=== block 1 ===
Figure 1. Clock wires, drivers and flops (block 1).
Drawn at 2 px/um.
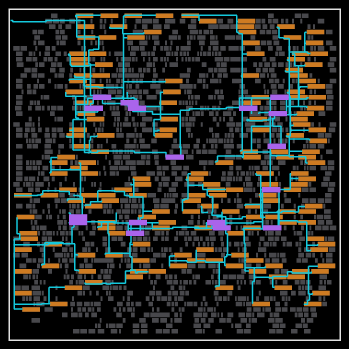

$ cat config.mk
export PLATFORM = sky130hd
export DESIGN_NAME = div_seq
export DESIGN_NICKNAME = d
export VERILOG_FILES = /design/src/rtl/div_pkg.sv /design/src/rtl/div_step.sv /design/src/rtl/div_seq.sv
export SDC_FILE = /design/constraint.sdc
export NUM_CORES = 1
export LEC_CHECK = 0
export ABC_CLOCK_PERIOD_IN_PS = 9100
export CAP_MARGIN = 20
export CELL_PAD_IN_SITES_DETAIL_PLACEMENT = 0
export CELL_PAD_IN_SITES_GLOBAL_PLACEMENT = 1
export CORE_UTILIZATION = 48
export CTS_CLUSTER_DIAMETER = 100
export CTS_CLUSTER_SIZE = 12
export DETAILED_ROUTE_END_ITERATION = 10
export GPL_TIMING_DRIVEN = 0
export PLACE_DENSITY_LB_ADDON = 0.1
export SLEW_MARGIN = 20
export SYNTH_ARGS = -nofsm -noshare
export SYNTH_HDL_FRONTEND = slang
export SYNTH_HIERARCHICAL = 1
export SYNTH_SLANG_ARGS = --single-unit
$ cat constraint.sdc
create_clock -name clk -period 9.1 [get_ports clk]
set_input_delay 1.365 -clock clk [delete_from_list [all_inputs] [get_ports clk]]
set_output_delay 1.365 -clock clk [all_outputs]
set_load 0.02 [all_outputs]
$ cat src/rtl/div_pkg.sv
// Shared definitions for the sequential restoring divider: FSM states,
// default operand width and the iteration-counter width helper.
package div_pkg;

  localparam int unsigned DIV_WIDTH = 32;

  typedef enum logic [1:0] {
    IDLE,
    CALC,
    FIX,
    DONE
  } state_t;

  // Counter must hold the value WIDTH itself, hence WIDTH+1.
  function automatic int unsigned cnt_bits(input int unsigned w);
    return $clog2(w + 1);
  endfunction

endpackage

$ cat src/rtl/div_step.sv
// One restoring-division step: shift {rem,quo} left by one bit and
// subtract the divisor magnitude from the partial remainder if it fits.
module div_step
  import div_pkg::*;
#(
  parameter int unsigned WIDTH = DIV_WIDTH
) (
  input  logic [WIDTH-1:0] rem,
  input  logic [WIDTH-1:0] quo,
  input  logic [WIDTH:0]   dvs,
  output logic [WIDTH-1:0] rem_next,
  output logic [WIDTH-1:0] quo_next
);

  logic [WIDTH:0] shifted;
  logic [WIDTH:0] diff;
  logic           fits;

  always_comb begin
    shifted  = {rem, quo[WIDTH-1]};
    fits     = (shifted >= dvs);
    diff     = shifted - dvs;
    // The kept remainder is always below the divisor, so WIDTH bits suffice.
    rem_next = WIDTH'(fits ? diff : shifted);
    quo_next = {quo[WIDTH-2:0], fits};
  end

endmodule

$ cat src/rtl/div_seq.sv
// Multi-cycle signed divider (quotient on lo, remainder on hi, one bit per cycle).
// Optional DIV_UNSIGNED_EN adds the unsigned_op port for DIVU operation.
module div_seq
  import div_pkg::*;
#(
  parameter int unsigned WIDTH = DIV_WIDTH
) (
  input  logic             clk,
  input  logic             reset,
  input  logic             start,
  input  logic [WIDTH-1:0] a,
  input  logic [WIDTH-1:0] b,
`ifdef DIV_UNSIGNED_EN
  input  logic             unsigned_op,
`endif
  output logic             busy,
  output logic             done,
  output logic [WIDTH-1:0] hi,
  output logic [WIDTH-1:0] lo,
  output logic             div_zero
);

  localparam int unsigned CW = cnt_bits(WIDTH);

  state_t           state, state_next;
  logic [CW-1:0]    count;
  logic [WIDTH-1:0] rem, quo;
  logic [WIDTH-1:0] rem_step, quo_step;
  logic [WIDTH:0]   dvs;
  logic             sign_a, sign_b;

  logic             signed_op;
  logic             sa, sb;
  logic             b_zero;
  logic [WIDTH-1:0] mag_a;
  logic [WIDTH:0]   mag_b;

  always_comb begin
`ifdef DIV_UNSIGNED_EN
    signed_op = !unsigned_op;
`else
    signed_op = 1'b1;
`endif
    sa     = signed_op & a[WIDTH-1];
    sb     = signed_op & b[WIDTH-1];
    b_zero = (b == '0);
    // |min_int| still fits as an unsigned WIDTH-bit value.
    mag_a  = sa ? (~a + 1'b1) : a;
    mag_b  = sb ? -{b[WIDTH-1], b} : {1'b0, b};
  end

  div_step #(
    .WIDTH(WIDTH)
  ) u_step (
    .rem      (rem),
    .quo      (quo),
    .dvs      (dvs),
    .rem_next (rem_step),
    .quo_next (quo_step)
  );

  always_ff @(posedge clk or posedge reset) begin
    if (reset) state <= IDLE;
    else       state <= state_next;
  end

  always_comb begin
    state_next = state;
    case (state)
      IDLE: if (start) state_next = b_zero ? DONE : CALC;
      CALC: if (count == CW'(1)) state_next = FIX;
      FIX:  state_next = DONE;
      DONE: state_next = IDLE;
      default: state_next = IDLE;
    endcase
  end

  always_ff @(posedge clk or posedge reset) begin
    if (reset) begin
      busy     <= 1'b0;
      done     <= 1'b0;
      div_zero <= 1'b0;
      hi       <= '0;
      lo       <= '0;
      count    <= '0;
      rem      <= '0;
      quo      <= '0;
      dvs      <= '0;
      sign_a   <= 1'b0;
      sign_b   <= 1'b0;
    end else begin
      case (state)
        IDLE: begin
          if (start) begin
            if (b_zero) begin
              div_zero <= 1'b1;
              done     <= 1'b1;
            end else begin
              sign_a <= sa;
              sign_b <= sb;
              quo    <= mag_a;
              dvs    <= mag_b;
              rem    <= '0;
              count  <= CW'(WIDTH);
              busy   <= 1'b1;
            end
          end
        end
        CALC: begin
          rem   <= rem_step;
          quo   <= quo_step;
          count <= count - 1'b1;
        end
        FIX: begin
          lo       <= (sign_a ^ sign_b) ? -quo : quo;
          hi       <= sign_a ? -rem : rem;
          done     <= 1'b1;
          busy     <= 1'b0;
          div_zero <= 1'b0;
        end
        DONE: done <= 1'b0;
        default: ;
      endcase
    end
  end

endmodule
=== block 2 ===
### config.mk
export PLATFORM = sky130hd
export DESIGN_NAME = ir_prefetch_queue
export DESIGN_NICKNAME = d
export VERILOG_FILES = /design/src/rtl/ir_prefetch_queue.sv
export SDC_FILE = /design/constraint.sdc
export NUM_CORES = 1
export LEC_CHECK = 0
export CORE_MARGIN = 5
export CORE_UTILIZATION = 44
export CTS_CLUSTER_DIAMETER = 60
export DETAILED_ROUTE_END_ITERATION = 6
export GPL_TIMING_DRIVEN = 1
export HOLD_SLACK_MARGIN = 0.15
export PLACE_DENSITY = 0.71
export SYNTH_ARGS = -nofsm -noshare
export SYNTH_HDL_FRONTEND = slang
export SYNTH_SLANG_ARGS = --single-unit
### constraint.sdc
create_clock -name CLK -period 9.68 [get_ports CLK]
set_input_delay 1.936 -clock CLK [delete_from_list [all_inputs] [get_ports CLK]]
set_output_delay 1.936 -clock CLK [all_outputs]
set_load 0.01 [all_outputs]
### src/rtl/ir_prefetch_queue.sv
// Instruction register fronted by a small prefetch FIFO.
// Instruction memory pushes {PC, instruction} pairs under a valid/ready
// handshake. IRWre moves the head entry into the decode register, which is
// then presented as MIPS fields.
// Optional feature macro: IR_EXT_IMM_EN adds ExtSel and a registered,
// sign- or zero-extended immediate on Ext_Imm.
module ir_prefetch_queue #(
    parameter  int DEPTH = 4,
    parameter  int PC_W  = 32,
    localparam int CNT_W = $clog2(DEPTH) + 1
) (
    input  logic             CLK,
    input  logic             RST_n,
    input  logic             Flush,
    input  logic             In_Valid,
    output logic             In_Ready,
    input  logic [31:0]      Ins_Data,
    input  logic [PC_W-1:0]  Ins_PC,
    input  logic             IRWre,
    output logic [5:0]       Op_code,
    output logic [4:0]       Rs_reg,
    output logic [4:0]       Rt_reg,
    output logic [4:0]       Rd_reg,
    output logic [4:0]       Sa_number,
    output logic [15:0]      Imm_number,
    output logic [PC_W-1:0]  IR_PC,
    output logic             IR_Valid,
    output logic [CNT_W-1:0] Count
`ifdef IR_EXT_IMM_EN
    ,
    input  logic             ExtSel,
    output logic [31:0]      Ext_Imm
`endif
);

    localparam int AW = $clog2(DEPTH);
    localparam int EW = PC_W + 32;

    // Pointers carry one extra wrap bit so that full and empty are distinct
    // and occupancy is a plain subtraction.
    logic [CNT_W-1:0] wr_ptr_q, wr_ptr_d;
    logic [CNT_W-1:0] rd_ptr_q, rd_ptr_d;
    logic [31:0]      ir_q, ir_d;
    logic [PC_W-1:0]  ir_pc_q, ir_pc_d;
    logic             ir_valid_q, ir_valid_d;
    logic [EW-1:0]    mem_q [DEPTH];

    logic [CNT_W-1:0] count;
    logic             push;
    logic             pop;
    logic [EW-1:0]    head;

`ifdef IR_EXT_IMM_EN
    logic [31:0] ext_imm_q, ext_imm_d;
`endif

    // Occupancy, handshake and transfer qualification.
    always_comb begin
        count    = wr_ptr_q - rd_ptr_q;
        In_Ready = (count < CNT_W'(DEPTH));
        push     = In_Valid & In_Ready & ~Flush;
        pop      = IRWre & (count != '0) & ~Flush;
        head     = mem_q[rd_ptr_q[AW-1:0]];
    end

    // Next-state for pointers and the decode register; Flush dominates.
    always_comb begin
        wr_ptr_d   = wr_ptr_q;
        rd_ptr_d   = rd_ptr_q;
        ir_d       = ir_q;
        ir_pc_d    = ir_pc_q;
        ir_valid_d = ir_valid_q;
`ifdef IR_EXT_IMM_EN
        ext_imm_d  = ext_imm_q;
`endif
        if (Flush) begin
            wr_ptr_d   = '0;
            rd_ptr_d   = '0;
            ir_valid_d = 1'b0;
        end else begin
            if (push) begin
                wr_ptr_d = wr_ptr_q + CNT_W'(1);
            end
            if (pop) begin
                rd_ptr_d   = rd_ptr_q + CNT_W'(1);
                ir_d       = head[31:0];
                ir_pc_d    = head[EW-1:32];
                ir_valid_d = 1'b1;
`ifdef IR_EXT_IMM_EN
                ext_imm_d  = ExtSel ? {{16{head[15]}}, head[15:0]}
                                    : {16'h0000, head[15:0]};
`endif
            end else if (IRWre) begin
                // Starved decode: mark IR stale but keep the last fields.
                ir_valid_d = 1'b0;
            end
        end
    end

    // Control and decode registers, asynchronously cleared.
    always_ff @(posedge CLK or negedge RST_n) begin
        if (!RST_n) begin
            wr_ptr_q   <= '0;
            rd_ptr_q   <= '0;
            ir_q       <= '0;
            ir_pc_q    <= '0;
            ir_valid_q <= 1'b0;
`ifdef IR_EXT_IMM_EN
            ext_imm_q  <= '0;
`endif
        end else begin
            wr_ptr_q   <= wr_ptr_d;
            rd_ptr_q   <= rd_ptr_d;
            ir_q       <= ir_d;
            ir_pc_q    <= ir_pc_d;
            ir_valid_q <= ir_valid_d;
`ifdef IR_EXT_IMM_EN
            ext_imm_q  <= ext_imm_d;
`endif
        end
    end

    // FIFO storage has no reset; pointers alone define which entries are live.
    always_ff @(posedge CLK) begin
        if (push) begin
            mem_q[wr_ptr_q[AW-1:0]] <= {Ins_PC, Ins_Data};
        end
    end

    // Field slices of the registered IR; Imm_number overlaps Rd/Sa on purpose.
    always_comb begin
        Op_code    = ir_q[31:26];
        Rs_reg     = ir_q[25:21];
        Rt_reg     = ir_q[20:16];
        Rd_reg     = ir_q[15:11];
        Sa_number  = ir_q[10:6];
        Imm_number = ir_q[15:0];
        IR_PC      = ir_pc_q;
        IR_Valid   = ir_valid_q;
        Count      = count;
`ifdef IR_EXT_IMM_EN
        Ext_Imm    = ext_imm_q;
`endif
    end

endmodule

=== block 3 ===
--- config.mk ---
export PLATFORM = sky130hd
export DESIGN_NAME = path_hop_streamer
export DESIGN_NICKNAME = d
export VERILOG_FILES = /design/src/rtl/path_pkg.sv /design/src/rtl/hop_byte_mux.sv /design/src/rtl/path_hop_streamer.sv
export SDC_FILE = /design/constraint.sdc
export NUM_CORES = 1
export LEC_CHECK = 0
export CAP_MARGIN = 40
export CORE_ASPECT_RATIO = 1.4
export CORE_MARGIN = 10
export CORE_UTILIZATION = 40
export CTS_CLUSTER_DIAMETER = 80
export DETAILED_ROUTE_END_ITERATION = 6
export GPL_TIMING_DRIVEN = 0
export PLACE_DENSITY = 0.7
export SYNTH_ARGS = -nofsm -noshare
export SYNTH_HDL_FRONTEND = slang
export SYNTH_SLANG_ARGS = --single-unit
--- constraint.sdc ---
create_clock -name clk -period 3.1 [get_ports clk]
set_input_delay 0.62 -clock clk [delete_from_list [all_inputs] [get_ports clk]]
set_output_delay 0.62 -clock clk [all_outputs]
set_load 0.005 [all_outputs]
--- src/rtl/path_pkg.sv ---
// Shared constants, state encoding and byte-extraction helper for the path hop streamer.
// The CPU wrapper imports this package so its SP/EP width stays in step with NODE_W.
package path_pkg;

  localparam int         NUM_WORDS = 9;
  localparam int         NODE_W    = 5;
  localparam logic [7:0] TERM      = 8'hFF;
  localparam int         MAX_HOPS  = 4 * NUM_WORDS;
  localparam int         FLAT_W    = 32 * NUM_WORDS;
  localparam int         IDX_W     = 6;

  typedef enum logic [1:0] {
    IDLE,
    CHECK,
    STREAM,
    DONE
  } state_t;

  // Hop k lives in byte (k mod 4) of word k/4, LSB first. Reads past the last hop return TERM.
  function automatic logic [7:0] byte_at(input logic [FLAT_W-1:0] flat,
                                         input logic [IDX_W-1:0]  k);
    if (int'(k) < MAX_HOPS) return flat[int'(k)*8 +: 8];
    return TERM;
  endfunction

endpackage

--- src/rtl/hop_byte_mux.sv ---
// Selects the current hop byte and its successor from the path snapshot.
// The successor feeds the node_last look-ahead.
module hop_byte_mux
  import path_pkg::*;
(
  input  logic [FLAT_W-1:0] snap,
  input  logic [IDX_W-1:0]  idx,
  output logic [7:0]        cur_byte,
  output logic [7:0]        nxt_byte
);

  assign cur_byte = byte_at(snap, idx);
  assign nxt_byte = byte_at(snap, idx + IDX_W'(1));

endmodule

--- src/rtl/path_hop_streamer.sv ---
// Snapshots the CPU path words on a path_found rising edge and replays them as a
// valid/ready stream of node IDs, flagging malformed paths and a wrong end point.
module path_hop_streamer
  import path_pkg::*;
(
  input  logic              clk,
  input  logic              rst,
  input  logic [NODE_W-1:0] ep,
  input  logic              path_found,
  input  logic [FLAT_W-1:0] path_flat,
  output logic [NODE_W-1:0] node_id,
  output logic              node_valid,
  input  logic              node_ready,
  output logic              node_last,
  output logic [5:0]        node_idx,
  output logic              busy,
  output logic              path_done,
  output logic              path_err,
  output logic [5:0]        hop_count
);

  state_t            state, state_next;
  logic              pf_q;
  logic [FLAT_W-1:0] snap;
  logic [NODE_W-1:0] ep_q;
  logic [IDX_W-1:0]  idx;
  logic [5:0]        hop_cnt_q;
  logic              err_q;

  logic [7:0]        cur_byte, nxt_byte;
  logic              start, cur_is_node, at_last;
  logic              hop_fire, err_set;

  hop_byte_mux u_mux (
    .snap     (snap),
    .idx      (idx),
    .cur_byte (cur_byte),
    .nxt_byte (nxt_byte)
  );

  assign start       = path_found & ~pf_q;
  assign cur_is_node = (cur_byte[7:NODE_W] == '0);
  assign at_last     = (idx == IDX_W'(MAX_HOPS - 1)) || (nxt_byte == TERM);

  // NOTE: every signal driven here gets a default first, so no branch can infer a latch.
  always_comb begin
    state_next = state;
    node_valid = 1'b0;
    node_id    = '0;
    node_idx   = '0;
    node_last  = 1'b0;
    busy       = 1'b0;
    path_done  = 1'b0;
    hop_fire   = 1'b0;
    err_set    = 1'b0;
    case (state)
      IDLE: begin
        if (start) state_next = CHECK;
      end
      CHECK: begin
        busy = 1'b1;
        // A terminator at idx 0 (empty path) is rejected here along with malformed bytes.
        if (cur_is_node) begin
          state_next = STREAM;
        end else begin
          err_set    = 1'b1;
          state_next = DONE;
        end
      end
      STREAM: begin
        busy       = 1'b1;
        node_valid = 1'b1;
        node_id    = cur_byte[NODE_W-1:0];
        node_idx   = idx;
        node_last  = at_last;
        if (node_ready) begin
          hop_fire   = 1'b1;
          state_next = at_last ? DONE : CHECK;
        end
      end
      DONE: begin
        path_done  = 1'b1;
        state_next = IDLE;
      end
      default: state_next = IDLE;
    endcase
  end

  // NOTE: sequential state uses non-blocking assignments so every register sees pre-edge values.
  always_ff @(posedge clk) begin
    if (rst) state <= IDLE;
    else     state <= state_next;
  end

  // NOTE: the snapshot is plain flops, not RAM, so it takes the reset like every other register.
  always_ff @(posedge clk) begin
    if (rst) begin
      pf_q      <= 1'b0;
      snap      <= '0;
      ep_q      <= '0;
      idx       <= '0;
      hop_cnt_q <= '0;
      err_q     <= 1'b0;
    end else begin
      pf_q <= path_found;
      if (state == IDLE && start) begin
        snap      <= path_flat;
        ep_q      <= ep;
        idx       <= '0;
        hop_cnt_q <= '0;
        err_q     <= 1'b0;
      end
      if (err_set) err_q <= 1'b1;
      if (hop_fire) begin
        hop_cnt_q <= hop_cnt_q + 6'd1;
        if (at_last) begin
          if (cur_byte[NODE_W-1:0] != ep_q) err_q <= 1'b1;
        end else begin
          idx <= idx + IDX_W'(1);
        end
      end
    end
  end

  assign hop_count = hop_cnt_q;
  assign path_err  = err_q;

endmodule
Figure 2. Signal wires by layer (block 2).
Drawn at 3 px/um.
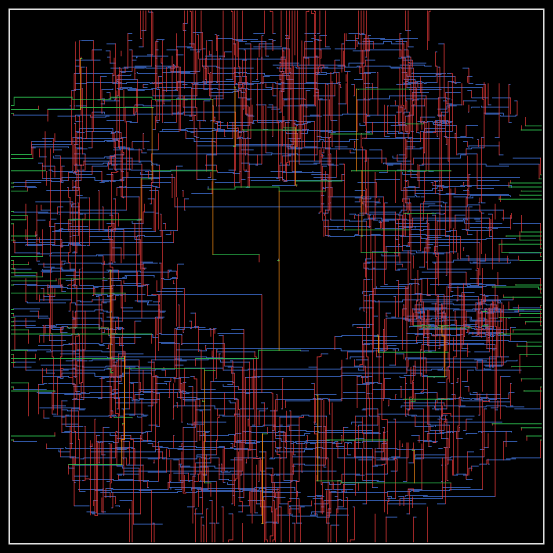
Orange marks met4, wire length 443 um. Blue marks met1, wire length 9,400 um. Green marks met3, wire length 1,220 um. Red marks met2, wire length 11,200 um.
Post-Route WL: 22.3 mm
routed via count: 5,502
gr usage total: 0.145
Avg WL per Cell: 20.4 um

==> run summary, block 2 <==
Seq share, synth -> 0.765
# DRC -> 0
Post-route ant nets -> 0
Met3 GRT Util -> 0.0347
Gr busiest metal -> met2
R2r setup slk -> 5700 ps
CTS buffer count -> 35
Vias per cell -> 5.04
Critical path's largest stage delay -> 1080 ps
Register area -> 9470 um^2
Worst Hold Path EP -> ir_q[17]$_DFFE_PN0P_
Crit Reg-Reg Endpoint -> mem_q[1][2]$_DFFE_PP_
Clock Latency Late Sink -> 500 ps
Layout cells sized above 1 -> 0.276
Overflow left after global routing -> 0
Top sig layer -> met4
Seq pwr share -> 0.435
CORE AREA -> 27,800 um^2
Worst Tran Pin Value -> 1200 ps
Hold path cells -> 1
Post-synthesis cell type count -> 28
Met2 wire length -> 11.2 mm
Largest logic family -> multiplexers
Antenna Cells -> 0
Dpl cells -> 1,029
RSZ-0062 raised after global routing -> no
Simple share -> 0.00850
Period Utilization, post-route -> 0.548
Worst path depth -> 5
Reg clk slew, reported paths -> 60 ps
Switch Pwr -> 1.12 mW
Final hold vios -> 0
CP endpoint -> In_Ready
Gpl congestion -> 0.719
CTS tree -> done
Hold-fix buffers, CTS -> 0
Sinks on Clock Net -> 327
Status -> finished clean
Largest cell class -> sequential cells
## block 2: synth_stat cells
cell type / count
nand2b_1: 6
a21oi_1: 2
and2_1: 4
mux2_4: 40
edfxtp_1: 256
dfrtp_1: 71
mux4_2: 64
mux2_2: 26
buf_8: 6
fa_1: 1
mux2i_1: 2
o211ai_1: 1
buf_2: 5
buf_4: 10
o21ai_4: 1
o21ai_0: 1
o21a_1: 1
a311oi_1: 1
mux2_1: 1
nor3_1: 1
xnor3_2: 1
nor2_1: 5
inv_1: 7
nor2b_1: 3
ha_1: 6
xnor2_1: 1
clkbuf_1: 9
buf_1: 1
## block 2: state kept, by name, summed over array words and instances (netlist names)
signal and flops:
mem_q 256, IR_PC 32, wr_ptr_q 3, ir_q 32, rd_ptr_q 3, IR_Valid 1
## block 2: per-stage QoR
stage | utilization | setup slack, ps | area (um^2)
floorplan | - | 5420 | 12400
global placement | 0.508 | 4940 | 14100
detailed placement | 0.508 | 4850 | 14100
CTS | 0.551 | 4310 | 15300
global route | 0.551 | 4160 | 15300
finish | 0.551 | 4380 | 15300
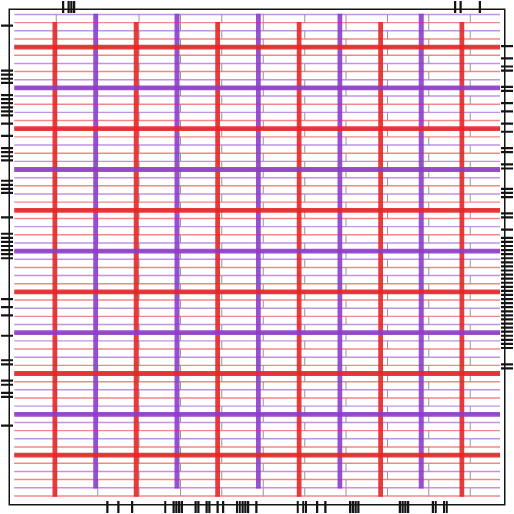
Figure 3: block 1, PDN straps and rails.
Drawn at 3 px/um. Pins as bars on the die edge. Tap cells in grey.
Red marks VSS. Purple marks VDD.
335 tap cells. 11 straps on met4. 134 signal pins sit on the boundary.
Die X: 165 um
overall die height: 165 um
CORE AREA: 26,000 um^2
worst IR drop on VDD: 0.213 mV

Figure 4. Signal wires by layer (block 1).
Drawn at 3 px/um.
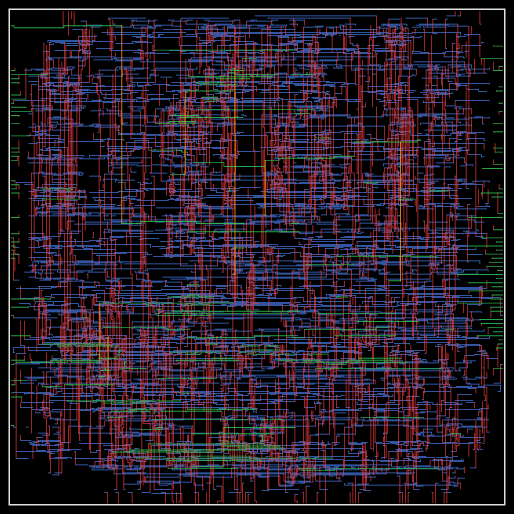
Orange marks met4, wire length 275 um. Blue marks met1, wire length 18,200 um. Red marks met2, wire length 15,400 um. Green marks met3, wire length 2,270 um.
Post-Route WL: 36.2 mm
gr usage total: 0.276
routed via count: 11,400
Avg WL per Cell: 18.5 um

Notes on Figure 1 above:
Purple marks cells driving clock nets, count 17. Orange marks flip-flops, count 174. Cyan marks clock wires, length 2,370 um.
There are 18 routed clock nets. Position of the flops: spread over the die.
Layout Skew: 19.5 ps
Clock Latency Late Sink: 440 ps
Clock group: 723 uW

==> run summary, block 1 <==
CP startpoint -> b[0]
Fraction of registers with async set/reset -> 1.00
CTS tree -> done
Overflow left after global routing -> 0
Non-clk buf share -> 0.131
Pre-antenna DRT Iters -> 5
Fp util -> 0.489
R2r setup slk -> 5480 ps
Post-CTS setup buffers -> 0
Main flop type -> dfrtp_1
Sinks on Clock Net -> 174
Final Setup Violations -> 0
Met2 Usage GRT -> 0.402
Gpl congestion -> 0.910
WS Path Type -> in -> reg
CTS buffer count -> 17
Pre-CTS setup slack -> 4100 ps
CP endpoint -> quo[5]$_DFFE_PP0P_
Tot Pwr -> 6.73 mW
Reg clk slew, reported paths -> 80 ps
CP cell instances -> clkdlybuf4s50_1, inv_1, ha_1, nor3b_1, nand4b_1, o31ai_2, nand2_1, clkbuf_1, mux2_1
Max Fclk -> 226 MHz
Setup crit end kind -> register
Max-Cap Viols -> 0
RSZ-0062 raised after global routing -> no
Max transition margin -> 0.237
Commonest Layout Cell -> dfrtp_1
Largest cell class -> multi-input combinational cells
Comb/total area -> 0.495
I/O pin total -> 134
Cell taking the most area after synthesis -> dfrtp_1
Vias in the first global route -> 10,600
Clock network share of area -> 0.0382
Fin util -> 0.579
Top cells by area -> dfrtp_1 34%, xor2_1 5.9%, ha_1 4.3%
Gr busiest metal -> met1
HP Start -> dvs[26]$_DFFE_PP0P_
Dpl cells -> 1,921
Buffers on Ports -> 129
Status -> finished clean
Hold/Removal Path Class -> reg -> reg
Rows -> 59
Nets -> 1,717
## block 1: state kept, by name (all words and copies together) (netlist names)
name      cells
dvs          33
lo           32
div_zero      1
rem          32
busy          1
hi           32
state         2
sign_a        1
count         6
done          1
sign_b        1
quo          32
## block 1: power by group
| group | internal, mW | switching, mW |
|---|---|---|
| sequential | 1.17 | 0.428 |
| clock | 0.364 | 0.359 |
| combinational | 2.05 | 2.36 |
## block 1: logic make-up after synthesis
| kind of cell | Yosys count | synth area share |
|---|---|---|
| mux | 65 | 0.0637 |
| simple gates | 451 | 0.177 |
| flops | 174 | 0.343 |
| compound gates | 400 | 0.213 |
| fa+ha+maj | 45 | 0.0449 |
| buf+inv | 194 | 0.0718 |
| xor+xnor | 126 | 0.0869 |
## block 1: worst register-to-register path, stage by stage, from the launching register on
cell and delay, ps:
dfrtp_1 470, inv_1 100, ha_1 240, fa_1 410, nor2b_1 190, o2111ai_1 220
a211oi_1 390, o31ai_2 170, o31ai_1 500, a21boi_0 220, xnor2_1 160, mux2_4 260
a22o_1 190
Figure 5. Placed cells, one colour a class (block 3).
Drawn at 2 px/um. Fill, decap, tap and diode cells in grey.
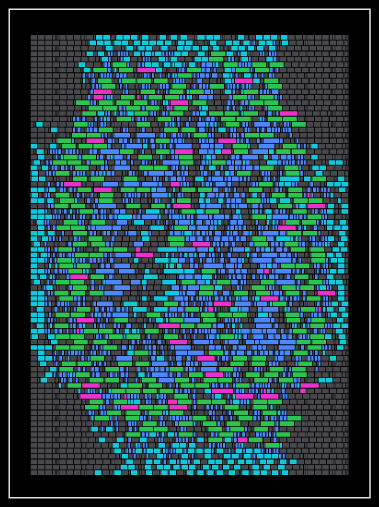
Green marks flip-flops, cells 309. Cyan marks other buffers and delay cells, cells 483. Blue marks all other logic, cells 1,352. Magenta marks clock drivers and dummy loads, cells 49.
Rows: 81
CORE AREA: 35,100 um^2
fin util: 0.565

==> run summary, block 3 <==
Clock group -> 3.64 mW
Fin. max-slew vios -> 0
# DRC -> 1
RR Startpoint -> idx[0]$_SDFF_PP0_
Logic pwr share -> 0.199
Final setup margin -> -381 ps
Hold-fix buffers, CTS -> 0
Final Setup Violations -> 7
Final hold vios -> 0
Main flop type -> dfxtp_1
Tot Pwr -> 10.3 mW
Internal -> 7.34 mW
HP Start -> snap[286]$_SDFFE_PP0P_
Avg Cell Area, Syn -> 7.95 um^2
Yosys warnings -> 0
Reg clk slew, reported paths -> 70 ps
Yosys top cell by instances -> nand2_1
Clock Latency Late Sink -> 570 ps
Failing checks -> design-rule violations, negative setup slack
Register area -> 6190 um^2
Critical path's largest stage delay -> 410 ps
Status -> finished with violations
[block 3: cell families after synthesis]
group,synth area share
and+or+nand+nor,0.255
AOI/OAI and AO/OA,0.155
DFF,0.433
buffers and inverters,0.0457
muxes,0.0989
xor gates and xnor gates,0.00675
adders and majority gates,0.00526
[block 3: cell type report]
type,count,share of cell area
timing repair buffer,350,0.176
inverter,10,0.00215
multi-input combinational,1342,0.392
tap,456,0.0288
antenna,1,0.000126
clock inverter,9,0.00663
sequential,309,0.312
buffer,133,0.0414
clock buffer,40,0.0412
[block 3: layer usage]
| layer | vias to the layer above | routed length [um] | global-route usage |
|---|---|---|---|
| li1 | 7013 | - | - |
| met1 | 7008 | 21100 | 0.270 |
| met2 | 785 | 29100 | 0.450 |
| met3 | 215 | 3850 | 0.0433 |
| met4 | 0 | 3870 | 0.155 |
| met5 | - | 0 | 0 |
[block 3: per-stage QoR]
stage,instance area [um^2],hold slack (ps),utilization
6_report,19800,471,0.565
5_1_grt,19800,485,0.565
4_1_cts,19700,472,0.562
3_5_place_dp,18000,463,0.515
3_3_place_gp,18000,456,0.514
2_1_floorplan,14300,442,-

==> screenshots <==
Routing congestion map.
(a)
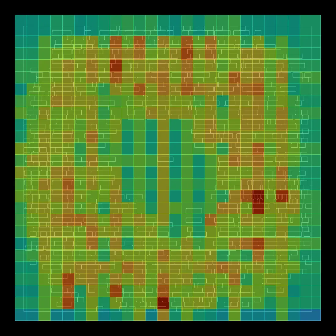
(b)
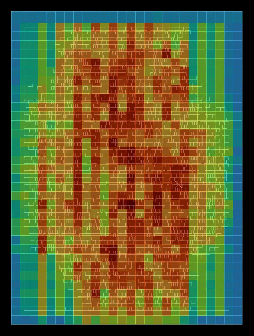
(c)
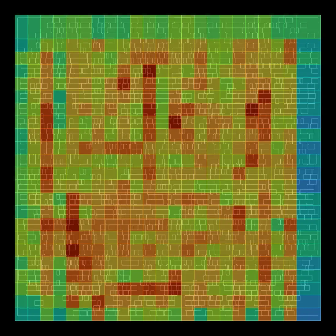
(a) -> block 2
(b) -> block 3
(c) -> block 1
The one with the lowest track usage is (a).


=== block 4 ===
$ cat config.mk
export PLATFORM = sky130hd
export DESIGN_NAME = led_pattern_sequencer_flat
export DESIGN_NICKNAME = d
export VERILOG_FILES = /design/src/rtl/led_pattern_sequencer_if.sv /design/src/rtl/led_pattern_sequencer.sv /design/src/flat_wrapper.sv
export SDC_FILE = /design/constraint.sdc
export NUM_CORES = 1
export LEC_CHECK = 0
export ABC_CLOCK_PERIOD_IN_PS = 3750
export CORE_MARGIN = 4
export CORE_UTILIZATION = 55
export DETAILED_ROUTE_END_ITERATION = 10
export MAX_ROUTING_LAYER = met4
export PLACE_DENSITY = 0.77
export SLEW_MARGIN = 20
export SYNTH_ARGS = -nofsm -noshare
export SYNTH_HDL_FRONTEND = slang
export SYNTH_SLANG_ARGS = --single-unit
$ cat constraint.sdc
create_clock -name i_clk -period 3.75 [get_ports i_clk]
set_input_delay 0.75 -clock i_clk [delete_from_list [all_inputs] [get_ports i_clk]]
set_output_delay 0.75 -clock i_clk [all_outputs]
set_load 0.05 [all_outputs]
$ cat src/rtl/led_pattern_sequencer_if.sv
// rtl/led_pattern_sequencer_if.sv - pattern table write port (valid/ready)
interface led_pattern_sequencer_if #(
  parameter int NUM_LEDS  = 4,
  parameter int NUM_STEPS = 8,
  parameter int DUR_W     = 16
);
  localparam int SW = (NUM_STEPS > 1) ? $clog2(NUM_STEPS) : 1;

  logic                i_cfg_valid;
  logic                o_cfg_ready;
  logic [SW-1:0]       i_cfg_addr;
  logic [NUM_LEDS-1:0] i_cfg_mask;
  logic [3:0]          i_cfg_rate;
  logic [DUR_W-1:0]    i_cfg_dur;

  modport master (
    output i_cfg_valid, i_cfg_addr, i_cfg_mask, i_cfg_rate, i_cfg_dur,
    input  o_cfg_ready
  );

  modport slave (
    input  i_cfg_valid, i_cfg_addr, i_cfg_mask, i_cfg_rate, i_cfg_dur,
    output o_cfg_ready
  );
endinterface

$ cat src/rtl/led_pattern_sequencer.sv
// rtl/led_pattern_sequencer.sv - programmable step table driving a led_controller bank
module led_pattern_sequencer #(
  parameter int  NUM_LEDS  = 4,
  parameter int  NUM_STEPS = 8,
  parameter int  DUR_W     = 16,
  localparam int SW        = (NUM_STEPS > 1) ? $clog2(NUM_STEPS) : 1
) (
  input  logic                     i_clk,
  input  logic                     i_rst_n,
  led_pattern_sequencer_if.slave   cfg,
  input  logic                     i_start,
  input  logic                     i_stop,
  input  logic                     i_loop,
  input  logic [SW-1:0]            i_last_step,
  output logic [NUM_LEDS-1:0]      o_led_enable,
  output logic [3:0]               o_blink_rate,
  output logic [SW-1:0]            o_step,
  output logic                     o_busy,
  output logic                     o_done
);
  typedef enum logic [1:0] {S_IDLE, S_RUN, S_DONE} state_t;

  state_t              state_q, state_d;
  logic [SW-1:0]       step_q, step_d;
  logic [SW-1:0]       last_q, last_d;
  logic                loop_q, loop_d;
  logic [DUR_W-1:0]    cnt_q, cnt_d;
  logic [NUM_LEDS-1:0] enable_q, enable_d;
  logic [3:0]          rate_q, rate_d;
  logic                busy_q, busy_d;
  logic                done_q, done_d;

  logic [NUM_LEDS-1:0] tbl_mask_q [NUM_STEPS];
  logic [NUM_LEDS-1:0] tbl_mask_d [NUM_STEPS];
  logic [3:0]          tbl_rate_q [NUM_STEPS];
  logic [3:0]          tbl_rate_d [NUM_STEPS];
  logic [DUR_W-1:0]    tbl_dur_q  [NUM_STEPS];
  logic [DUR_W-1:0]    tbl_dur_d  [NUM_STEPS];

  logic [SW-1:0]       last_clamped;
  logic                addr_ok;
  logic                load;
  logic [SW-1:0]       load_idx;

  // Clamping only matters when the index width can name entries past the table.
  if ((1 << SW) > NUM_STEPS) begin : g_clamp
    assign last_clamped = (i_last_step > SW'(NUM_STEPS - 1)) ? SW'(NUM_STEPS - 1) : i_last_step;
    assign addr_ok      = (cfg.i_cfg_addr <= SW'(NUM_STEPS - 1));
  end else begin : g_noclamp
    assign last_clamped = i_last_step;
    assign addr_ok      = 1'b1;
  end

  assign cfg.o_cfg_ready = (state_q == S_IDLE);

  always_comb begin
    state_d    = state_q;
    step_d     = step_q;
    last_d     = last_q;
    loop_d     = loop_q;
    cnt_d      = cnt_q;
    enable_d   = enable_q;
    rate_d     = rate_q;
    busy_d     = busy_q;
    done_d     = 1'b0;
    tbl_mask_d = tbl_mask_q;
    tbl_rate_d = tbl_rate_q;
    tbl_dur_d  = tbl_dur_q;
    load       = 1'b0;
    load_idx   = '0;

    case (state_q)
      S_IDLE: begin
        enable_d = '0;
        rate_d   = '0;
        step_d   = '0;
        busy_d   = 1'b0;
        if (cfg.i_cfg_valid && addr_ok) begin
          tbl_mask_d[cfg.i_cfg_addr] = cfg.i_cfg_mask;
          tbl_rate_d[cfg.i_cfg_addr] = cfg.i_cfg_rate;
          tbl_dur_d[cfg.i_cfg_addr]  = cfg.i_cfg_dur;
        end
        // Step 0 is loaded from the pre-write table contents.
        if (i_start && !i_stop) begin
          state_d  = S_RUN;
          loop_d   = i_loop;
          last_d   = last_clamped;
          busy_d   = 1'b1;
          load     = 1'b1;
          load_idx = '0;
        end
      end
      S_RUN: begin
        if (i_stop) begin
          state_d  = S_IDLE;
          enable_d = '0;
          rate_d   = '0;
          step_d   = '0;
          busy_d   = 1'b0;
        end else if (cnt_q != '0) begin
          cnt_d = cnt_q - 1'b1;
        end else if (step_q < last_q) begin
          load     = 1'b1;
          load_idx = step_q + 1'b1;
        end else if (loop_q) begin
          load     = 1'b1;
          load_idx = '0;
        end else begin
          state_d  = S_DONE;
          enable_d = '0;
          rate_d   = '0;
          step_d   = '0;
          busy_d   = 1'b0;
          done_d   = 1'b1;
        end
      end
      S_DONE: begin
        state_d = S_IDLE;
      end
      default: begin
        state_d = S_IDLE;
      end
    endcase

    if (load) begin
      step_d   = load_idx;
      enable_d = tbl_mask_q[load_idx];
      rate_d   = tbl_rate_q[load_idx];
      cnt_d    = (tbl_dur_q[load_idx] == '0) ? '0 : tbl_dur_q[load_idx] - 1'b1;
    end
  end

  always_ff @(posedge i_clk) begin
    if (!i_rst_n) begin
      state_q  <= S_IDLE;
      step_q   <= '0;
      last_q   <= '0;
      loop_q   <= 1'b0;
      cnt_q    <= '0;
      enable_q <= '0;
      rate_q   <= '0;
      busy_q   <= 1'b0;
      done_q   <= 1'b0;
      for (int i = 0; i < NUM_STEPS; i++) begin
        tbl_mask_q[i] <= '0;
        tbl_rate_q[i] <= '0;
        tbl_dur_q[i]  <= '0;
      end
    end else begin
      state_q    <= state_d;
      step_q     <= step_d;
      last_q     <= last_d;
      loop_q     <= loop_d;
      cnt_q      <= cnt_d;
      enable_q   <= enable_d;
      rate_q     <= rate_d;
      busy_q     <= busy_d;
      done_q     <= done_d;
      tbl_mask_q <= tbl_mask_d;
      tbl_rate_q <= tbl_rate_d;
      tbl_dur_q  <= tbl_dur_d;
    end
  end

  assign o_led_enable = enable_q;
  assign o_blink_rate = rate_q;
  assign o_step       = step_q;
  assign o_busy       = busy_q;
  assign o_done       = done_q;
endmodule

$ cat src/flat_wrapper.sv
// flat-port wrapper written by rule: the top's interface ports become plain ports
module led_pattern_sequencer_flat 
#(
  parameter int  NUM_LEDS  = 4,
  parameter int  NUM_STEPS = 8,
  parameter int  DUR_W     = 16,
  localparam int SW        = (NUM_STEPS > 1) ? $clog2(NUM_STEPS) : 1
)
  (i_clk, i_rst_n, i_start, i_stop, i_loop, i_last_step, o_led_enable, o_blink_rate, o_step, o_busy, o_done, cfg_i_cfg_valid, cfg_i_cfg_addr, cfg_i_cfg_mask, cfg_i_cfg_rate, cfg_i_cfg_dur, cfg_o_cfg_ready);
  led_pattern_sequencer_if #(.NUM_LEDS(NUM_LEDS), .NUM_STEPS(NUM_STEPS), .DUR_W(DUR_W)) cfg_i ();
  input  logic i_clk;
  input  logic i_rst_n;
  input  logic i_start;
  input  logic i_stop;
  input  logic i_loop;
  input  logic [SW-1:0] i_last_step;
  output logic [NUM_LEDS-1:0] o_led_enable;
  output logic [3:0] o_blink_rate;
  output logic [SW-1:0] o_step;
  output logic o_busy;
  output logic o_done;
  input wire logic [$bits(cfg_i.i_cfg_valid)-1:0] cfg_i_cfg_valid;
  input wire logic [$bits(cfg_i.i_cfg_addr)-1:0] cfg_i_cfg_addr;
  input wire logic [$bits(cfg_i.i_cfg_mask)-1:0] cfg_i_cfg_mask;
  input wire logic [$bits(cfg_i.i_cfg_rate)-1:0] cfg_i_cfg_rate;
  input wire logic [$bits(cfg_i.i_cfg_dur)-1:0] cfg_i_cfg_dur;
  output wire logic [$bits(cfg_i.o_cfg_ready)-1:0] cfg_o_cfg_ready;
  assign cfg_i.i_cfg_valid = cfg_i_cfg_valid;
  assign cfg_i.i_cfg_addr = cfg_i_cfg_addr;
  assign cfg_i.i_cfg_mask = cfg_i_cfg_mask;
  assign cfg_i.i_cfg_rate = cfg_i_cfg_rate;
  assign cfg_i.i_cfg_dur = cfg_i_cfg_dur;
  assign cfg_o_cfg_ready = cfg_i.o_cfg_ready;
  led_pattern_sequencer #(.NUM_LEDS(NUM_LEDS), .NUM_STEPS(NUM_STEPS), .DUR_W(DUR_W)) u_core (.i_clk(i_clk), .i_rst_n(i_rst_n), .cfg(cfg_i), .i_start(i_start), .i_stop(i_stop), .i_loop(i_loop), .i_last_step(i_last_step), .o_led_enable(o_led_enable), .o_blink_rate(o_blink_rate), .o_step(o_step), .o_busy(o_busy), .o_done(o_done));
endmodule
=== block 5 ===
`config.mk`:
```
export PLATFORM = sky130hd
export DESIGN_NAME = gray_counter
export DESIGN_NICKNAME = d
export VERILOG_FILES = /design/src/rtl/gray_pkg.sv /design/src/rtl/bin_to_gray.sv /design/src/rtl/gray_counter.sv
export SDC_FILE = /design/constraint.sdc
export NUM_CORES = 1
export LEC_CHECK = 0
export CORE_AREA = 10 10 47 49
export DETAILED_ROUTE_END_ITERATION = 8
export DIE_AREA = 0 0 57 59
export PLACE_DENSITY = 0.68
export SLEW_MARGIN = 20
export SYNTH_ARGS = -nofsm -noshare
export SYNTH_HDL_FRONTEND = slang
export SYNTH_SLANG_ARGS = --single-unit
export TNS_END_PERCENT = 50
```
`constraint.sdc`:
```
create_clock -name clk -period 2.3 [get_ports clk]
set_input_delay 0.575 -clock clk [delete_from_list [all_inputs] [get_ports clk]]
set_output_delay 0.575 -clock clk [all_outputs]
set_load 0.005 [all_outputs]
```
`src/rtl/gray_pkg.sv`:
```
// Shared constants for the Gray counter and its downstream gray_to_bin stage.
package gray_pkg;
  localparam int GRAY_WIDTH_DEF = 4;
  localparam int GRAY_RST_VAL   = 0;

  // Reflected binary encoding, usable by any WIDTH up to 16.
  function automatic logic [15:0] bin2gray16(input logic [15:0] b);
    return b ^ (b >> 1);
  endfunction
endpackage

```
`src/rtl/bin_to_gray.sv`:
```
// Combinational binary-to-Gray encoder, WIDTH-parameterised.
module bin_to_gray
  import gray_pkg::*;
#(
  parameter int WIDTH = GRAY_WIDTH_DEF
) (
  input  logic [WIDTH-1:0] bin,
  output logic [WIDTH-1:0] gray
);
  assign gray = bin ^ (bin >> 1);
endmodule

```
`src/rtl/gray_counter.sv`:
```
// Loadable Gray/binary counter with wrap pulse and update strobe.
// Define GRAY_CNT_UPDOWN_EN to honour up_dn; otherwise it counts up only.
module gray_counter
  import gray_pkg::*;
#(
  parameter int WIDTH = GRAY_WIDTH_DEF
) (
  input  logic             clk,
  input  logic             rst_n,
  input  logic             en,
  input  logic             up_dn,
  input  logic             load,
  input  logic [WIDTH-1:0] load_bin,
  output logic [WIDTH-1:0] gray,
  output logic [WIDTH-1:0] bin,
  output logic             tc,
  output logic             upd
);
  localparam logic [WIDTH-1:0] RST_VAL  = WIDTH'(GRAY_RST_VAL);
  localparam logic [WIDTH-1:0] ALL_ONES = '1;

  logic             dir_up;
  logic             step;
  logic             wrap;
  logic [WIDTH-1:0] bin_nxt;
  logic [WIDTH-1:0] gray_nxt;

`ifdef GRAY_CNT_UPDOWN_EN
  assign dir_up = up_dn;
`else
  logic unused_up_dn;
  assign unused_up_dn = up_dn;
  assign dir_up       = 1'b1;
`endif

  assign step = en && !load;
  assign wrap = step && (dir_up ? (bin == ALL_ONES) : (bin == '0));

  always_comb begin
    bin_nxt = bin;
    if (load)      bin_nxt = load_bin;
    else if (en)   bin_nxt = dir_up ? bin + 1'b1 : bin - 1'b1;
  end

  bin_to_gray #(.WIDTH(WIDTH)) u_b2g (
    .bin  (bin_nxt),
    .gray (gray_nxt)
  );

  always_ff @(posedge clk or negedge rst_n) begin
    if (!rst_n) begin
      bin  <= RST_VAL;
      gray <= RST_VAL ^ (RST_VAL >> 1);
      tc   <= 1'b0;
      upd  <= 1'b0;
    end else begin
      bin  <= bin_nxt;
      gray <= gray_nxt;
      tc   <= wrap;
      upd  <= (gray_nxt != gray);
    end
  end
endmodule

```
=== block 6 ===
## src/rtl/tank_pkg.sv

```systemverilog
// Shared constants, controller state encoding and bullet record for the tank game.
package tank_pkg;

  localparam int unsigned NUM_BULLETS = 3;
  localparam int unsigned BULLET_SIZE = 2;
  localparam int unsigned SPEED       = 4;
  localparam int unsigned LIFETIME    = 600;
  localparam int unsigned COOLDOWN    = 8;
  localparam int unsigned SCREEN_W    = 640;
  localparam int unsigned SCREEN_H    = 480;

  typedef enum logic [1:0] {
    IDLE,
    MOVE,
    SPAWN
  } state_t;

  // Positions are unsigned 10.6, velocities signed 10.6.
  typedef struct packed {
    logic               active;
    logic        [15:0] x;
    logic        [15:0] y;
    logic signed [15:0] vx;
    logic signed [15:0] vy;
    logic        [9:0]  life;
  } bullet_t;

  // Q1.6 heading component scaled to a 10.6 per-frame velocity.
  function automatic logic signed [15:0] heading_vel(input logic signed [7:0] h);
    logic signed [15:0] ext;
    ext = {{8{h[7]}}, h};
    return ext * $signed(16'(SPEED));
  endfunction

endpackage

```

## src/rtl/bullet_slot.sv

```systemverilog
// One bullet slot: per-frame move, life countdown and screen-edge handling.
// Edge behaviour selected by BULLET_BOUNCE_EN (bounce) or retire (default).
module bullet_slot
  import tank_pkg::*;
(
  input  logic              clk,
  input  logic              reset,
  input  logic              move,
  input  logic              load,
  input  logic [9:0]        load_x,
  input  logic [9:0]        load_y,
  input  logic signed [7:0] load_sin,
  input  logic signed [7:0] load_cos,
  output logic              active,
  output logic [9:0]        pos_x,
  output logic [9:0]        pos_y
);

  bullet_t            st;
  bullet_t            nxt;
  logic signed [17:0] sx;
  logic signed [17:0] sy;
  logic               ux, ox, uy, oy;
  logic               expire;

  always_comb begin
    sx = $signed({2'b00, st.x}) + 18'(st.vx);
    sy = $signed({2'b00, st.y}) + 18'(st.vy);
    ux = sx[17];
    uy = sy[17];
    ox = !ux && (sx[16] || (sx[15:6] > 10'(SCREEN_W - 1)));
    oy = !uy && (sy[16] || (sy[15:6] > 10'(SCREEN_H - 1)));
    expire = (st.life <= 10'd1);
  end

  always_comb begin
    nxt = st;
    if (load) begin
      nxt.active = 1'b1;
      nxt.x      = {load_x, 6'b0};
      nxt.y      = {load_y, 6'b0};
      nxt.vx     = heading_vel(load_cos);
      nxt.vy     = -heading_vel(load_sin);
      nxt.life   = 10'(LIFETIME);
    end else if (move && st.active) begin
      nxt.life = (st.life == '0) ? '0 : st.life - 10'd1;
      nxt.x    = sx[15:0];
      nxt.y    = sy[15:0];
`ifdef BULLET_BOUNCE_EN
      if (ux) begin
        nxt.x  = '0;
        nxt.vx = -st.vx;
      end else if (ox) begin
        nxt.x  = {10'(SCREEN_W - 1), 6'b0};
        nxt.vx = -st.vx;
      end
      if (uy) begin
        nxt.y  = '0;
        nxt.vy = -st.vy;
      end else if (oy) begin
        nxt.y  = {10'(SCREEN_H - 1), 6'b0};
        nxt.vy = -st.vy;
      end
      if (expire) nxt.active = 1'b0;
`else
      // Leaving the screen retires the slot at its last on-screen position.
      if (ux || ox || uy || oy) begin
        nxt.x      = st.x;
        nxt.y      = st.y;
        nxt.active = 1'b0;
      end else if (expire) begin
        nxt.active = 1'b0;
      end
`endif
    end
  end

  always_ff @(posedge clk) begin
    if (reset) st <= '0;
    else       st <= nxt;
  end

  assign active = st.active;
  assign pos_x  = st.x[15:6];
  assign pos_y  = st.y[15:6];

endmodule

```

## src/rtl/bullet_pool.sv

```systemverilog
// Bullet pool top: frame FSM, fire request latch, slot allocator and cooldown.
// Optional edge bounce via BULLET_BOUNCE_EN (handled inside bullet_slot).
module bullet_pool
  import tank_pkg::*;
(
  input  logic       Clk,
  input  logic       Reset,
  input  logic       frame_clk,
  input  logic       fire,
  input  logic [9:0] TankX,
  input  logic [9:0] TankY,
  input  logic [7:0] sin,
  input  logic [7:0] cos,
  output logic [9:0] Bullet1X,
  output logic [9:0] Bullet2X,
  output logic [9:0] Bullet3X,
  output logic [9:0] Bullet1Y,
  output logic [9:0] Bullet2Y,
  output logic [9:0] Bullet3Y,
  output logic [9:0] Bullet1S,
  output logic [9:0] Bullet2S,
  output logic [9:0] Bullet3S,
  output logic       is_bullet1_active,
  output logic       is_bullet2_active,
  output logic       is_bullet3_active,
  output logic [1:0] free_slots
);

  state_t state, state_nxt;
  logic   frame_q, fire_q;
  logic   frame_tick, fire_edge;
  logic   move_en, spawn_en;
  logic   pending;
  logic [3:0] cooldown;
  logic   serve;
  logic   found;

  logic [NUM_BULLETS-1:0] load;
  logic [NUM_BULLETS-1:0] active;
  logic [9:0]             px [NUM_BULLETS];
  logic [9:0]             py [NUM_BULLETS];

  assign frame_tick = frame_clk && !frame_q;
  assign fire_edge  = fire && !fire_q;

  always_ff @(posedge Clk) begin
    if (Reset) state <= IDLE;
    else       state <= state_nxt;
  end

  always_comb begin
    state_nxt = state;
    case (state)
      IDLE:    if (frame_tick) state_nxt = MOVE;
      MOVE:    state_nxt = SPAWN;
      SPAWN:   state_nxt = IDLE;
      default: state_nxt = IDLE;
    endcase
  end

  always_comb begin
    move_en  = (state == MOVE);
    spawn_en = (state == SPAWN);
  end

  always_comb begin
    free_slots = '0;
    for (int unsigned i = 0; i < NUM_BULLETS; i++)
      if (!active[i]) free_slots = free_slots + 2'd1;
  end

  assign serve = spawn_en && pending && (cooldown == '0) && (free_slots != '0);

  always_comb begin
    load  = '0;
    found = 1'b0;
    for (int unsigned i = 0; i < NUM_BULLETS; i++) begin
      if (!found && !active[i]) begin
        load[i] = serve;
        found   = 1'b1;
      end
    end
  end

  // A fresh edge in the SPAWN cycle survives as a new request for the next frame.
  always_ff @(posedge Clk) begin
    if (Reset) begin
      frame_q  <= 1'b0;
      fire_q   <= 1'b0;
      pending  <= 1'b0;
      cooldown <= '0;
    end else begin
      frame_q <= frame_clk;
      fire_q  <= fire;
      if (fire_edge)     pending <= 1'b1;
      else if (spawn_en) pending <= 1'b0;
      if (serve)                          cooldown <= 4'(COOLDOWN);
      else if (move_en && cooldown != '0) cooldown <= cooldown - 4'd1;
    end
  end

  for (genvar g = 0; g < NUM_BULLETS; g++) begin : g_slot
    bullet_slot u_slot (
      .clk      (Clk),
      .reset    (Reset),
      .move     (move_en),
      .load     (load[g]),
      .load_x   (TankX),
      .load_y   (TankY),
      .load_sin (sin),
      .load_cos (cos),
      .active   (active[g]),
      .pos_x    (px[g]),
      .pos_y    (py[g])
    );
  end

  assign Bullet1X = px[0];
  assign Bullet2X = px[1];
  assign Bullet3X = px[2];
  assign Bullet1Y = py[0];
  assign Bullet2Y = py[1];
  assign Bullet3Y = py[2];
  assign Bullet1S = 10'(BULLET_SIZE);
  assign Bullet2S = 10'(BULLET_SIZE);
  assign Bullet3S = 10'(BULLET_SIZE);
  assign is_bullet1_active = active[0];
  assign is_bullet2_active = active[1];
  assign is_bullet3_active = active[2];

endmodule

```

## config.mk

```make
export PLATFORM = sky130hd
export DESIGN_NAME = bullet_pool
export DESIGN_NICKNAME = d
export VERILOG_FILES = /design/src/rtl/tank_pkg.sv /design/src/rtl/bullet_slot.sv /design/src/rtl/bullet_pool.sv
export SDC_FILE = /design/constraint.sdc
export NUM_CORES = 1
export LEC_CHECK = 0
export CORE_MARGIN = 8
export CORE_UTILIZATION = 32
export CTS_CLUSTER_SIZE = 28
export DETAILED_ROUTE_END_ITERATION = 6
export PLACE_DENSITY_LB_ADDON = 0.1
export SETUP_SLACK_MARGIN = 0.02
export SLEW_MARGIN = 20
export SYNTH_ARGS = -nofsm -noshare
export SYNTH_HDL_FRONTEND = slang
export SYNTH_SLANG_ARGS = --single-unit
```

## constraint.sdc

```tcl
create_clock -name Clk -period 6.9 [get_ports Clk]
set_input_delay 1.035 -clock Clk [delete_from_list [all_inputs] [get_ports Clk]]
set_output_delay 1.035 -clock Clk [all_outputs]
set_load 0.1 [all_outputs]
```

=== block 7 ===
### src/rtl/pipe_ctrl_pkg.sv
// Shared types and constants for the pipeline stall/flush sequencer.
package pipe_ctrl_pkg;

    localparam int unsigned REG_FILE_ADDRESS_LEN = 4;
    localparam int unsigned WAIT_CNT_W           = 8;
    localparam int unsigned PERF_CNT_W           = 32;

    typedef enum logic {
        StRun     = 1'b0,
        StMemWait = 1'b1
    } ctrl_state_e;

    // Saturating increment for the performance counters.
    function automatic logic [PERF_CNT_W-1:0] sat_inc(input logic [PERF_CNT_W-1:0] v);
        return (&v) ? v : v + PERF_CNT_W'(1);
    endfunction

endpackage

### src/rtl/hazard_detect.sv
// RAW hazard comparator between the ID-stage sources and the EX/MEM destinations.
module hazard_detect
    import pipe_ctrl_pkg::*;
#(
    parameter bit FWD_EN = 1'b1
) (
    input  logic [REG_FILE_ADDRESS_LEN-1:0] id_src1,
    input  logic [REG_FILE_ADDRESS_LEN-1:0] id_src2,
    input  logic                            id_two_src,
    input  logic [REG_FILE_ADDRESS_LEN-1:0] ex_dst,
    input  logic                            ex_wb_en,
    input  logic                            ex_mem_read,
    input  logic [REG_FILE_ADDRESS_LEN-1:0] mem_dst,
    input  logic                            mem_wb_en,
    output logic                            hazard
);

    logic ex_match;
    logic mem_match;

    assign ex_match  = (ex_dst == id_src1) | (id_two_src & (ex_dst == id_src2));
    assign mem_match = (mem_dst == id_src1) | (id_two_src & (mem_dst == id_src2));

    generate
        if (FWD_EN) begin : g_fwd
            // Forwarding covers everything except a load result still in EX.
            assign hazard = ex_mem_read & ex_wb_en & ex_match;
        end else begin : g_nofwd
            assign hazard = (ex_wb_en & ex_match) | (mem_wb_en & mem_match);
        end
    endgenerate

    logic unused_mem;
    assign unused_mem = ^{mem_match, mem_wb_en, ex_mem_read};

endmodule

### src/rtl/pipeline_ctrl.sv
// Stall/flush sequencer for the 5-stage pipeline: RAW bubbles, branch flushes, memory wait.
// Optional performance counters are enabled by defining PIPELINE_CTRL_PERF_EN.
module pipeline_ctrl
    import pipe_ctrl_pkg::*;
#(
    parameter bit          FWD_EN      = 1'b1,
    parameter int unsigned MEM_TIMEOUT = 255
) (
    input  logic        clk,
    input  logic        rst,
    input  logic [3:0]  id_src1,
    input  logic [3:0]  id_src2,
    input  logic        id_two_src,
    input  logic [3:0]  ex_dst,
    input  logic        ex_wb_en,
    input  logic        ex_mem_read,
    input  logic [3:0]  mem_dst,
    input  logic        mem_wb_en,
    input  logic        branch_taken,
    input  logic        mem_req,
    input  logic        mem_ready,
    output logic        freeze_pc,
    output logic        freeze_ifid,
    output logic        flush_ifid,
    output logic        freeze_idex,
    output logic        flush_idex,
    output logic        freeze_back,
`ifdef PIPELINE_CTRL_PERF_EN
    output logic [31:0] perf_stall_cnt,
    output logic [31:0] perf_flush_cnt,
    output logic [31:0] perf_wait_cnt,
`endif
    output logic        mem_err
);

    localparam logic [WAIT_CNT_W-1:0] TimeoutVal = WAIT_CNT_W'(MEM_TIMEOUT);

    ctrl_state_e           state_q, state_d;
    logic [WAIT_CNT_W-1:0] wait_cnt_q, wait_cnt_d;
    logic                  br_pend_q, br_pend_d;
    logic                  mem_err_q, mem_err_d;

    logic hazard;
    logic frz_front, frz_back, fl_ifid, fl_idex, bubble;
    logic stall_ev, flush_ev;

    hazard_detect #(
        .FWD_EN (FWD_EN)
    ) u_hazard_detect (
        .id_src1     (id_src1),
        .id_src2     (id_src2),
        .id_two_src  (id_two_src),
        .ex_dst      (ex_dst),
        .ex_wb_en    (ex_wb_en),
        .ex_mem_read (ex_mem_read),
        .mem_dst     (mem_dst),
        .mem_wb_en   (mem_wb_en),
        .hazard      (hazard)
    );

    always_comb begin
        state_d    = state_q;
        wait_cnt_d = wait_cnt_q;
        br_pend_d  = br_pend_q;
        mem_err_d  = mem_err_q;
        frz_front  = 1'b0;
        frz_back   = 1'b0;
        fl_ifid    = 1'b0;
        fl_idex    = 1'b0;
        bubble     = 1'b0;
        stall_ev   = 1'b0;
        flush_ev   = 1'b0;
        unique case (state_q)
            StRun: begin
                if (mem_req && !mem_ready) begin
                    frz_front  = 1'b1;
                    frz_back   = 1'b1;
                    state_d    = StMemWait;
                    wait_cnt_d = WAIT_CNT_W'(1);
                    if (branch_taken) br_pend_d = 1'b1;
                end else if (branch_taken || br_pend_q) begin
                    // Wrong-path instructions are discarded, so any hazard is moot.
                    fl_ifid   = 1'b1;
                    fl_idex   = 1'b1;
                    br_pend_d = 1'b0;
                    flush_ev  = 1'b1;
                end else if (hazard) begin
                    bubble   = 1'b1;
                    stall_ev = 1'b1;
                end
            end
            StMemWait: begin
                frz_front  = 1'b1;
                frz_back   = 1'b1;
                wait_cnt_d = wait_cnt_q + WAIT_CNT_W'(1);
                if (branch_taken) br_pend_d = 1'b1;
                if (mem_ready) begin
                    state_d = StRun;
                end else if (wait_cnt_q == TimeoutVal) begin
                    mem_err_d = 1'b1;
                    state_d   = StRun;
                end
            end
        endcase
    end

    always_ff @(posedge clk) begin
        if (rst) begin
            state_q    <= StRun;
            wait_cnt_q <= '0;
            br_pend_q  <= 1'b0;
            mem_err_q  <= 1'b0;
        end else begin
            state_q    <= state_d;
            wait_cnt_q <= wait_cnt_d;
            br_pend_q  <= br_pend_d;
            mem_err_q  <= mem_err_d;
        end
    end

    assign freeze_pc   = ~rst & (frz_front | bubble);
    assign freeze_ifid = ~rst & (frz_front | bubble);
    assign flush_ifid  = ~rst & fl_ifid;
    assign freeze_idex = ~rst & frz_front;
    assign flush_idex  = ~rst & (fl_idex | bubble);
    assign freeze_back = ~rst & frz_back;
    assign mem_err     = mem_err_q;

`ifdef PIPELINE_CTRL_PERF_EN
    logic [PERF_CNT_W-1:0] stall_cnt_q, flush_cnt_q, wait_cnt_perf_q;

    // Wait cycles include the RUN cycle that first detects the stalled access.
    always_ff @(posedge clk) begin
        if (rst) begin
            stall_cnt_q     <= '0;
            flush_cnt_q     <= '0;
            wait_cnt_perf_q <= '0;
        end else begin
            if (stall_ev) stall_cnt_q <= sat_inc(stall_cnt_q);
            if (flush_ev) flush_cnt_q <= sat_inc(flush_cnt_q);
            if (frz_back) wait_cnt_perf_q <= sat_inc(wait_cnt_perf_q);
        end
    end

    assign perf_stall_cnt = stall_cnt_q;
    assign perf_flush_cnt = flush_cnt_q;
    assign perf_wait_cnt  = wait_cnt_perf_q;
`endif

endmodule
### config.mk
export PLATFORM = sky130hd
export DESIGN_NAME = pipeline_ctrl
export DESIGN_NICKNAME = d
export VERILOG_FILES = /design/src/rtl/pipe_ctrl_pkg.sv /design/src/rtl/hazard_detect.sv /design/src/rtl/pipeline_ctrl.sv
export SDC_FILE = /design/constraint.sdc
export NUM_CORES = 1
export LEC_CHECK = 0
export CAP_MARGIN = 20
export CORE_ASPECT_RATIO = 0.8
export CORE_UTILIZATION = 38
export DETAILED_ROUTE_END_ITERATION = 6
export PLACE_DENSITY = 0.87
export SYNTH_ARGS = -nofsm -noshare
export SYNTH_HDL_FRONTEND = slang
export SYNTH_SLANG_ARGS = --single-unit
### constraint.sdc
create_clock -name clk -period 1.7 [get_ports clk]
set_input_delay 0.34 -clock clk [delete_from_list [all_inputs] [get_ports clk]]
set_output_delay 0.34 -clock clk [all_outputs]
set_load 0.1 [all_outputs]
Figure 6. Signal wires by layer (block 7).
Drawn at 10 px/um.
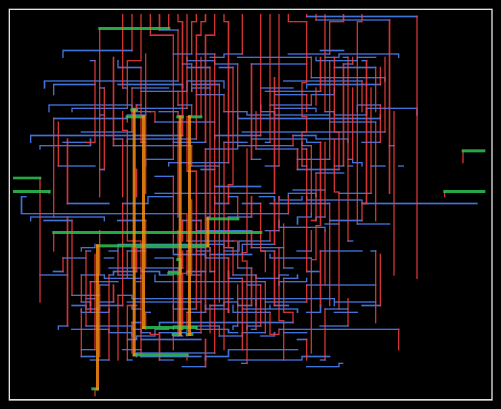
Green marks met3, wire length 71.3 um. Orange marks met4, wire length 106 um. Blue marks met1, wire length 917 um. Red marks met2, wire length 1,170 um.
routed via count: 707
Avg WL per Cell: 17.3 um
gr usage total: 0.279
Post-Route WL: 2.26 mm

Figure 7. Routing congestion map (block 7).
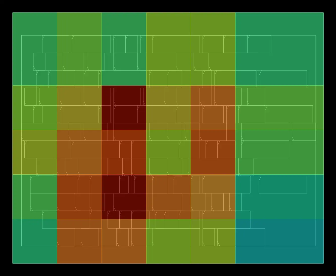
GR Util met1: 0.321
fin util: 0.760
gr busiest metal: met2

==> run summary, block 7 <==
Status -> finished with violations
Seq share, synth -> 0.340
Die X -> 48.1 um
Tap Cells -> 21
Hold-fix buffers, CTS -> 0
Critical path required time -> 1360 ps
Failing checks -> negative setup slack
Chip area -> 1870 um^2
Simple share -> 0.338
Final Setup Violations -> 3
Avg Cell Area, Syn -> 8.29 um^2
P per Cell Area -> 618 nW/um^2
Final setup margin -> -63.4 ps
Registers -> 11
Layout cells sized above 1 -> 0.445
Fraction of registers with async set/reset -> 0
[block 7: worst max-delay path: stages]
cell,delay [ps]
dlygate4sd2_1,250
nand3_2,80
nor2_2,40
and3_1,190
a211o_4,340
buf_12,170
[block 7: flip-flops by register name, indices dropped and copies added, names as in the netlist]
| signal | count |
|---|---|
| wait_cnt_q | 8 |
| mem_err | 1 |
| state_q | 1 |
| br_pend_q | 1 |
[block 7: power by group through the flow]
stage | registers [mW] | logic [mW] | clock network, mW
after global routing | 0.269 | 0.263 | 0.194
after CTS | 0.268 | 0.239 | 0.182
final | 0.269 | 0.253 | 0.177
after floorplan | 0.273 | 0.138 | 0
after global placement | 0.273 | 0.239 | 0
after detailed placement | 0.274 | 0.244 | 0
[block 7: final timing paths]
path,slack [ps],to,depth (start not counted)
min,530,wait_cnt_q[7]$_SDFFE_PP0N_,2
max,-60,freeze_ifid,6
max reg2reg,260,wait_cnt_q[5]$_SDFFE_PP0N_,4
min reg2reg,530,wait_cnt_q[7]$_SDFFE_PP0N_,2
[block 7: per-layer routing]
metal	track usage	vias up	wire (um)
met5	0	-	0
li1	-	342	-
met4	0.160	0	106
met2	0.453	20	1170
met1	0.321	333	917
met3	0.0794	12	71
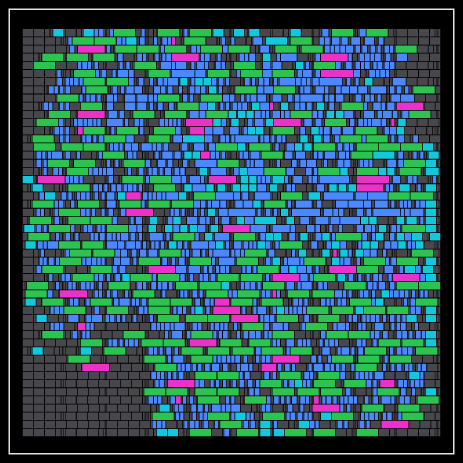
Figure 8: block 4, placed cells, one colour a class.
Drawn at 3 px/um. Fill, decap, tap and diode cells in grey.
Green marks flip-flops, cells 227. Blue marks all other logic, cells 1,086. Cyan marks other buffers and delay cells, cells 152. Magenta marks clock drivers and dummy loads, cells 42.
fin util: 0.675
flop share of the area: 0.356
Final Instance Area: 12,800 um^2

Figure 9. PDN straps and rails (block 4).
Drawn at 3 px/um. Pins as bars on the die edge. Tap cells in grey.
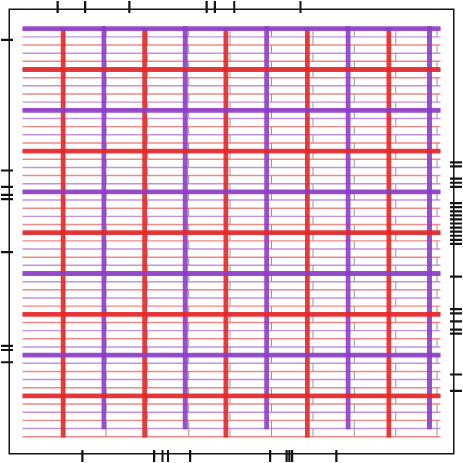
Purple marks VDD. Red marks VSS.
50 signal pins sit on the boundary. The core has 50 rows. 10 straps on met4. 10 straps on met5. 260 tap cells.
CORE AREA: 19,000 um^2
Die X: 148 um
overall die height: 148 um
worst IR drop on VDD: 0.351 mV

==> run summary, block 4 <==
Clock share of power -> 0.426
Fraction of registers with async set/reset -> 0
Largest net degree at the start of global routing -> 93
Final min period -> 3630 ps
Gr busiest metal -> met2
Max transition margin -> 0.270
Top cells by area -> dfxtp_1 42%, nand2_1 16%, a21oi_1 12%
Seq pwr -> 2.54 mW
Layout Skew -> 8.78 ps
Final std cells w/o fill -> 1,767
Worst R2R Path Depth -> 15
Met2 wire length -> 15.6 mm
P per Cell Area -> 446 nW/um^2
Placed Area -> 11,900 um^2
I/O pin total -> 50
Seq share, synth -> 0.424
Synthesis area per yosys -> 10,700 um^2
Yosys warnings -> 0
Avg WL per Cell -> 19.8 um
Tool warnings -> 29
Gpl congestion -> 0.943
Hold/Removal Path Class -> reg -> reg
Final hold vios -> 0
HP Start -> u_core.tbl_dur_q[126]$_SDFFE_PN0P_
Fp util -> 0.566
Sw frac -> 0.263
CTS buffer count -> 25
Fin. max-slew vios -> 0
Seq pwr share -> 0.445
CP startpoint -> u_core.o_step[1]$_SDFFE_PN0P_
Clock group -> 2.43 mW
Avg Cell Area, Syn -> 7.47 um^2
TNS Setup -> 0 ps
First-pass GRT wire length -> 54.5 mm
Status -> finished clean
[block 4: logic make-up (layout without fill, tap and decap cells)]
group | Yosys count | after routing | synth area share
simple gates | 624 | 624 | 0.254
compound gates | 407 | 407 | 0.228
flops | 227 | 227 | 0.424
buf+inv | 135 | 206 | 0.0542
mux | 19 | 19 | 0.0182
xor+xnor | 18 | 18 | 0.0147
fa+ha+maj | 6 | 6 | 0.00700
[block 4: cell usage after synthesis (all sizes together), types with 5 or more instances]
cell	number
a211oi	7
a21oi	262
a221oi	16
a22oi	9
a31oi	5
and2	11
and3	9
buf	19
clkbuf	104
dfxtp	227
ha	6
inv	11
mux2i	15
nand2	455
nand2b	6
nand3	16
nand4	6
nor2	54
nor2b	6
nor3	19
nor3b	6
nor4	15
o211ai	9
o21ai	46
o221ai	6
o22ai	6
o32a	6
xnor2	12
xor2	6
[block 4: worst max-delay path: stages (launching register included)]
cell and delay [ps]:
dfxtp_4 360, ha_4 180, or3b_4 390, a2111oi_4 380, mux2_4 340, o221ai_2 130
a31o_2 220, ha_4 130, nand3b_1 150, nor4_4 280, nand2_2 120, buf_4 180
o31ai_4 200, buf_4 180, o221ai_1 100, and2_1 170
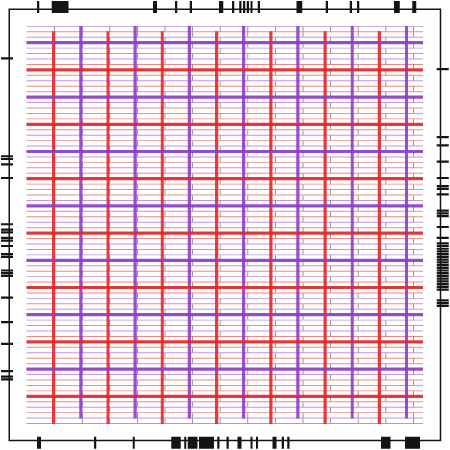
Figure 10: block 6, PDN straps and rails.
Drawn at 2 px/um. Pins as bars on the die edge. Tap cells in grey.
Red marks VSS. Purple marks VDD.
14 straps on met4. 135 signal pins sit on the boundary. 74 met1 rails follow the rows. The core has 73 rows. 525 tap cells.
Die X: 215 um
CORE AREA: 39,400 um^2
overall die height: 215 um
worst IR drop on VDD: 0.176 mV

Figure 11. Routing congestion map (block 6).
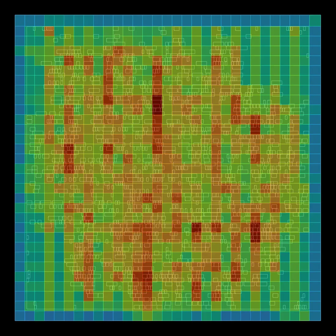
gr usage total: 0.172
Avg WL per Cell: 18.9 um
fin util: 0.361

==> run summary, block 6 <==
Status -> finished clean
Crit-path max FO -> 24
Synthesis area per yosys -> 12,700 um^2
Logic area -> 7870 um^2
Final min period -> 4500 ps
Internal -> 1.70 mW
Mux frac, synth -> 0.0221
Met2 Usage GRT -> 0.278
Reg clk slew, reported paths -> 80 ps
Clock Tree Buf Depth -> 2
Buffers on Ports -> 104
# fillers -> 4,113
Worst Tran Pin Value -> 1070 ps
Tot Pwr -> 2.36 mW
Non-clock buffer count -> 115
Placed Area -> 13,600 um^2
Seq share, synth -> 0.304
Aoi share -> 0.222
Met3 GRT Util -> 0.0369
Top cells by area -> dfxtp_1 30%, ha_1 10%, a21oi_1 7.3%
Clock Latency Late Sink -> 450 ps
Pre-antenna DRT Iters -> 5
Cell taking the most area after synthesis -> dfxtp_1
Gr busiest metal -> met2
Dpl hpwl -> 30.1 mm
Register area -> 3840 um^2
-- block 6: worst paths after layout --
path	start	endpoint	slack (ps)	cells after the start
max	g_slot[2].u_slot.st[12]$_SDFFE_PP0P_	g_slot[2].u_slot.pos_y[7]$_SDFFE_PP0P_	2400	11
min	frame_q$_SDFF_PP0_	state[0]$_SDFFE_PP0P_	390	1
max reg2reg	g_slot[2].u_slot.st[12]$_SDFFE_PP0P_	g_slot[2].u_slot.pos_y[7]$_SDFFE_PP0P_	2400	11
min reg2reg	frame_q$_SDFF_PP0_	state[0]$_SDFFE_PP0P_	390	1
-- block 6: state kept, by name (all words and copies together) (netlist names) --
| signal | cells |
|---|---|
| cooldown | 4 |
| fire_q | 1 |
| frame_q | 1 |
| g_slot.u_slot.active | 3 |
| g_slot.u_slot.pos_x | 30 |
| g_slot.u_slot.pos_y | 30 |
| g_slot.u_slot.st | 120 |
| pending | 1 |
| state | 2 |
-- block 6: critical path, cell delays in order (launching register included) --
cell and delay, ps:
dfxtp_1 320, ha_1 220, fa_1 420, a21o_1 230, a221oi_2 440, nand3_1 140, a221oi_1 430, nor3b_1 90
nor4_1 480, a311o_1 780, o21ai_0 470, o221a_2 360
Figure 12. Signal wires by layer (block 5).
Drawn at 8 px/um.
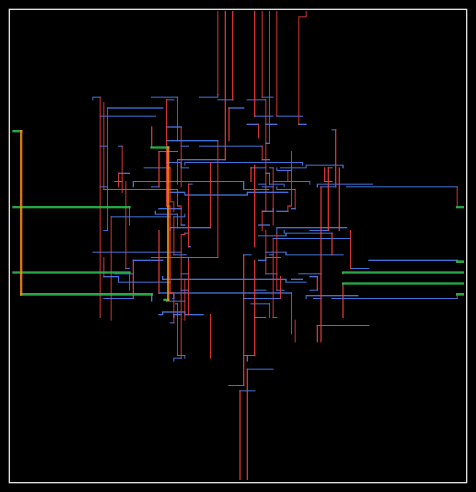
Green marks met3, wire length 80.5 um. Red marks met2, wire length 559 um. Blue marks met1, wire length 422 um. Orange marks met4, wire length 39.4 um.
Avg WL per Cell: 14.5 um
Post-Route WL: 1.10 mm

==> run summary, block 5 <==
Final std cells w/o fill -> 76
Tap Cells -> 16
Final min period -> 1980 ps
Number of non-clock inverters in the layout -> 2
CP cell instances -> clkdlybuf4s50_1, mux2_4, mux2i_4, xnor2_1, xnor2_1, nand4_1
Pre-CTS setup slack -> 32.2 ps
Post-Synth XOR/XNOR Area -> 0.208
CTS tree -> done
Cell taking the most area after synthesis -> dfrtp_1
Final hold vios -> 0
Fin util -> 0.510
Non-clock buffer count -> 20
P_comb -> 228 uW
Vias in the first global route -> 392
Max-Cap Viols -> 0
Ys flops -> 9
Yosys adder share -> 0.0256
Die X -> 57 um
Largest logic family -> XOR/XNOR gates
Antenna Cells -> 0
Max-area cell share -> 0.462
Clock Tree Buf Depth -> 2
Max transition margin -> 0.733
Status -> finished clean
Yosys top cell by instances -> dfrtp_1
Seq pwr share -> 0.382
Rows -> 14
Dpl hpwl -> 883 um
Top pwr grp -> combinational cells
Final setup margin -> 321 ps
Mux frac, synth -> 0.0974
Seq pwr -> 217 uW
Critical-path top delay cell -> clkdlybuf4s50_1
## block 5: layer usage
layer | up-vias | track usage | wire length, um
li1 | 174 | - | -
met1 | 161 | 0.0720 | 421
met2 | 10 | 0.112 | 559
met3 | 4 | 0.0322 | 80
met4 | 0 | 0.0604 | 39
met5 | - | 0 | 0
## block 5: registers in the layout, summed over array words and instances, names as in the netlist
signal / flops
gray: 3
bin: 4
tc: 1
upd: 1
## block 5: path summary, 6_finish.rpt
path                                   startpoint               end  slack [ps]  cells past startpoint
worst max register to register   bin[0]$_DFF_PN0_     upd$_DFF_PN0_         530                      6
worst min register to register  gray[0]$_DFF_PN0_     upd$_DFF_PN0_         550                      2
worst min-delay path            gray[0]$_DFF_PN0_     upd$_DFF_PN0_         550                      2
worst max-delay path                           en     upd$_DFF_PN0_         320                      6
min in group asynchronous                   rst_n     upd$_DFF_PN0_         610                      1
max in group asynchronous                   rst_n  bin[1]$_DFF_PN0_        1410                      1
## block 5: worst register-to-register path, delay by kind of cell, from the launching register on
family	cells	cell delay, ps
adders and majority gates	1	300
muxes	2	490
xor gates and xnor gates	2	340
and+or+nand+nor	1	100
DFF	1	420

=== block 8 ===
Figure 13. Placed cells, one colour a class (block 8).
Drawn at 2 px/um. Fill, decap, tap and diode cells in grey.
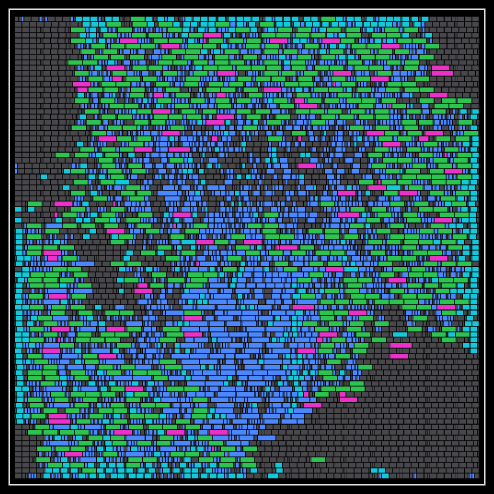

File: src/rtl/volt_cal_sched.sv
// Time-multiplexed AD7606 voltage scheduler: one abs/multiply/shift/BCD datapath
// shared by all channels, results published atomically once per frame.
module volt_cal_sched #(
  parameter int unsigned NUM_CH     = 8,
  parameter int unsigned FULL_SCALE = 50000,
  parameter int unsigned SHIFT      = 15
) (
  input  logic                  clk,
  input  logic                  ad_reset,
  input  logic                  ad_valid,
  input  logic [16*NUM_CH-1:0]  ad_data,
  output logic                  busy,
  output logic                  frame_done,
  output logic                  overrun,
  output logic [20*NUM_CH-1:0]  ch_dec,
  output logic [8*NUM_CH-1:0]   ch_sig
);

  localparam int unsigned CW      = (NUM_CH > 1) ? $clog2(NUM_CH) : 1;
  localparam int unsigned SAMP_W  = 16;
  localparam int unsigned DEC_W   = 20;
  localparam int unsigned SIG_W   = 8;
  localparam int unsigned PROD_W  = 32;
  localparam int unsigned NDIG    = 5;
  localparam logic [7:0]  SIG_POS = 8'd43;
  localparam logic [7:0]  SIG_NEG = 8'd45;

  typedef enum logic [2:0] {
    S_IDLE,
    S_ABS,
    S_MUL,
    S_SHR,
    S_BCD,
    S_STORE,
    S_DONE
  } state_e;

  state_e                    state_q, state_d;
  logic [SAMP_W*NUM_CH-1:0]  snap_q, snap_d;
  logic [CW-1:0]             ch_idx_q, ch_idx_d;
  logic [SAMP_W-1:0]         mag_q, mag_d;
  logic [SIG_W-1:0]          sign_q, sign_d;
  logic [PROD_W-1:0]         prod_q, prod_d;
  logic [SAMP_W-1:0]         sh_q, sh_d;
  logic [DEC_W-1:0]          bcd_q, bcd_d;
  logic [3:0]                cnt_q, cnt_d;
  logic [DEC_W*NUM_CH-1:0]   sh_dec_q, sh_dec_d;
  logic [SIG_W*NUM_CH-1:0]   sh_sig_q, sh_sig_d;
  logic [DEC_W*NUM_CH-1:0]   ch_dec_q, ch_dec_d;
  logic [SIG_W*NUM_CH-1:0]   ch_sig_q, ch_sig_d;
  logic                      busy_q, busy_d;
  logic                      frame_done_q, frame_done_d;
  logic                      overrun_q, overrun_d;
  logic [SAMP_W-1:0]         cur_x;
  logic [DEC_W-1:0]          bcd_adj;

  assign busy       = busy_q;
  assign frame_done = frame_done_q;
  assign overrun    = overrun_q;
  assign ch_dec     = ch_dec_q;
  assign ch_sig     = ch_sig_q;

  assign cur_x = snap_q[SAMP_W*int'(ch_idx_q) +: SAMP_W];

  // Double-dabble pre-shift correction: add 3 to every digit that is 5 or more
  always_comb begin
    bcd_adj = bcd_q;
    for (int d = 0; d < int'(NDIG); d++) begin
      if (bcd_adj[4*d +: 4] >= 4'd5) begin
        bcd_adj[4*d +: 4] = bcd_adj[4*d +: 4] + 4'd3;
      end
    end
  end

  // Next-state and datapath sequencing for one frame
  always_comb begin
    state_d      = state_q;
    snap_d       = snap_q;
    ch_idx_d     = ch_idx_q;
    mag_d        = mag_q;
    sign_d       = sign_q;
    prod_d       = prod_q;
    sh_d         = sh_q;
    bcd_d        = bcd_q;
    cnt_d        = cnt_q;
    sh_dec_d     = sh_dec_q;
    sh_sig_d     = sh_sig_q;
    ch_dec_d     = ch_dec_q;
    ch_sig_d     = ch_sig_q;
    frame_done_d = 1'b0;
    overrun_d    = ad_valid && (state_q != S_IDLE);

    case (state_q)
      S_IDLE: begin
        if (ad_valid) begin
          snap_d   = ad_data;
          ch_idx_d = '0;
          state_d  = S_ABS;
        end
      end
      S_ABS: begin
        if (cur_x[SAMP_W-1]) begin
          mag_d  = ~cur_x + 16'd1;
          sign_d = SIG_NEG;
        end else begin
          mag_d  = cur_x;
          sign_d = SIG_POS;
        end
        state_d = S_MUL;
      end
      S_MUL: begin
        prod_d  = PROD_W'(mag_q) * PROD_W'(FULL_SCALE);
        state_d = S_SHR;
      end
      S_SHR: begin
        sh_d    = SAMP_W'(prod_q >> SHIFT);
        bcd_d   = '0;
        cnt_d   = '0;
        state_d = S_BCD;
      end
      S_BCD: begin
        bcd_d = {bcd_adj[DEC_W-2:0], sh_q[SAMP_W-1]};
        sh_d  = {sh_q[SAMP_W-2:0], 1'b0};
        cnt_d = cnt_q + 4'd1;
        if (cnt_q == 4'd15) begin
          state_d = S_STORE;
        end
      end
      S_STORE: begin
        sh_dec_d[DEC_W*int'(ch_idx_q) +: DEC_W] = bcd_q;
        sh_sig_d[SIG_W*int'(ch_idx_q) +: SIG_W] = sign_q;
        if (ch_idx_q == CW'(NUM_CH - 1)) begin
          state_d = S_DONE;
        end else begin
          ch_idx_d = ch_idx_q + CW'(1);
          state_d  = S_ABS;
        end
      end
      S_DONE: begin
        ch_dec_d     = sh_dec_q;
        ch_sig_d     = sh_sig_q;
        frame_done_d = 1'b1;
        state_d      = S_IDLE;
      end
      default: begin
        state_d = S_IDLE;
      end
    endcase

    busy_d = (state_d != S_IDLE);
  end

  // State and output registers; synchronous reset discards any frame in flight
  always_ff @(posedge clk) begin
    if (ad_reset) begin
      state_q      <= S_IDLE;
      snap_q       <= '0;
      ch_idx_q     <= '0;
      mag_q        <= '0;
      sign_q       <= SIG_POS;
      prod_q       <= '0;
      sh_q         <= '0;
      bcd_q        <= '0;
      cnt_q        <= '0;
      sh_dec_q     <= '0;
      sh_sig_q     <= {NUM_CH{SIG_POS}};
      ch_dec_q     <= '0;
      ch_sig_q     <= {NUM_CH{SIG_POS}};
      busy_q       <= 1'b0;
      frame_done_q <= 1'b0;
      overrun_q    <= 1'b0;
    end else begin
      state_q      <= state_d;
      snap_q       <= snap_d;
      ch_idx_q     <= ch_idx_d;
      mag_q        <= mag_d;
      sign_q       <= sign_d;
      prod_q       <= prod_d;
      sh_q         <= sh_d;
      bcd_q        <= bcd_d;
      cnt_q        <= cnt_d;
      sh_dec_q     <= sh_dec_d;
      sh_sig_q     <= sh_sig_d;
      ch_dec_q     <= ch_dec_d;
      ch_sig_q     <= ch_sig_d;
      busy_q       <= busy_d;
      frame_done_q <= frame_done_d;
      overrun_q    <= overrun_d;
    end
  end

endmodule

File: config.mk
export PLATFORM = sky130hd
export DESIGN_NAME = volt_cal_sched
export DESIGN_NICKNAME = d
export VERILOG_FILES = /design/src/rtl/volt_cal_sched.sv
export SDC_FILE = /design/constraint.sdc
export NUM_CORES = 2
export LEC_CHECK = 0
export CORE_MARGIN = 2
export CORE_UTILIZATION = 50
export CTS_CLUSTER_SIZE = 12
export DETAILED_ROUTE_END_ITERATION = 16
export PLACE_DENSITY = 0.87
export RECOVER_POWER = 100
export SLEW_MARGIN = 20
export SYNTH_ARGS = -nofsm -noshare
export SYNTH_HDL_FRONTEND = slang
export SYNTH_SLANG_ARGS = --single-unit
File: constraint.sdc
create_clock -name clk -period 4.15 [get_ports clk]
set_input_delay 0.6225 -clock clk [delete_from_list [all_inputs] [get_ports clk]]
set_output_delay 0.6225 -clock clk [all_outputs]
set_load 0.005 [all_outputs]
=== block 9 ===
`config.mk`:
```
export PLATFORM = sky130hd
export DESIGN_NAME = alu
export DESIGN_NICKNAME = d
export VERILOG_FILES = /design/src/rtl/alu_pkg.sv /design/src/rtl/alu_shifter.sv /design/src/rtl/alu.sv
export SDC_FILE = /design/constraint.sdc
export NUM_CORES = 1
export LEC_CHECK = 0
export CAP_MARGIN = 20
export CORE_MARGIN = 2
export CORE_UTILIZATION = 35
export CTS_CLUSTER_DIAMETER = 40
export DETAILED_ROUTE_END_ITERATION = 10
export HOLD_SLACK_MARGIN = 0.05
export PLACE_DENSITY = 0.55
export SYNTH_ARGS = -nofsm -noshare
export SYNTH_HDL_FRONTEND = slang
export SYNTH_SLANG_ARGS = --single-unit
```
`constraint.sdc`:
```
create_clock -name clk -period 11.4 [get_ports clk]
set_input_delay 2.28 -clock clk [delete_from_list [all_inputs] [get_ports clk]]
set_output_delay 2.28 -clock clk [all_outputs]
set_load 0.1 [all_outputs]
```
`src/rtl/alu_pkg.sv`:
```
// Shared opcode encodings, flag bit positions and flag record for the 8-bit ALU.
// Imported by the shifter and the top level.
package alu_pkg;

    localparam int unsigned DataW = 8;
    localparam int unsigned OpW   = 4;

    localparam logic [OpW-1:0] OP_ADD   = 4'h0;
    localparam logic [OpW-1:0] OP_SUB   = 4'h1;
    localparam logic [OpW-1:0] OP_AND   = 4'h2;
    localparam logic [OpW-1:0] OP_OR    = 4'h3;
    localparam logic [OpW-1:0] OP_XOR   = 4'h4;
    localparam logic [OpW-1:0] OP_NOT   = 4'h5;
    localparam logic [OpW-1:0] OP_SLL   = 4'h6;
    localparam logic [OpW-1:0] OP_SRL   = 4'h7;
    localparam logic [OpW-1:0] OP_SRA   = 4'h8;
    localparam logic [OpW-1:0] OP_ROL   = 4'h9;
    localparam logic [OpW-1:0] OP_ROR   = 4'hA;
    localparam logic [OpW-1:0] OP_SLT   = 4'hB;
    localparam logic [OpW-1:0] OP_SLTU  = 4'hC;
    localparam logic [OpW-1:0] OP_EQ    = 4'hD;
    localparam logic [OpW-1:0] OP_MUL   = 4'hE;
    localparam logic [OpW-1:0] OP_PASSB = 4'hF;

    // Bit positions inside the packed {C, Z, N, V} flag vector.
    localparam int unsigned FLAG_C = 3;
    localparam int unsigned FLAG_Z = 2;
    localparam int unsigned FLAG_N = 1;
    localparam int unsigned FLAG_V = 0;

    typedef struct packed {
        logic c;
        logic z;
        logic n;
        logic v;
    } alu_flags_t;

    function automatic logic is_shift_op(input logic [OpW-1:0] op);
        return (op == OP_SLL) || (op == OP_SRL) || (op == OP_SRA) ||
               (op == OP_ROL) || (op == OP_ROR);
    endfunction

endpackage

```
`src/rtl/alu_shifter.sv`:
```
// Shift/rotate unit: SLL, SRL, SRA, ROL, ROR by a 3-bit amount, plus the shift carry-out.
// Rotates report no carry; any non-shift opcode yields zero outputs.
module alu_shifter
    import alu_pkg::*;
(
    input  logic [OpW-1:0]   op_i,
    input  logic [DataW-1:0] a_i,
    input  logic [2:0]       shamt_i,
    output logic [DataW-1:0] result_o,
    output logic             carry_o
);

    logic       shift_nz;
    logic [2:0] shamt_neg;

    assign shift_nz  = (shamt_i != 3'd0);
    // 8 - shamt modulo 8; used as the complementary distance for rotates and SLL carry.
    assign shamt_neg = 3'd0 - shamt_i;

    always_comb begin
        result_o = '0;
        carry_o  = 1'b0;
        unique case (op_i)
            OP_SLL: begin
                result_o = a_i << shamt_i;
                carry_o  = shift_nz & a_i[shamt_neg];
            end
            OP_SRL: begin
                result_o = a_i >> shamt_i;
                carry_o  = shift_nz & a_i[shamt_i - 3'd1];
            end
            OP_SRA: begin
                result_o = DataW'($signed(a_i) >>> shamt_i);
                carry_o  = shift_nz & a_i[shamt_i - 3'd1];
            end
            OP_ROL: begin
                result_o = (a_i << shamt_i) | (a_i >> shamt_neg);
            end
            OP_ROR: begin
                result_o = (a_i >> shamt_i) | (a_i << shamt_neg);
            end
            default: begin
                result_o = '0;
                carry_o  = 1'b0;
            end
        endcase
    end

endmodule

```
`src/rtl/alu.sv`:
```
// 8-bit ALU: combinational result F for 16 opcodes, with a registered {C, Z, N, V}
// flag bank captured on every rising clock edge and cleared by synchronous reset.
module alu
    import alu_pkg::*;
(
    input  logic             clk,
    input  logic             rst,
    input  logic [OpW-1:0]   instruction,
    input  logic [DataW-1:0] A,
    input  logic [DataW-1:0] B,
    output logic [DataW-1:0] F,
    output logic [3:0]       flags
);

    logic [DataW:0]     sum;
    logic [DataW:0]     diff;
    logic [2*DataW-1:0] prod;
    logic               add_ovf;
    logic               sub_ovf;
    logic               lt_signed;
    logic               lt_unsigned;
    logic               equal;
    logic [DataW-1:0]   shift_res;
    logic               shift_carry;

    logic [DataW-1:0]   result;
    logic               carry;
    logic               ovf;
    alu_flags_t         flags_d;
    alu_flags_t         flags_q;

    assign sum  = {1'b0, A} + {1'b0, B};
    // The ninth bit of the zero-extended difference is the unsigned borrow.
    assign diff = {1'b0, A} - {1'b0, B};
    assign prod = A * B;

    assign add_ovf = (A[DataW-1] == B[DataW-1]) && (sum[DataW-1] != A[DataW-1]);
    assign sub_ovf = (A[DataW-1] != B[DataW-1]) && (diff[DataW-1] != A[DataW-1]);

    assign lt_signed   = $signed(A) < $signed(B);
    assign lt_unsigned = A < B;
    assign equal       = A == B;

    alu_shifter u_shifter (
        .op_i     (instruction),
        .a_i      (A),
        .shamt_i  (B[2:0]),
        .result_o (shift_res),
        .carry_o  (shift_carry)
    );

    always_comb begin
        result = '0;
        carry  = 1'b0;
        ovf    = 1'b0;
        unique case (instruction)
            OP_ADD: begin
                result = sum[DataW-1:0];
                carry  = sum[DataW];
                ovf    = add_ovf;
            end
            OP_SUB: begin
                result = diff[DataW-1:0];
                carry  = diff[DataW];
                ovf    = sub_ovf;
            end
            OP_AND:   result = A & B;
            OP_OR:    result = A | B;
            OP_XOR:   result = A ^ B;
            OP_NOT:   result = ~A;
            OP_SLL, OP_SRL, OP_SRA, OP_ROL, OP_ROR: begin
                result = shift_res;
                carry  = shift_carry;
            end
            OP_SLT:   result = {{(DataW-1){1'b0}}, lt_signed};
            OP_SLTU:  result = {{(DataW-1){1'b0}}, lt_unsigned};
            OP_EQ:    result = {{(DataW-1){1'b0}}, equal};
            OP_MUL: begin
                result = prod[DataW-1:0];
                carry  = |prod[2*DataW-1:DataW];
            end
            OP_PASSB: result = B;
            default: begin
                result = '0;
                carry  = 1'b0;
                ovf    = 1'b0;
            end
        endcase
    end

    always_comb begin
        flags_d   = '0;
        flags_d.c = carry;
        flags_d.z = (result == '0);
        flags_d.n = result[DataW-1];
        flags_d.v = ovf;
    end

    always_ff @(posedge clk) begin
        if (rst) begin
            flags_q <= '0;
        end else begin
            flags_q <= flags_d;
        end
    end

    assign F     = result;
    assign flags = flags_q;

endmodule

```
=== block 10 ===
--- src/rtl/vae_stage_sequencer_if.sv ---
`default_nettype none
// ============================================================================
// Module   : vae_stage_sequencer_if
// Purpose  : Handshake, stage-control and debug signals of the VAE encoder
//            stage sequencer, grouped for connection to its environment.
// Revision : 1.0 - initial release
// ============================================================================
interface vae_stage_sequencer_if #(
    parameter int CNT_W = 7
);
    logic             in_valid;
    logic             in_ready;
    logic [3:0]       enc_start;
    logic [3:0]       enc_done;
    logic             lambda_start;
    logic             lambda_done;
    logic             act_start;
    logic             act_done;
    logic             act_mode;
    logic [1:0]       act_sel;
    logic             out_valid;
    logic             out_ready;
    logic             busy;
    logic             timeout_err;
    logic             clr_err;
    logic [3:0]       stage_id;
    logic [CNT_W-1:0] cycle_cnt;

    // Sequencer side
    modport master (
        input  in_valid, enc_done, lambda_done, act_done, out_ready, clr_err,
        output in_ready, enc_start, lambda_start, act_start, act_mode, act_sel,
               out_valid, busy, timeout_err, stage_id, cycle_cnt
    );

    // Environment side (sample source, datapath units, result sink)
    modport slave (
        output in_valid, enc_done, lambda_done, act_done, out_ready, clr_err,
        input  in_ready, enc_start, lambda_start, act_start, act_mode, act_sel,
               out_valid, busy, timeout_err, stage_id, cycle_cnt
    );
endinterface
`default_nettype wire

--- src/rtl/vae_stage_sequencer.sv ---
`default_nettype none
// ============================================================================
// Module   : vae_stage_sequencer
// Purpose  : Done-driven sequencer for the encoder datapath
//            ENC1, softplus, ENC2, softplus, lambda, ENC3, softplus, ENC4,
//            sigmoid. Issues one-cycle start pulses, owns the shared
//            activation unit configuration and guards every stage with a
//            watchdog.
// Revision : 1.0 - initial release
// ============================================================================
module vae_stage_sequencer #(
    parameter int OFFSET     = 2,
    parameter int TIMEOUT_CC = 64,
    parameter int CNT_W      = 7
) (
    input  logic                  clk,
    input  logic                  reset,
    vae_stage_sequencer_if.master bus
);

    localparam logic [3:0]       LAST_STAGE  = 4'd8;
    localparam logic [3:0]       NO_STAGE_ID = 4'd15;
    localparam logic [3:0]       SETTLE_LOAD = 4'(OFFSET);
    localparam logic [7:0]       WD_LAST     = 8'(TIMEOUT_CC - 1);
    localparam logic [CNT_W-1:0] CNT_MAX     = '1;

    typedef enum logic [2:0] {
        S_IDLE   = 3'd0,
        S_SETTLE = 3'd1,
        S_ISSUE  = 3'd2,
        S_WAIT   = 3'd3,
        S_HOLD   = 3'd4,
        S_ERR    = 3'd5
    } state_t;

    state_t           state;
    logic [3:0]       stage;
    logic [3:0]       settle_cnt;
    logic [7:0]       wd_cnt;
    logic [3:0]       enc_start;
    logic             lambda_start;
    logic             act_start;
    logic             act_mode;
    logic [1:0]       act_sel;
    logic             in_ready;
    logic             out_valid;
    logic             busy;
    logic             timeout_err;
    logic [3:0]       stage_id;
    logic [CNT_W-1:0] cycle_cnt;

    // Decode of the stage about to be issued; vector is {act, lambda, enc[3:0]}
    logic [3:0]       issue_k;
    logic [5:0]       issue_vec;
    logic             issue_mode;
    logic [1:0]       issue_sel;
    logic             stage_done;

    // Stage table: which unit the next stage starts and how the activation
    // unit is configured when that unit is the shared activation.
    always_comb begin
        issue_k    = (state == S_SETTLE) ? 4'd0 : stage + 4'd1;
        issue_vec  = 6'b000000;
        issue_mode = 1'b0;
        issue_sel  = 2'd0;
        case (issue_k)
            4'd0: issue_vec = 6'b000001;
            4'd1: begin issue_vec = 6'b100000; issue_sel = 2'd0; end
            4'd2: issue_vec = 6'b000010;
            4'd3: begin issue_vec = 6'b100000; issue_sel = 2'd1; end
            4'd4: issue_vec = 6'b010000;
            4'd5: issue_vec = 6'b000100;
            4'd6: begin issue_vec = 6'b100000; issue_sel = 2'd2; end
            4'd7: issue_vec = 6'b001000;
            4'd8: begin issue_vec = 6'b100000; issue_sel = 2'd3; issue_mode = 1'b1; end
            default: issue_vec = 6'b000000;
        endcase
    end

    // Only the current stage's own done is looked at; everything else is stray.
    always_comb begin
        stage_done = 1'b0;
        case (stage)
            4'd0:    stage_done = bus.enc_done[0];
            4'd2:    stage_done = bus.enc_done[1];
            4'd5:    stage_done = bus.enc_done[2];
            4'd7:    stage_done = bus.enc_done[3];
            4'd4:    stage_done = bus.lambda_done;
            4'd1, 4'd3, 4'd6, 4'd8:
                     stage_done = bus.act_done;
            default: stage_done = 1'b0;
        endcase
    end

    // Sequencer FSM with all outputs registered; start pulses default low so
    // they last exactly the ISSUE cycle.
    always_ff @(posedge clk or negedge reset) begin
        if (!reset) begin
            state        <= S_IDLE;
            stage        <= 4'd0;
            settle_cnt   <= 4'd0;
            wd_cnt       <= 8'd0;
            enc_start    <= 4'd0;
            lambda_start <= 1'b0;
            act_start    <= 1'b0;
            act_mode     <= 1'b0;
            act_sel      <= 2'd0;
            in_ready     <= 1'b1;
            out_valid    <= 1'b0;
            busy         <= 1'b0;
            timeout_err  <= 1'b0;
            stage_id     <= NO_STAGE_ID;
            cycle_cnt    <= '0;
        end else begin
            enc_start    <= 4'd0;
            lambda_start <= 1'b0;
            act_start    <= 1'b0;

            if (state != S_IDLE && state != S_ERR && cycle_cnt != CNT_MAX) begin
                cycle_cnt <= cycle_cnt + CNT_W'(1);
            end

            case (state)
                S_IDLE: begin
                    if (bus.in_valid) begin
                        state      <= S_SETTLE;
                        settle_cnt <= SETTLE_LOAD;
                        cycle_cnt  <= '0;
                        in_ready   <= 1'b0;
                        busy       <= 1'b1;
                    end
                end

                S_SETTLE: begin
                    if (settle_cnt <= 4'd1) begin
                        state <= S_ISSUE;
                        stage <= issue_k;
                        stage_id <= issue_k;
                        {act_start, lambda_start, enc_start} <= issue_vec;
                        if (issue_vec[5]) begin
                            act_mode <= issue_mode;
                            act_sel  <= issue_sel;
                        end
                    end else begin
                        settle_cnt <= settle_cnt - 4'd1;
                    end
                end

                S_ISSUE: begin
                    state  <= S_WAIT;
                    wd_cnt <= 8'd0;
                end

                S_WAIT: begin
                    // A done arriving on the last watchdog cycle still counts.
                    if (stage_done) begin
                        if (stage == LAST_STAGE) begin
                            state     <= S_HOLD;
                            out_valid <= 1'b1;
                            stage_id  <= NO_STAGE_ID;
                        end else begin
                            state <= S_ISSUE;
                            stage <= issue_k;
                            stage_id <= issue_k;
                            {act_start, lambda_start, enc_start} <= issue_vec;
                            if (issue_vec[5]) begin
                                act_mode <= issue_mode;
                                act_sel  <= issue_sel;
                            end
                        end
                    end else if (wd_cnt == WD_LAST) begin
                        state       <= S_ERR;
                        timeout_err <= 1'b1;
                        busy        <= 1'b0;
                    end else begin
                        wd_cnt <= wd_cnt + 8'd1;
                    end
                end

                S_HOLD: begin
                    if (bus.out_ready) begin
                        state     <= S_IDLE;
                        out_valid <= 1'b0;
                        in_ready  <= 1'b1;
                        busy      <= 1'b0;
                    end
                end

                S_ERR: begin
                    // stage_id keeps the failing stage until the error is cleared
                    if (bus.clr_err) begin
                        state       <= S_IDLE;
                        timeout_err <= 1'b0;
                        in_ready    <= 1'b1;
                        stage_id    <= NO_STAGE_ID;
                    end
                end

                default: begin
                    state <= S_IDLE;
                end
            endcase
        end
    end

    assign bus.enc_start    = enc_start;
    assign bus.lambda_start = lambda_start;
    assign bus.act_start    = act_start;
    assign bus.act_mode     = act_mode;
    assign bus.act_sel      = act_sel;
    assign bus.in_ready     = in_ready;
    assign bus.out_valid    = out_valid;
    assign bus.busy         = busy;
    assign bus.timeout_err  = timeout_err;
    assign bus.stage_id     = stage_id;
    assign bus.cycle_cnt    = cycle_cnt;

endmodule
`default_nettype wire

--- src/flat_wrapper.sv ---
// flat-port wrapper written by rule: the top's interface ports become plain ports
module vae_stage_sequencer_flat 
#(
    parameter int OFFSET     = 2,
    parameter int TIMEOUT_CC = 64,
    parameter int CNT_W      = 7
)
  (clk, reset, bus_in_valid, bus_enc_done, bus_lambda_done, bus_act_done, bus_out_ready, bus_clr_err, bus_in_ready, bus_enc_start, bus_lambda_start, bus_act_start, bus_act_mode, bus_act_sel, bus_out_valid, bus_busy, bus_timeout_err, bus_stage_id, bus_cycle_cnt);
  vae_stage_sequencer_if #(.CNT_W(CNT_W)) bus_i ();
  input  logic clk;
  input  logic reset;
  input wire logic [$bits(bus_i.in_valid)-1:0] bus_in_valid;
  input wire logic [$bits(bus_i.enc_done)-1:0] bus_enc_done;
  input wire logic [$bits(bus_i.lambda_done)-1:0] bus_lambda_done;
  input wire logic [$bits(bus_i.act_done)-1:0] bus_act_done;
  input wire logic [$bits(bus_i.out_ready)-1:0] bus_out_ready;
  input wire logic [$bits(bus_i.clr_err)-1:0] bus_clr_err;
  output wire logic [$bits(bus_i.in_ready)-1:0] bus_in_ready;
  output wire logic [$bits(bus_i.enc_start)-1:0] bus_enc_start;
  output wire logic [$bits(bus_i.lambda_start)-1:0] bus_lambda_start;
  output wire logic [$bits(bus_i.act_start)-1:0] bus_act_start;
  output wire logic [$bits(bus_i.act_mode)-1:0] bus_act_mode;
  output wire logic [$bits(bus_i.act_sel)-1:0] bus_act_sel;
  output wire logic [$bits(bus_i.out_valid)-1:0] bus_out_valid;
  output wire logic [$bits(bus_i.busy)-1:0] bus_busy;
  output wire logic [$bits(bus_i.timeout_err)-1:0] bus_timeout_err;
  output wire logic [$bits(bus_i.stage_id)-1:0] bus_stage_id;
  output wire logic [$bits(bus_i.cycle_cnt)-1:0] bus_cycle_cnt;
  assign bus_i.in_valid = bus_in_valid;
  assign bus_i.enc_done = bus_enc_done;
  assign bus_i.lambda_done = bus_lambda_done;
  assign bus_i.act_done = bus_act_done;
  assign bus_i.out_ready = bus_out_ready;
  assign bus_i.clr_err = bus_clr_err;
  assign bus_in_ready = bus_i.in_ready;
  assign bus_enc_start = bus_i.enc_start;
  assign bus_lambda_start = bus_i.lambda_start;
  assign bus_act_start = bus_i.act_start;
  assign bus_act_mode = bus_i.act_mode;
  assign bus_act_sel = bus_i.act_sel;
  assign bus_out_valid = bus_i.out_valid;
  assign bus_busy = bus_i.busy;
  assign bus_timeout_err = bus_i.timeout_err;
  assign bus_stage_id = bus_i.stage_id;
  assign bus_cycle_cnt = bus_i.cycle_cnt;
  vae_stage_sequencer #(.OFFSET(OFFSET), .TIMEOUT_CC(TIMEOUT_CC), .CNT_W(CNT_W)) u_core (.clk(clk), .reset(reset), .bus(bus_i));
endmodule
--- config.mk ---
export PLATFORM = sky130hd
export DESIGN_NAME = vae_stage_sequencer_flat
export DESIGN_NICKNAME = d
export VERILOG_FILES = /design/src/rtl/vae_stage_sequencer_if.sv /design/src/rtl/vae_stage_sequencer.sv /design/src/flat_wrapper.sv
export SDC_FILE = /design/constraint.sdc
export NUM_CORES = 1
export LEC_CHECK = 0
export CAP_MARGIN = 20
export CORE_MARGIN = 2
export CORE_UTILIZATION = 48
export CTS_CLUSTER_DIAMETER = 80
export DETAILED_ROUTE_END_ITERATION = 7
export GPL_ROUTABILITY_DRIVEN = 0
export PLACE_DENSITY = 0.79
export SYNTH_ARGS = -nofsm -noshare
export SYNTH_HDL_FRONTEND = slang
export SYNTH_SLANG_ARGS = --single-unit
--- constraint.sdc ---
create_clock -name clk -period 2.5 [get_ports clk]
set_input_delay 0.25 -clock clk [delete_from_list [all_inputs] [get_ports clk]]
set_output_delay 0.25 -clock clk [all_outputs]
set_load 0.005 [all_outputs]
=== block 11 ===
$ cat config.mk
export PLATFORM = sky130hd
export DESIGN_NAME = pulse_train_gen
export DESIGN_NICKNAME = d
export VERILOG_FILES = /design/src/rtl/pulse_gen_pkg.sv /design/src/rtl/pulse_train_gen_phase_counter.sv /design/src/rtl/pulse_train_gen.sv
export SDC_FILE = /design/constraint.sdc
export NUM_CORES = 1
export LEC_CHECK = 0
export CORE_ASPECT_RATIO = 0.6
export CORE_MARGIN = 10
export CORE_UTILIZATION = 35
export CTS_BUF_LIST = sky130_fd_sc_hd__clkbuf_8
export CTS_CLUSTER_SIZE = 30
export DETAILED_ROUTE_END_ITERATION = 16
export SYNTH_ARGS = -nofsm -noshare
export SYNTH_HDL_FRONTEND = slang
export SYNTH_HIERARCHICAL = 1
export SYNTH_SLANG_ARGS = --single-unit
$ cat constraint.sdc
create_clock -name clk -period 9 [get_ports clk]
set_input_delay 1.8 -clock clk [delete_from_list [all_inputs] [get_ports clk]]
set_output_delay 1.8 -clock clk [all_outputs]
set_load 0.005 [all_outputs]
$ cat src/rtl/pulse_gen_pkg.sv
// Shared definitions for the pulse train generator: FSM state encoding and default field width.
package pulse_gen_pkg;

  typedef enum logic [1:0] {
    IDLE = 2'd0,
    HIGH = 2'd1,
    LOW  = 2'd2
  } state_t;

  localparam int CNT_W_DEF = 8;

endpackage

$ cat src/rtl/pulse_train_gen_phase_counter.sv
// Loadable down-counter with a zero flag; saturates at zero so it never wraps.
module phase_counter #(
  parameter int CNT_W = 8
) (
  input  logic             clk,
  input  logic             rst,
  input  logic             load,
  input  logic [CNT_W-1:0] load_val,
  input  logic             dec,
  output logic             zero
);

  logic [CNT_W-1:0] count;

  always_ff @(posedge clk) begin
    if (rst) begin
      count <= '0;
    end else if (load) begin
      count <= load_val;
    end else if (dec && (count != '0)) begin
      count <= count - CNT_W'(1);
    end
  end

  assign zero = (count == '0);

endmodule

$ cat src/rtl/pulse_train_gen.sv
// Pulse train generator: num pulses of width cycles high, separated by max(gap,1) cycles low.
// Optional abort input enabled by defining PULSE_TRAIN_GEN_ABORT_EN.
module pulse_train_gen
  import pulse_gen_pkg::*;
#(
  parameter int CNT_W = CNT_W_DEF
) (
  input  logic             clk,
  input  logic             rst,
  input  logic             start,
  input  logic [CNT_W-1:0] width,
  input  logic [CNT_W-1:0] gap,
  input  logic [CNT_W-1:0] num,
`ifdef PULSE_TRAIN_GEN_ABORT_EN
  input  logic             abort,
`endif
  output logic             sig_out,
  output logic             busy,
  output logic             done,
  output logic             err
);

  state_t           state;
  logic [CNT_W-1:0] width_m1_q;
  logic [CNT_W-1:0] gap_m1_q;

  logic             req_ok;
  logic             ph_load, ph_dec, ph_zero;
  logic [CNT_W-1:0] ph_val;
  logic             pl_load, pl_dec, pl_zero;
  logic [CNT_W-1:0] pl_val;

  assign req_ok = (width != '0) && (num != '0);

  // Counters hold "cycles remaining minus one", so a phase ends when its counter reads zero.
  always_comb begin
    ph_load = 1'b0;
    ph_dec  = 1'b0;
    ph_val  = '0;
    pl_load = 1'b0;
    pl_dec  = 1'b0;
    pl_val  = '0;
    case (state)
      IDLE: begin
        if (start && req_ok) begin
          ph_load = 1'b1;
          ph_val  = width - CNT_W'(1);
          pl_load = 1'b1;
          pl_val  = num - CNT_W'(1);
        end
      end
      HIGH: begin
        if (!ph_zero) begin
          ph_dec = 1'b1;
        end else if (!pl_zero) begin
          ph_load = 1'b1;
          ph_val  = gap_m1_q;
          pl_dec  = 1'b1;
        end
      end
      LOW: begin
        if (!ph_zero) begin
          ph_dec = 1'b1;
        end else begin
          ph_load = 1'b1;
          ph_val  = width_m1_q;
        end
      end
      default: ;
    endcase
`ifdef PULSE_TRAIN_GEN_ABORT_EN
    if (abort && (state != IDLE)) begin
      ph_load = 1'b0;
      ph_dec  = 1'b0;
      pl_load = 1'b0;
      pl_dec  = 1'b0;
    end
`endif
  end

  phase_counter #(.CNT_W(CNT_W)) u_phase (
    .clk      (clk),
    .rst      (rst),
    .load     (ph_load),
    .load_val (ph_val),
    .dec      (ph_dec),
    .zero     (ph_zero)
  );

  phase_counter #(.CNT_W(CNT_W)) u_pulse (
    .clk      (clk),
    .rst      (rst),
    .load     (pl_load),
    .load_val (pl_val),
    .dec      (pl_dec),
    .zero     (pl_zero)
  );

  always_ff @(posedge clk) begin
    if (rst) begin
      state      <= IDLE;
      width_m1_q <= '0;
      gap_m1_q   <= '0;
      sig_out    <= 1'b0;
      busy       <= 1'b0;
      done       <= 1'b0;
      err        <= 1'b0;
    end else begin
      done <= 1'b0;
      err  <= 1'b0;
      case (state)
        IDLE: begin
          if (start) begin
            if (req_ok) begin
              state      <= HIGH;
              width_m1_q <= width - CNT_W'(1);
              gap_m1_q   <= (gap == '0) ? '0 : gap - CNT_W'(1);
              sig_out    <= 1'b1;
              busy       <= 1'b1;
            end else begin
              err <= 1'b1;
            end
          end
        end
        HIGH: begin
          if (ph_zero) begin
            sig_out <= 1'b0;
            if (pl_zero) begin
              state <= IDLE;
              busy  <= 1'b0;
              done  <= 1'b1;
            end else begin
              state <= LOW;
            end
          end
        end
        LOW: begin
          if (ph_zero) begin
            state   <= HIGH;
            sig_out <= 1'b1;
          end
        end
        default: begin
          state   <= IDLE;
          sig_out <= 1'b0;
          busy    <= 1'b0;
        end
      endcase
`ifdef PULSE_TRAIN_GEN_ABORT_EN
      if (abort && (state != IDLE)) begin
        state   <= IDLE;
        sig_out <= 1'b0;
        busy    <= 1'b0;
        done    <= 1'b0;
        err     <= 1'b1;
      end
`endif
    end
  end

endmodule

Figure 14. Routing congestion map (block 11).
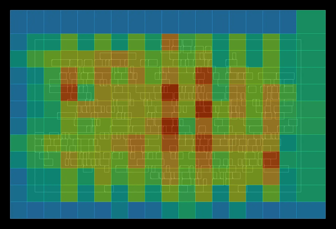
Avg WL per Cell: 14.6 um
met3 GRT Util: 0.0350
fin util: 0.443
GR Util met1: 0.169
gr busiest metal: met1

Figure 15. PDN straps and rails (block 11).
Drawn at 4 px/um. Pins as bars on the die edge. Tap cells in grey.
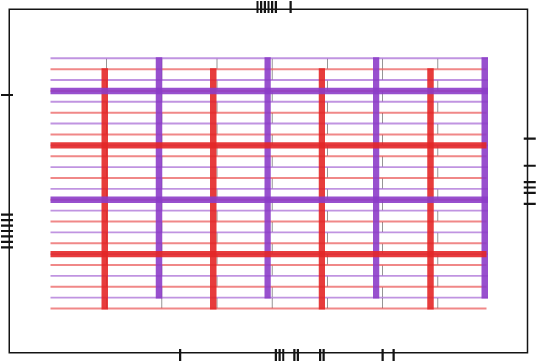
Purple marks VDD. Red marks VSS.
4 straps on met5. 8 straps on met4. 24 met1 rails follow the rows. 87 tap cells.
Die X: 129 um
overall die height: 85.5 um
CORE AREA: 6820 um^2

==> run summary, block 11 <==
Status -> finished clean
Crit path DAT -> 4680 ps
Initial antenna violation count -> 0
Worst path depth -> 9
Number of cells in Yosys stat -> 316
Ys flops -> 38
Avg Cell Area, Syn -> 7.92 um^2
Met2 wire length -> 2.58 mm
Critical path's largest stage delay -> 720 ps
Final std cells w/o fill -> 432
Setup crit end kind -> register
CTS tree -> done
Antenna Cells -> 0
Largest net degree at the start of global routing -> 43
Met1 WL -> 3.36 mm
CP startpoint -> width[0]
Period Utilization, post-route -> 0.501
P per Cell Area -> 271 nW/um^2
Tot Pwr -> 820 uW
CTS buffer count -> 5
Routed via count -> 2,283
Hold/Removal Path Class -> reg -> reg
Dpl cells -> 424
Starting DRC count in detailed routing -> 141
Post-Route WL -> 6.30 mm
Syn Nets -> 357
Overflow left after global routing -> 0
TNS Setup -> 0 ps
Post-CTS setup buffers -> 0
Clock Latency Late Sink -> 290 ps
Tool warnings -> 34
Layout cells sized above 1 -> 0.0957
Final min period -> 4510 ps
WS Path Type -> in -> reg
Crit-path max FO -> 24
First-pass GRT wire length -> 10.6 mm
I/O pin total -> 31
Crit path max-delay family -> buffers and inverters
Worst Tran Pin Value -> 927 ps
Hold Slack -> 458 ps
## block 11: kinds of logic after synthesis
logic type / after synthesis / share of synthesized area
mux: 4 / 0.0160
fa+ha+maj: 14 / 0.0700
xor+xnor: 21 / 0.0735
compound gates: 75 / 0.204
simple gates: 130 / 0.280
buf+inv: 34 / 0.0525
flops: 38 / 0.304
## block 11: layout make-up
cell class,count,area (um^2)
clock buffers,5,68.8
multi-input cells,244,1610
clock inverters,3,68.8
flip-flops and latches,38,761
inverters,23,86.3
well taps,87,109
fillers,684,3800
repair buffers,32,315
## block 11: report_power, final
group / switching (mW) / internal (mW)
Sequential: 0.0441 / 0.214
Combinational: 0.222 / 0.163
Clock: 0.0657 / 0.111
Total: 0.332 / 0.488
## block 11: synth_stat cells (5+ instances only)
cell,n,share of area
ha_1,14,0.070
a22oi_1,8,0.024
xor2_1,10,0.035
o21ai_0,6,0.012
nor3_1,5,0.010
a21oi_1,38,0.076
nand3_1,9,0.018
dfxtp_1,38,0.30
xnor2_1,11,0.038
nor2_1,36,0.054
or4_1,6,0.018
inv_1,20,0.030
nand2_1,33,0.049
nor3b_1,7,0.021
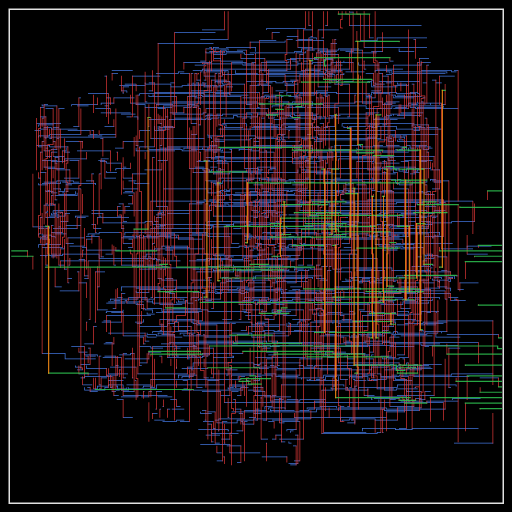
Figure 16: block 9, signal wires by layer.
Drawn at 4 px/um.
Blue marks met1, wire length 7,580 um. Red marks met2, wire length 8,630 um. Orange marks met4, wire length 783 um. Green marks met3, wire length 1,200 um.
Avg WL per Cell: 21.3 um
routed via count: 5,148
Post-Route WL: 18.2 mm
gr usage total: 0.246

Figure 17. PDN straps and rails (block 9).
Drawn at 4 px/um. Pins as bars on the die edge. Tap cells in grey.
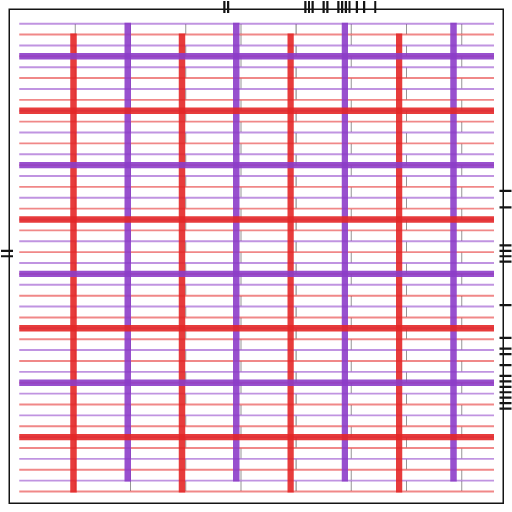
Purple marks VDD. Red marks VSS.
34 signal pins sit on the boundary. 180 tap cells. 8 straps on met5. 44 met1 rails follow the rows. The core has 43 rows.
overall die height: 123 um
CORE AREA: 13,900 um^2

==> run summary, block 9 <==
Starting DRC count in detailed routing -> 502
CTS tree -> done
Largest cell class -> multi-input combinational cells
Overflow left after global routing -> 0
Clock Tree Buf Depth -> 2
CP cell instances -> clkdlybuf4s50_1, ha_1, inv_1, fa_1, inv_1, fa_1, ha_1, inv_1, fa_1, inv_1, ha_1, a21o_1, a21oi_1, xnor2_1, a2111o_1, or4_4, nor3_1, nor3_1, buf_4
Clock share of power -> 0.099
Rows -> 43
Top sig layer -> met4
# fillers -> 1,461
Most frequent cells in the layout -> 88 x inv_1, 68 x nand2_1, 66 x nor2_1
Post-route ant nets -> 0
Number of cells in Yosys stat -> 666
Hold path cells -> 2
Switch Pwr -> 323 uW
Flop share of the area -> 0.0146
Number of non-clock inverters in the layout -> 91
Commonest Layout Cell -> inv_1
Met2 Usage GRT -> 0.415
Worst Tran Pin Value -> 989 ps
Largest net degree at the start of global routing -> 40
Final min period -> 10,300 ps
Fin. max-slew vios -> 0
Final setup margin -> 1100 ps
Gpl congestion -> 0.986
Gr busiest metal -> met2
Crit-path max FO -> 18
Tot Pwr -> 569 uW
Syn Nets -> 789
Antenna Cells -> 0
Yosys warnings -> 0
Vias per cell -> 6.01
Status -> finished clean
Max-area cell share -> 0.159
Synthesis area per yosys -> 4960 um^2
Clock group -> 56.1 uW
CP most frequent cell -> inv_1
Sw frac -> 0.568
## block 9: through the flow
| stage | hold WS (ps) | instances | instance area [um^2] |
|---|---|---|---|
| after global routing | 2710 | 856 | 5480 |
| after CTS | 2690 | 856 | 5480 |
| after global placement | 2940 | 853 | 5410 |
| after floorplan | 2350 | 666 | 4960 |
| after detailed placement | 2930 | 853 | 5410 |
| final | 2690 | 856 | 5480 |
## block 9: logic make-up (layout without fill, tap and decap cells)
| family | after synthesis | count (layout) | share of synthesized area |
|---|---|---|---|
| flops | 4 | 4 | 0.0161 |
| buf+inv | 134 | 144 | 0.116 |
| fa+ha+maj | 101 | 101 | 0.312 |
| xor+xnor | 14 | 14 | 0.0247 |
| mux | 30 | 30 | 0.0892 |
| compound gates | 163 | 163 | 0.225 |
| simple gates | 220 | 220 | 0.217 |
## block 9: worst max path at each step
stage               start  endpoint  slack, ps  depth (start not counted)
floorplan            B[2]      F[5]       1890                         20
global placement     A[2]      F[7]       1350                         19
detailed placement   A[2]      F[7]       1220                         19
CTS                  A[2]      F[7]       1160                         19
global route         A[2]      F[7]        860                         19
finish               A[2]      F[7]       1100                         19
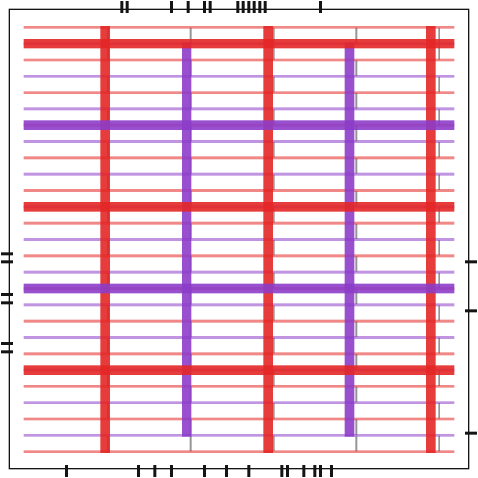
Figure 18: block 10, PDN straps and rails.
Drawn at 6 px/um. Pins as bars on the die edge. Tap cells in grey.
Red marks VSS. Purple marks VDD.
70 tap cells. The core has 26 rows. 35 signal pins sit on the boundary. 5 straps on met5.
worst IR drop on VDD: 0.655 mV
overall die height: 76.3 um
Die X: 76.3 um
CORE AREA: 5070 um^2

==> run summary, block 10 <==
Hold Slack -> 100 ps
Final min period -> 2370 ps
EDFF count, synth -> 0
Final std cells w/o fill -> 367
Max-Cap Viols -> 0
Final hold vios -> 0
Final Setup Violations -> 0
Vias per cell -> 5.78
Avg WL per Cell -> 15.4 um
Multi-input gates -> 189
Seq pwr -> 1.28 mW
Max transition margin -> 0.370
Logic area -> 1320 um^2
Reg clk slew, reported paths -> 80 ps
# fillers -> 437
Crit path max-delay family -> AND-OR/OR-AND gates
Seq pwr share -> 0.320
Non-clock buffer count -> 47
Clock Tree Buf Depth -> 2
Gr busiest metal -> met2
First-pass GRT wire length -> 9.74 mm
Syn Nets -> 276
Gr usage total -> 0.205
Chip area -> 5830 um^2
Flop share of the area -> 0.354
Layout cells sized above 1 -> 0.141
Initial antenna violation count -> 0
Status -> finished clean
Post-route ant nets -> 0
Crit Reg-Reg Endpoint -> u_core.bus.stage_id[0]$_DFFE_PN1P_
Final Instance Area -> 3060 um^2
Pre-CTS setup slack -> 169 ps
Leakage -> 1.30 nW
Tool warnings -> 30
CP Buf/Inv Count -> 1
Top sig layer -> met4
Number of cells in Yosys stat -> 257
Register area -> 1080 um^2
## block 10: synth_stat cells, types with 2 or more instances
master      n
a211o_1     3
a21o_1      4
a21oi_1     5
a22o_1      4
a22oi_1     2
a2bb2oi_1   2
a31oi_1     4
and3_1      3
and4b_1     2
buf_2       5
clkbuf_1    9
dfrtp_1    38
dfstp_2     5
ha_1        8
inv_1      10
mux2_1      2
mux2_2      3
mux2i_1     4
nand2_1    21
nand2b_1    3
nand3_1     9
nand4_1     4
nand4b_1    3
nor2_1     21
nor2b_1     3
nor3_1     10
nor3_2      2
nor3b_1     3
nor4_1      3
o21a_1      3
o21ai_0    13
o22a_1      3
o31ai_1     4
o41ai_1     5
or3_1       2
xnor2_1     3
xor2_1      6
## block 10: sequential cells by signal, indices dropped and copies added (netlist names)
signal / count
u_core.wd_cnt: 8
u_core.bus.act_sel: 2
u_core.bus.cycle_cnt: 7
u_core.settle_cnt: 4
u_core.stage: 4
u_core.bus.stage_id: 4
u_core.bus.lambda_start: 1
u_core.bus.act_mode: 1
u_core.bus.enc_start: 4
u_core.bus.busy: 1
u_core.bus.act_start: 1
u_core.bus.in_ready: 1
u_core.state: 3
u_core.bus.timeout_err: 1
u_core.bus.out_valid: 1
Figure 19. Signal wires by layer (block 8).
Drawn at 2 px/um.
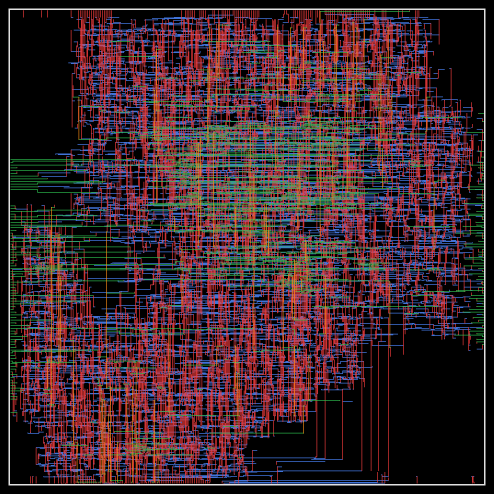
Blue marks met1, wire length 34.3 mm. Orange marks met4, wire length 2,750 um. Green marks met3, wire length 8,650 um. Red marks met2, wire length 38.4 mm.
gr usage total: 0.287
Avg WL per Cell: 19.5 um
Post-Route WL: 84.2 mm
routed via count: 24,800

About Figure 13:
Magenta marks clock drivers and dummy loads, cells 92. Green marks flip-flops, cells 579. Cyan marks other buffers and delay cells, cells 488. Blue marks all other logic, cells 2,453.
fin util: 0.635
CORE AREA: 53,700 um^2
Final Instance Area: 34,100 um^2

==> run summary, block 8 <==
CTS tree -> done
Max-Cap Viols -> 4
Critical path's largest stage delay -> 560 ps
Final setup margin -> -376 ps
Fin. max-slew vios -> 208
P_comb -> 1.71 mW
Period Utilization, post-route -> 1.09
Ys flops -> 579
Worst IR drop on VDD -> 0.319 mV
Post-route ant nets -> 0
Crit-path max FO -> 4
Commonest cells in the netlist -> 781 x nand2_1, 579 x dfxtp_1, 422 x a21oi_1
Largest logic family -> simple AND/OR/NAND/NOR gates
Reg clk slew, reported paths -> 60 ps
Dpl cells -> 4,204
Status -> finished with violations
Chip area -> 56,200 um^2
Failing checks -> max-capacitance violations, max-slew violations, negative setup slack
Final Setup Violations -> 22
-- block 8: worst paths after layout --
check / from / endpoint / slack [ps] / depth (start not counted)
min reg2reg: sh_sig_q[33]$_SDFFE_PP1P_ / ch_sig[33]$_SDFFE_PP1P_ / 420 / 2
max reg2reg: mag_q[10]$_SDFFE_PP0P_ / prod_q[29]$_SDFFE_PP0P_ / -380 / 16
max: mag_q[10]$_SDFFE_PP0P_ / prod_q[29]$_SDFFE_PP0P_ / -380 / 16
min: sh_sig_q[33]$_SDFFE_PP1P_ / ch_sig[33]$_SDFFE_PP1P_ / 420 / 2
-- block 8: per-stage QoR --
| stage | hold slack [ps] | power [mW] | setup TNS, ps | setup WS (ps) | util |
|---|---|---|---|---|---|
| 6_report | 422 | 12.8 | -3130 | -376 | 0.635 |
| 5_1_grt | 467 | 13.3 | -17940 | -497 | 0.635 |
| 4_1_cts | 438 | 12.8 | -1160 | -240 | 0.631 |
| 3_5_place_dp | 433 | 7.46 | -1860 | -385 | 0.592 |
| 3_3_place_gp | 429 | 7.41 | -986 | -289 | 0.592 |
| 2_1_floorplan | 415 | 6.92 | -112 | -99.2 | - |

==> screenshots <==
Placed cells, one colour a class.
image #1
Drawn at 4 px/um. Fill, decap, tap and diode cells in grey.
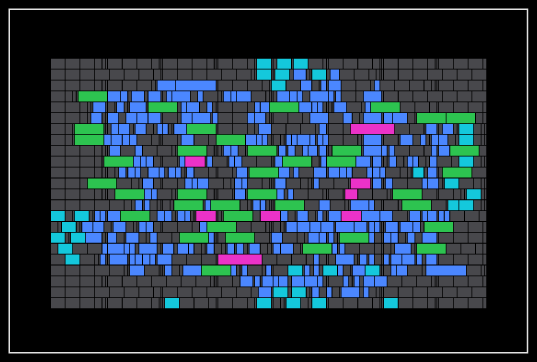
image #2
Drawn at 6 px/um. Fill, decap, tap and diode cells in grey.
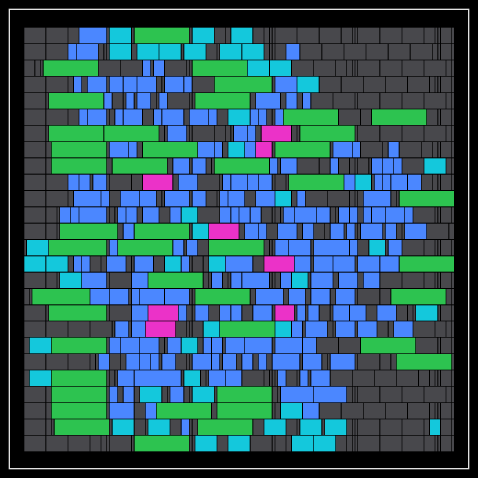
image #3
Drawn at 4 px/um. Fill, decap, tap and diode cells in grey.
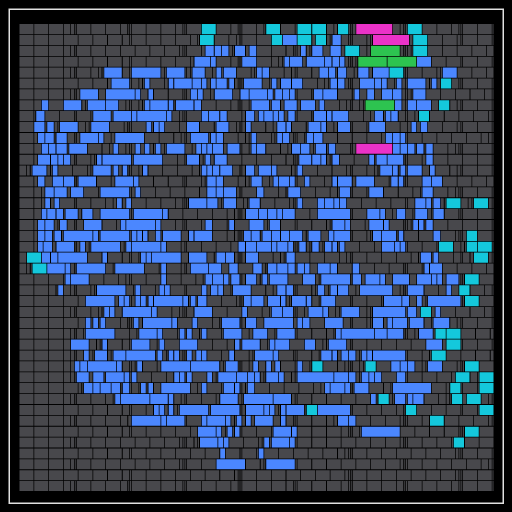
| from | picture |
|---|---|
| block 9 | image #3 |
| block 11 | image #1 |
| block 10 | image #2 |
The one with the smallest die is image #2.



==> gallery <==
Routing congestion map.
shot_01.png
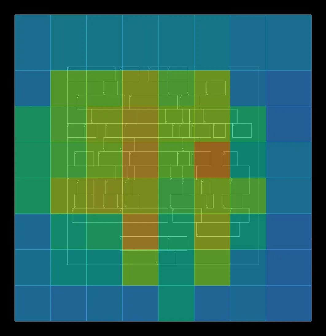
shot_02.png
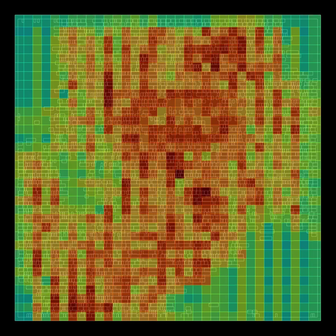
shot_03.png
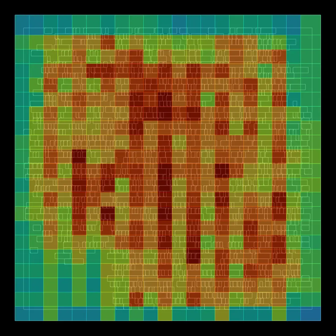
shot_04.png
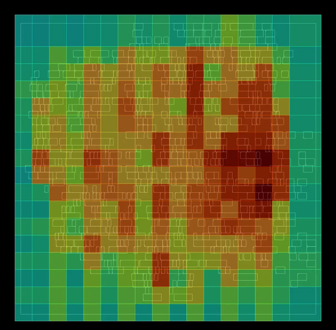
shot_05.png
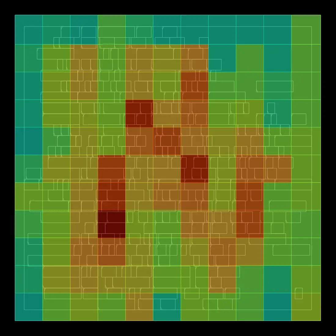
block 5: shot_01.png
block 8: shot_02.png
block 9: shot_04.png
block 10: shot_05.png
block 4: shot_03.png
Of these, lowest utilization: shot_04.png
Of these, lowest track usage: shot_01.png


==> notes/layouts.md <==
Pictures saved along the way, in no particular order.

Signal wires by layer.
panel A
Drawn at 2 px/um.
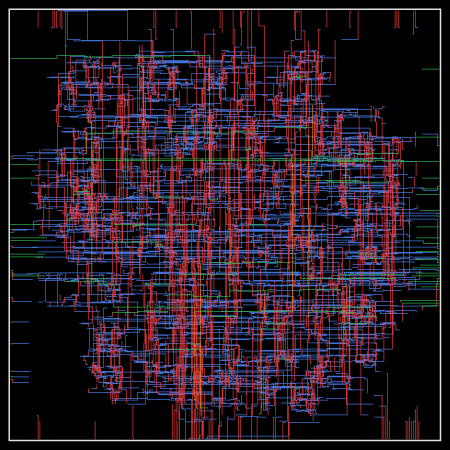
panel B
Drawn at 4 px/um.
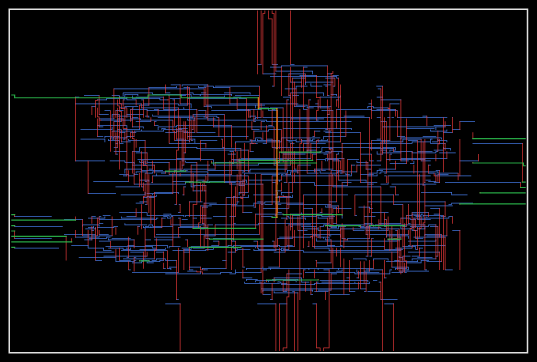
panel C
Drawn at 6 px/um.
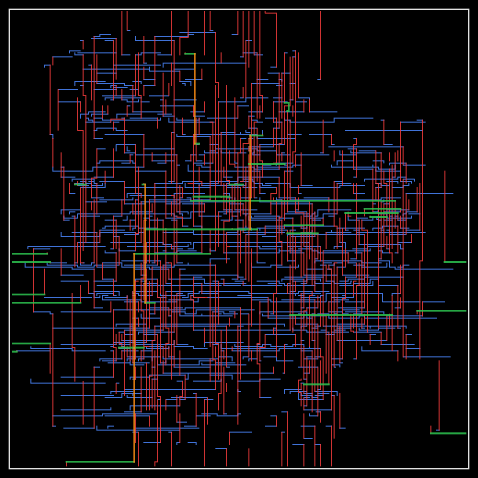
panel D
Drawn at 3 px/um.
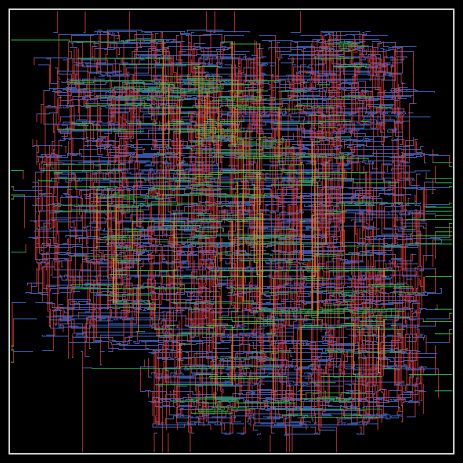
panel E
Drawn at 2 px/um.
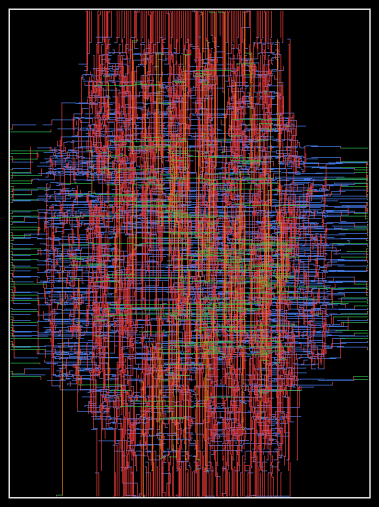
| picture | from |
|---|---|
| panel C | block 10 |
| panel B | block 11 |
| panel D | block 4 |
| panel E | block 3 |
| panel A | block 6 |
The one with the smallest die is panel C.

Power and IR drop assume default switching activity.
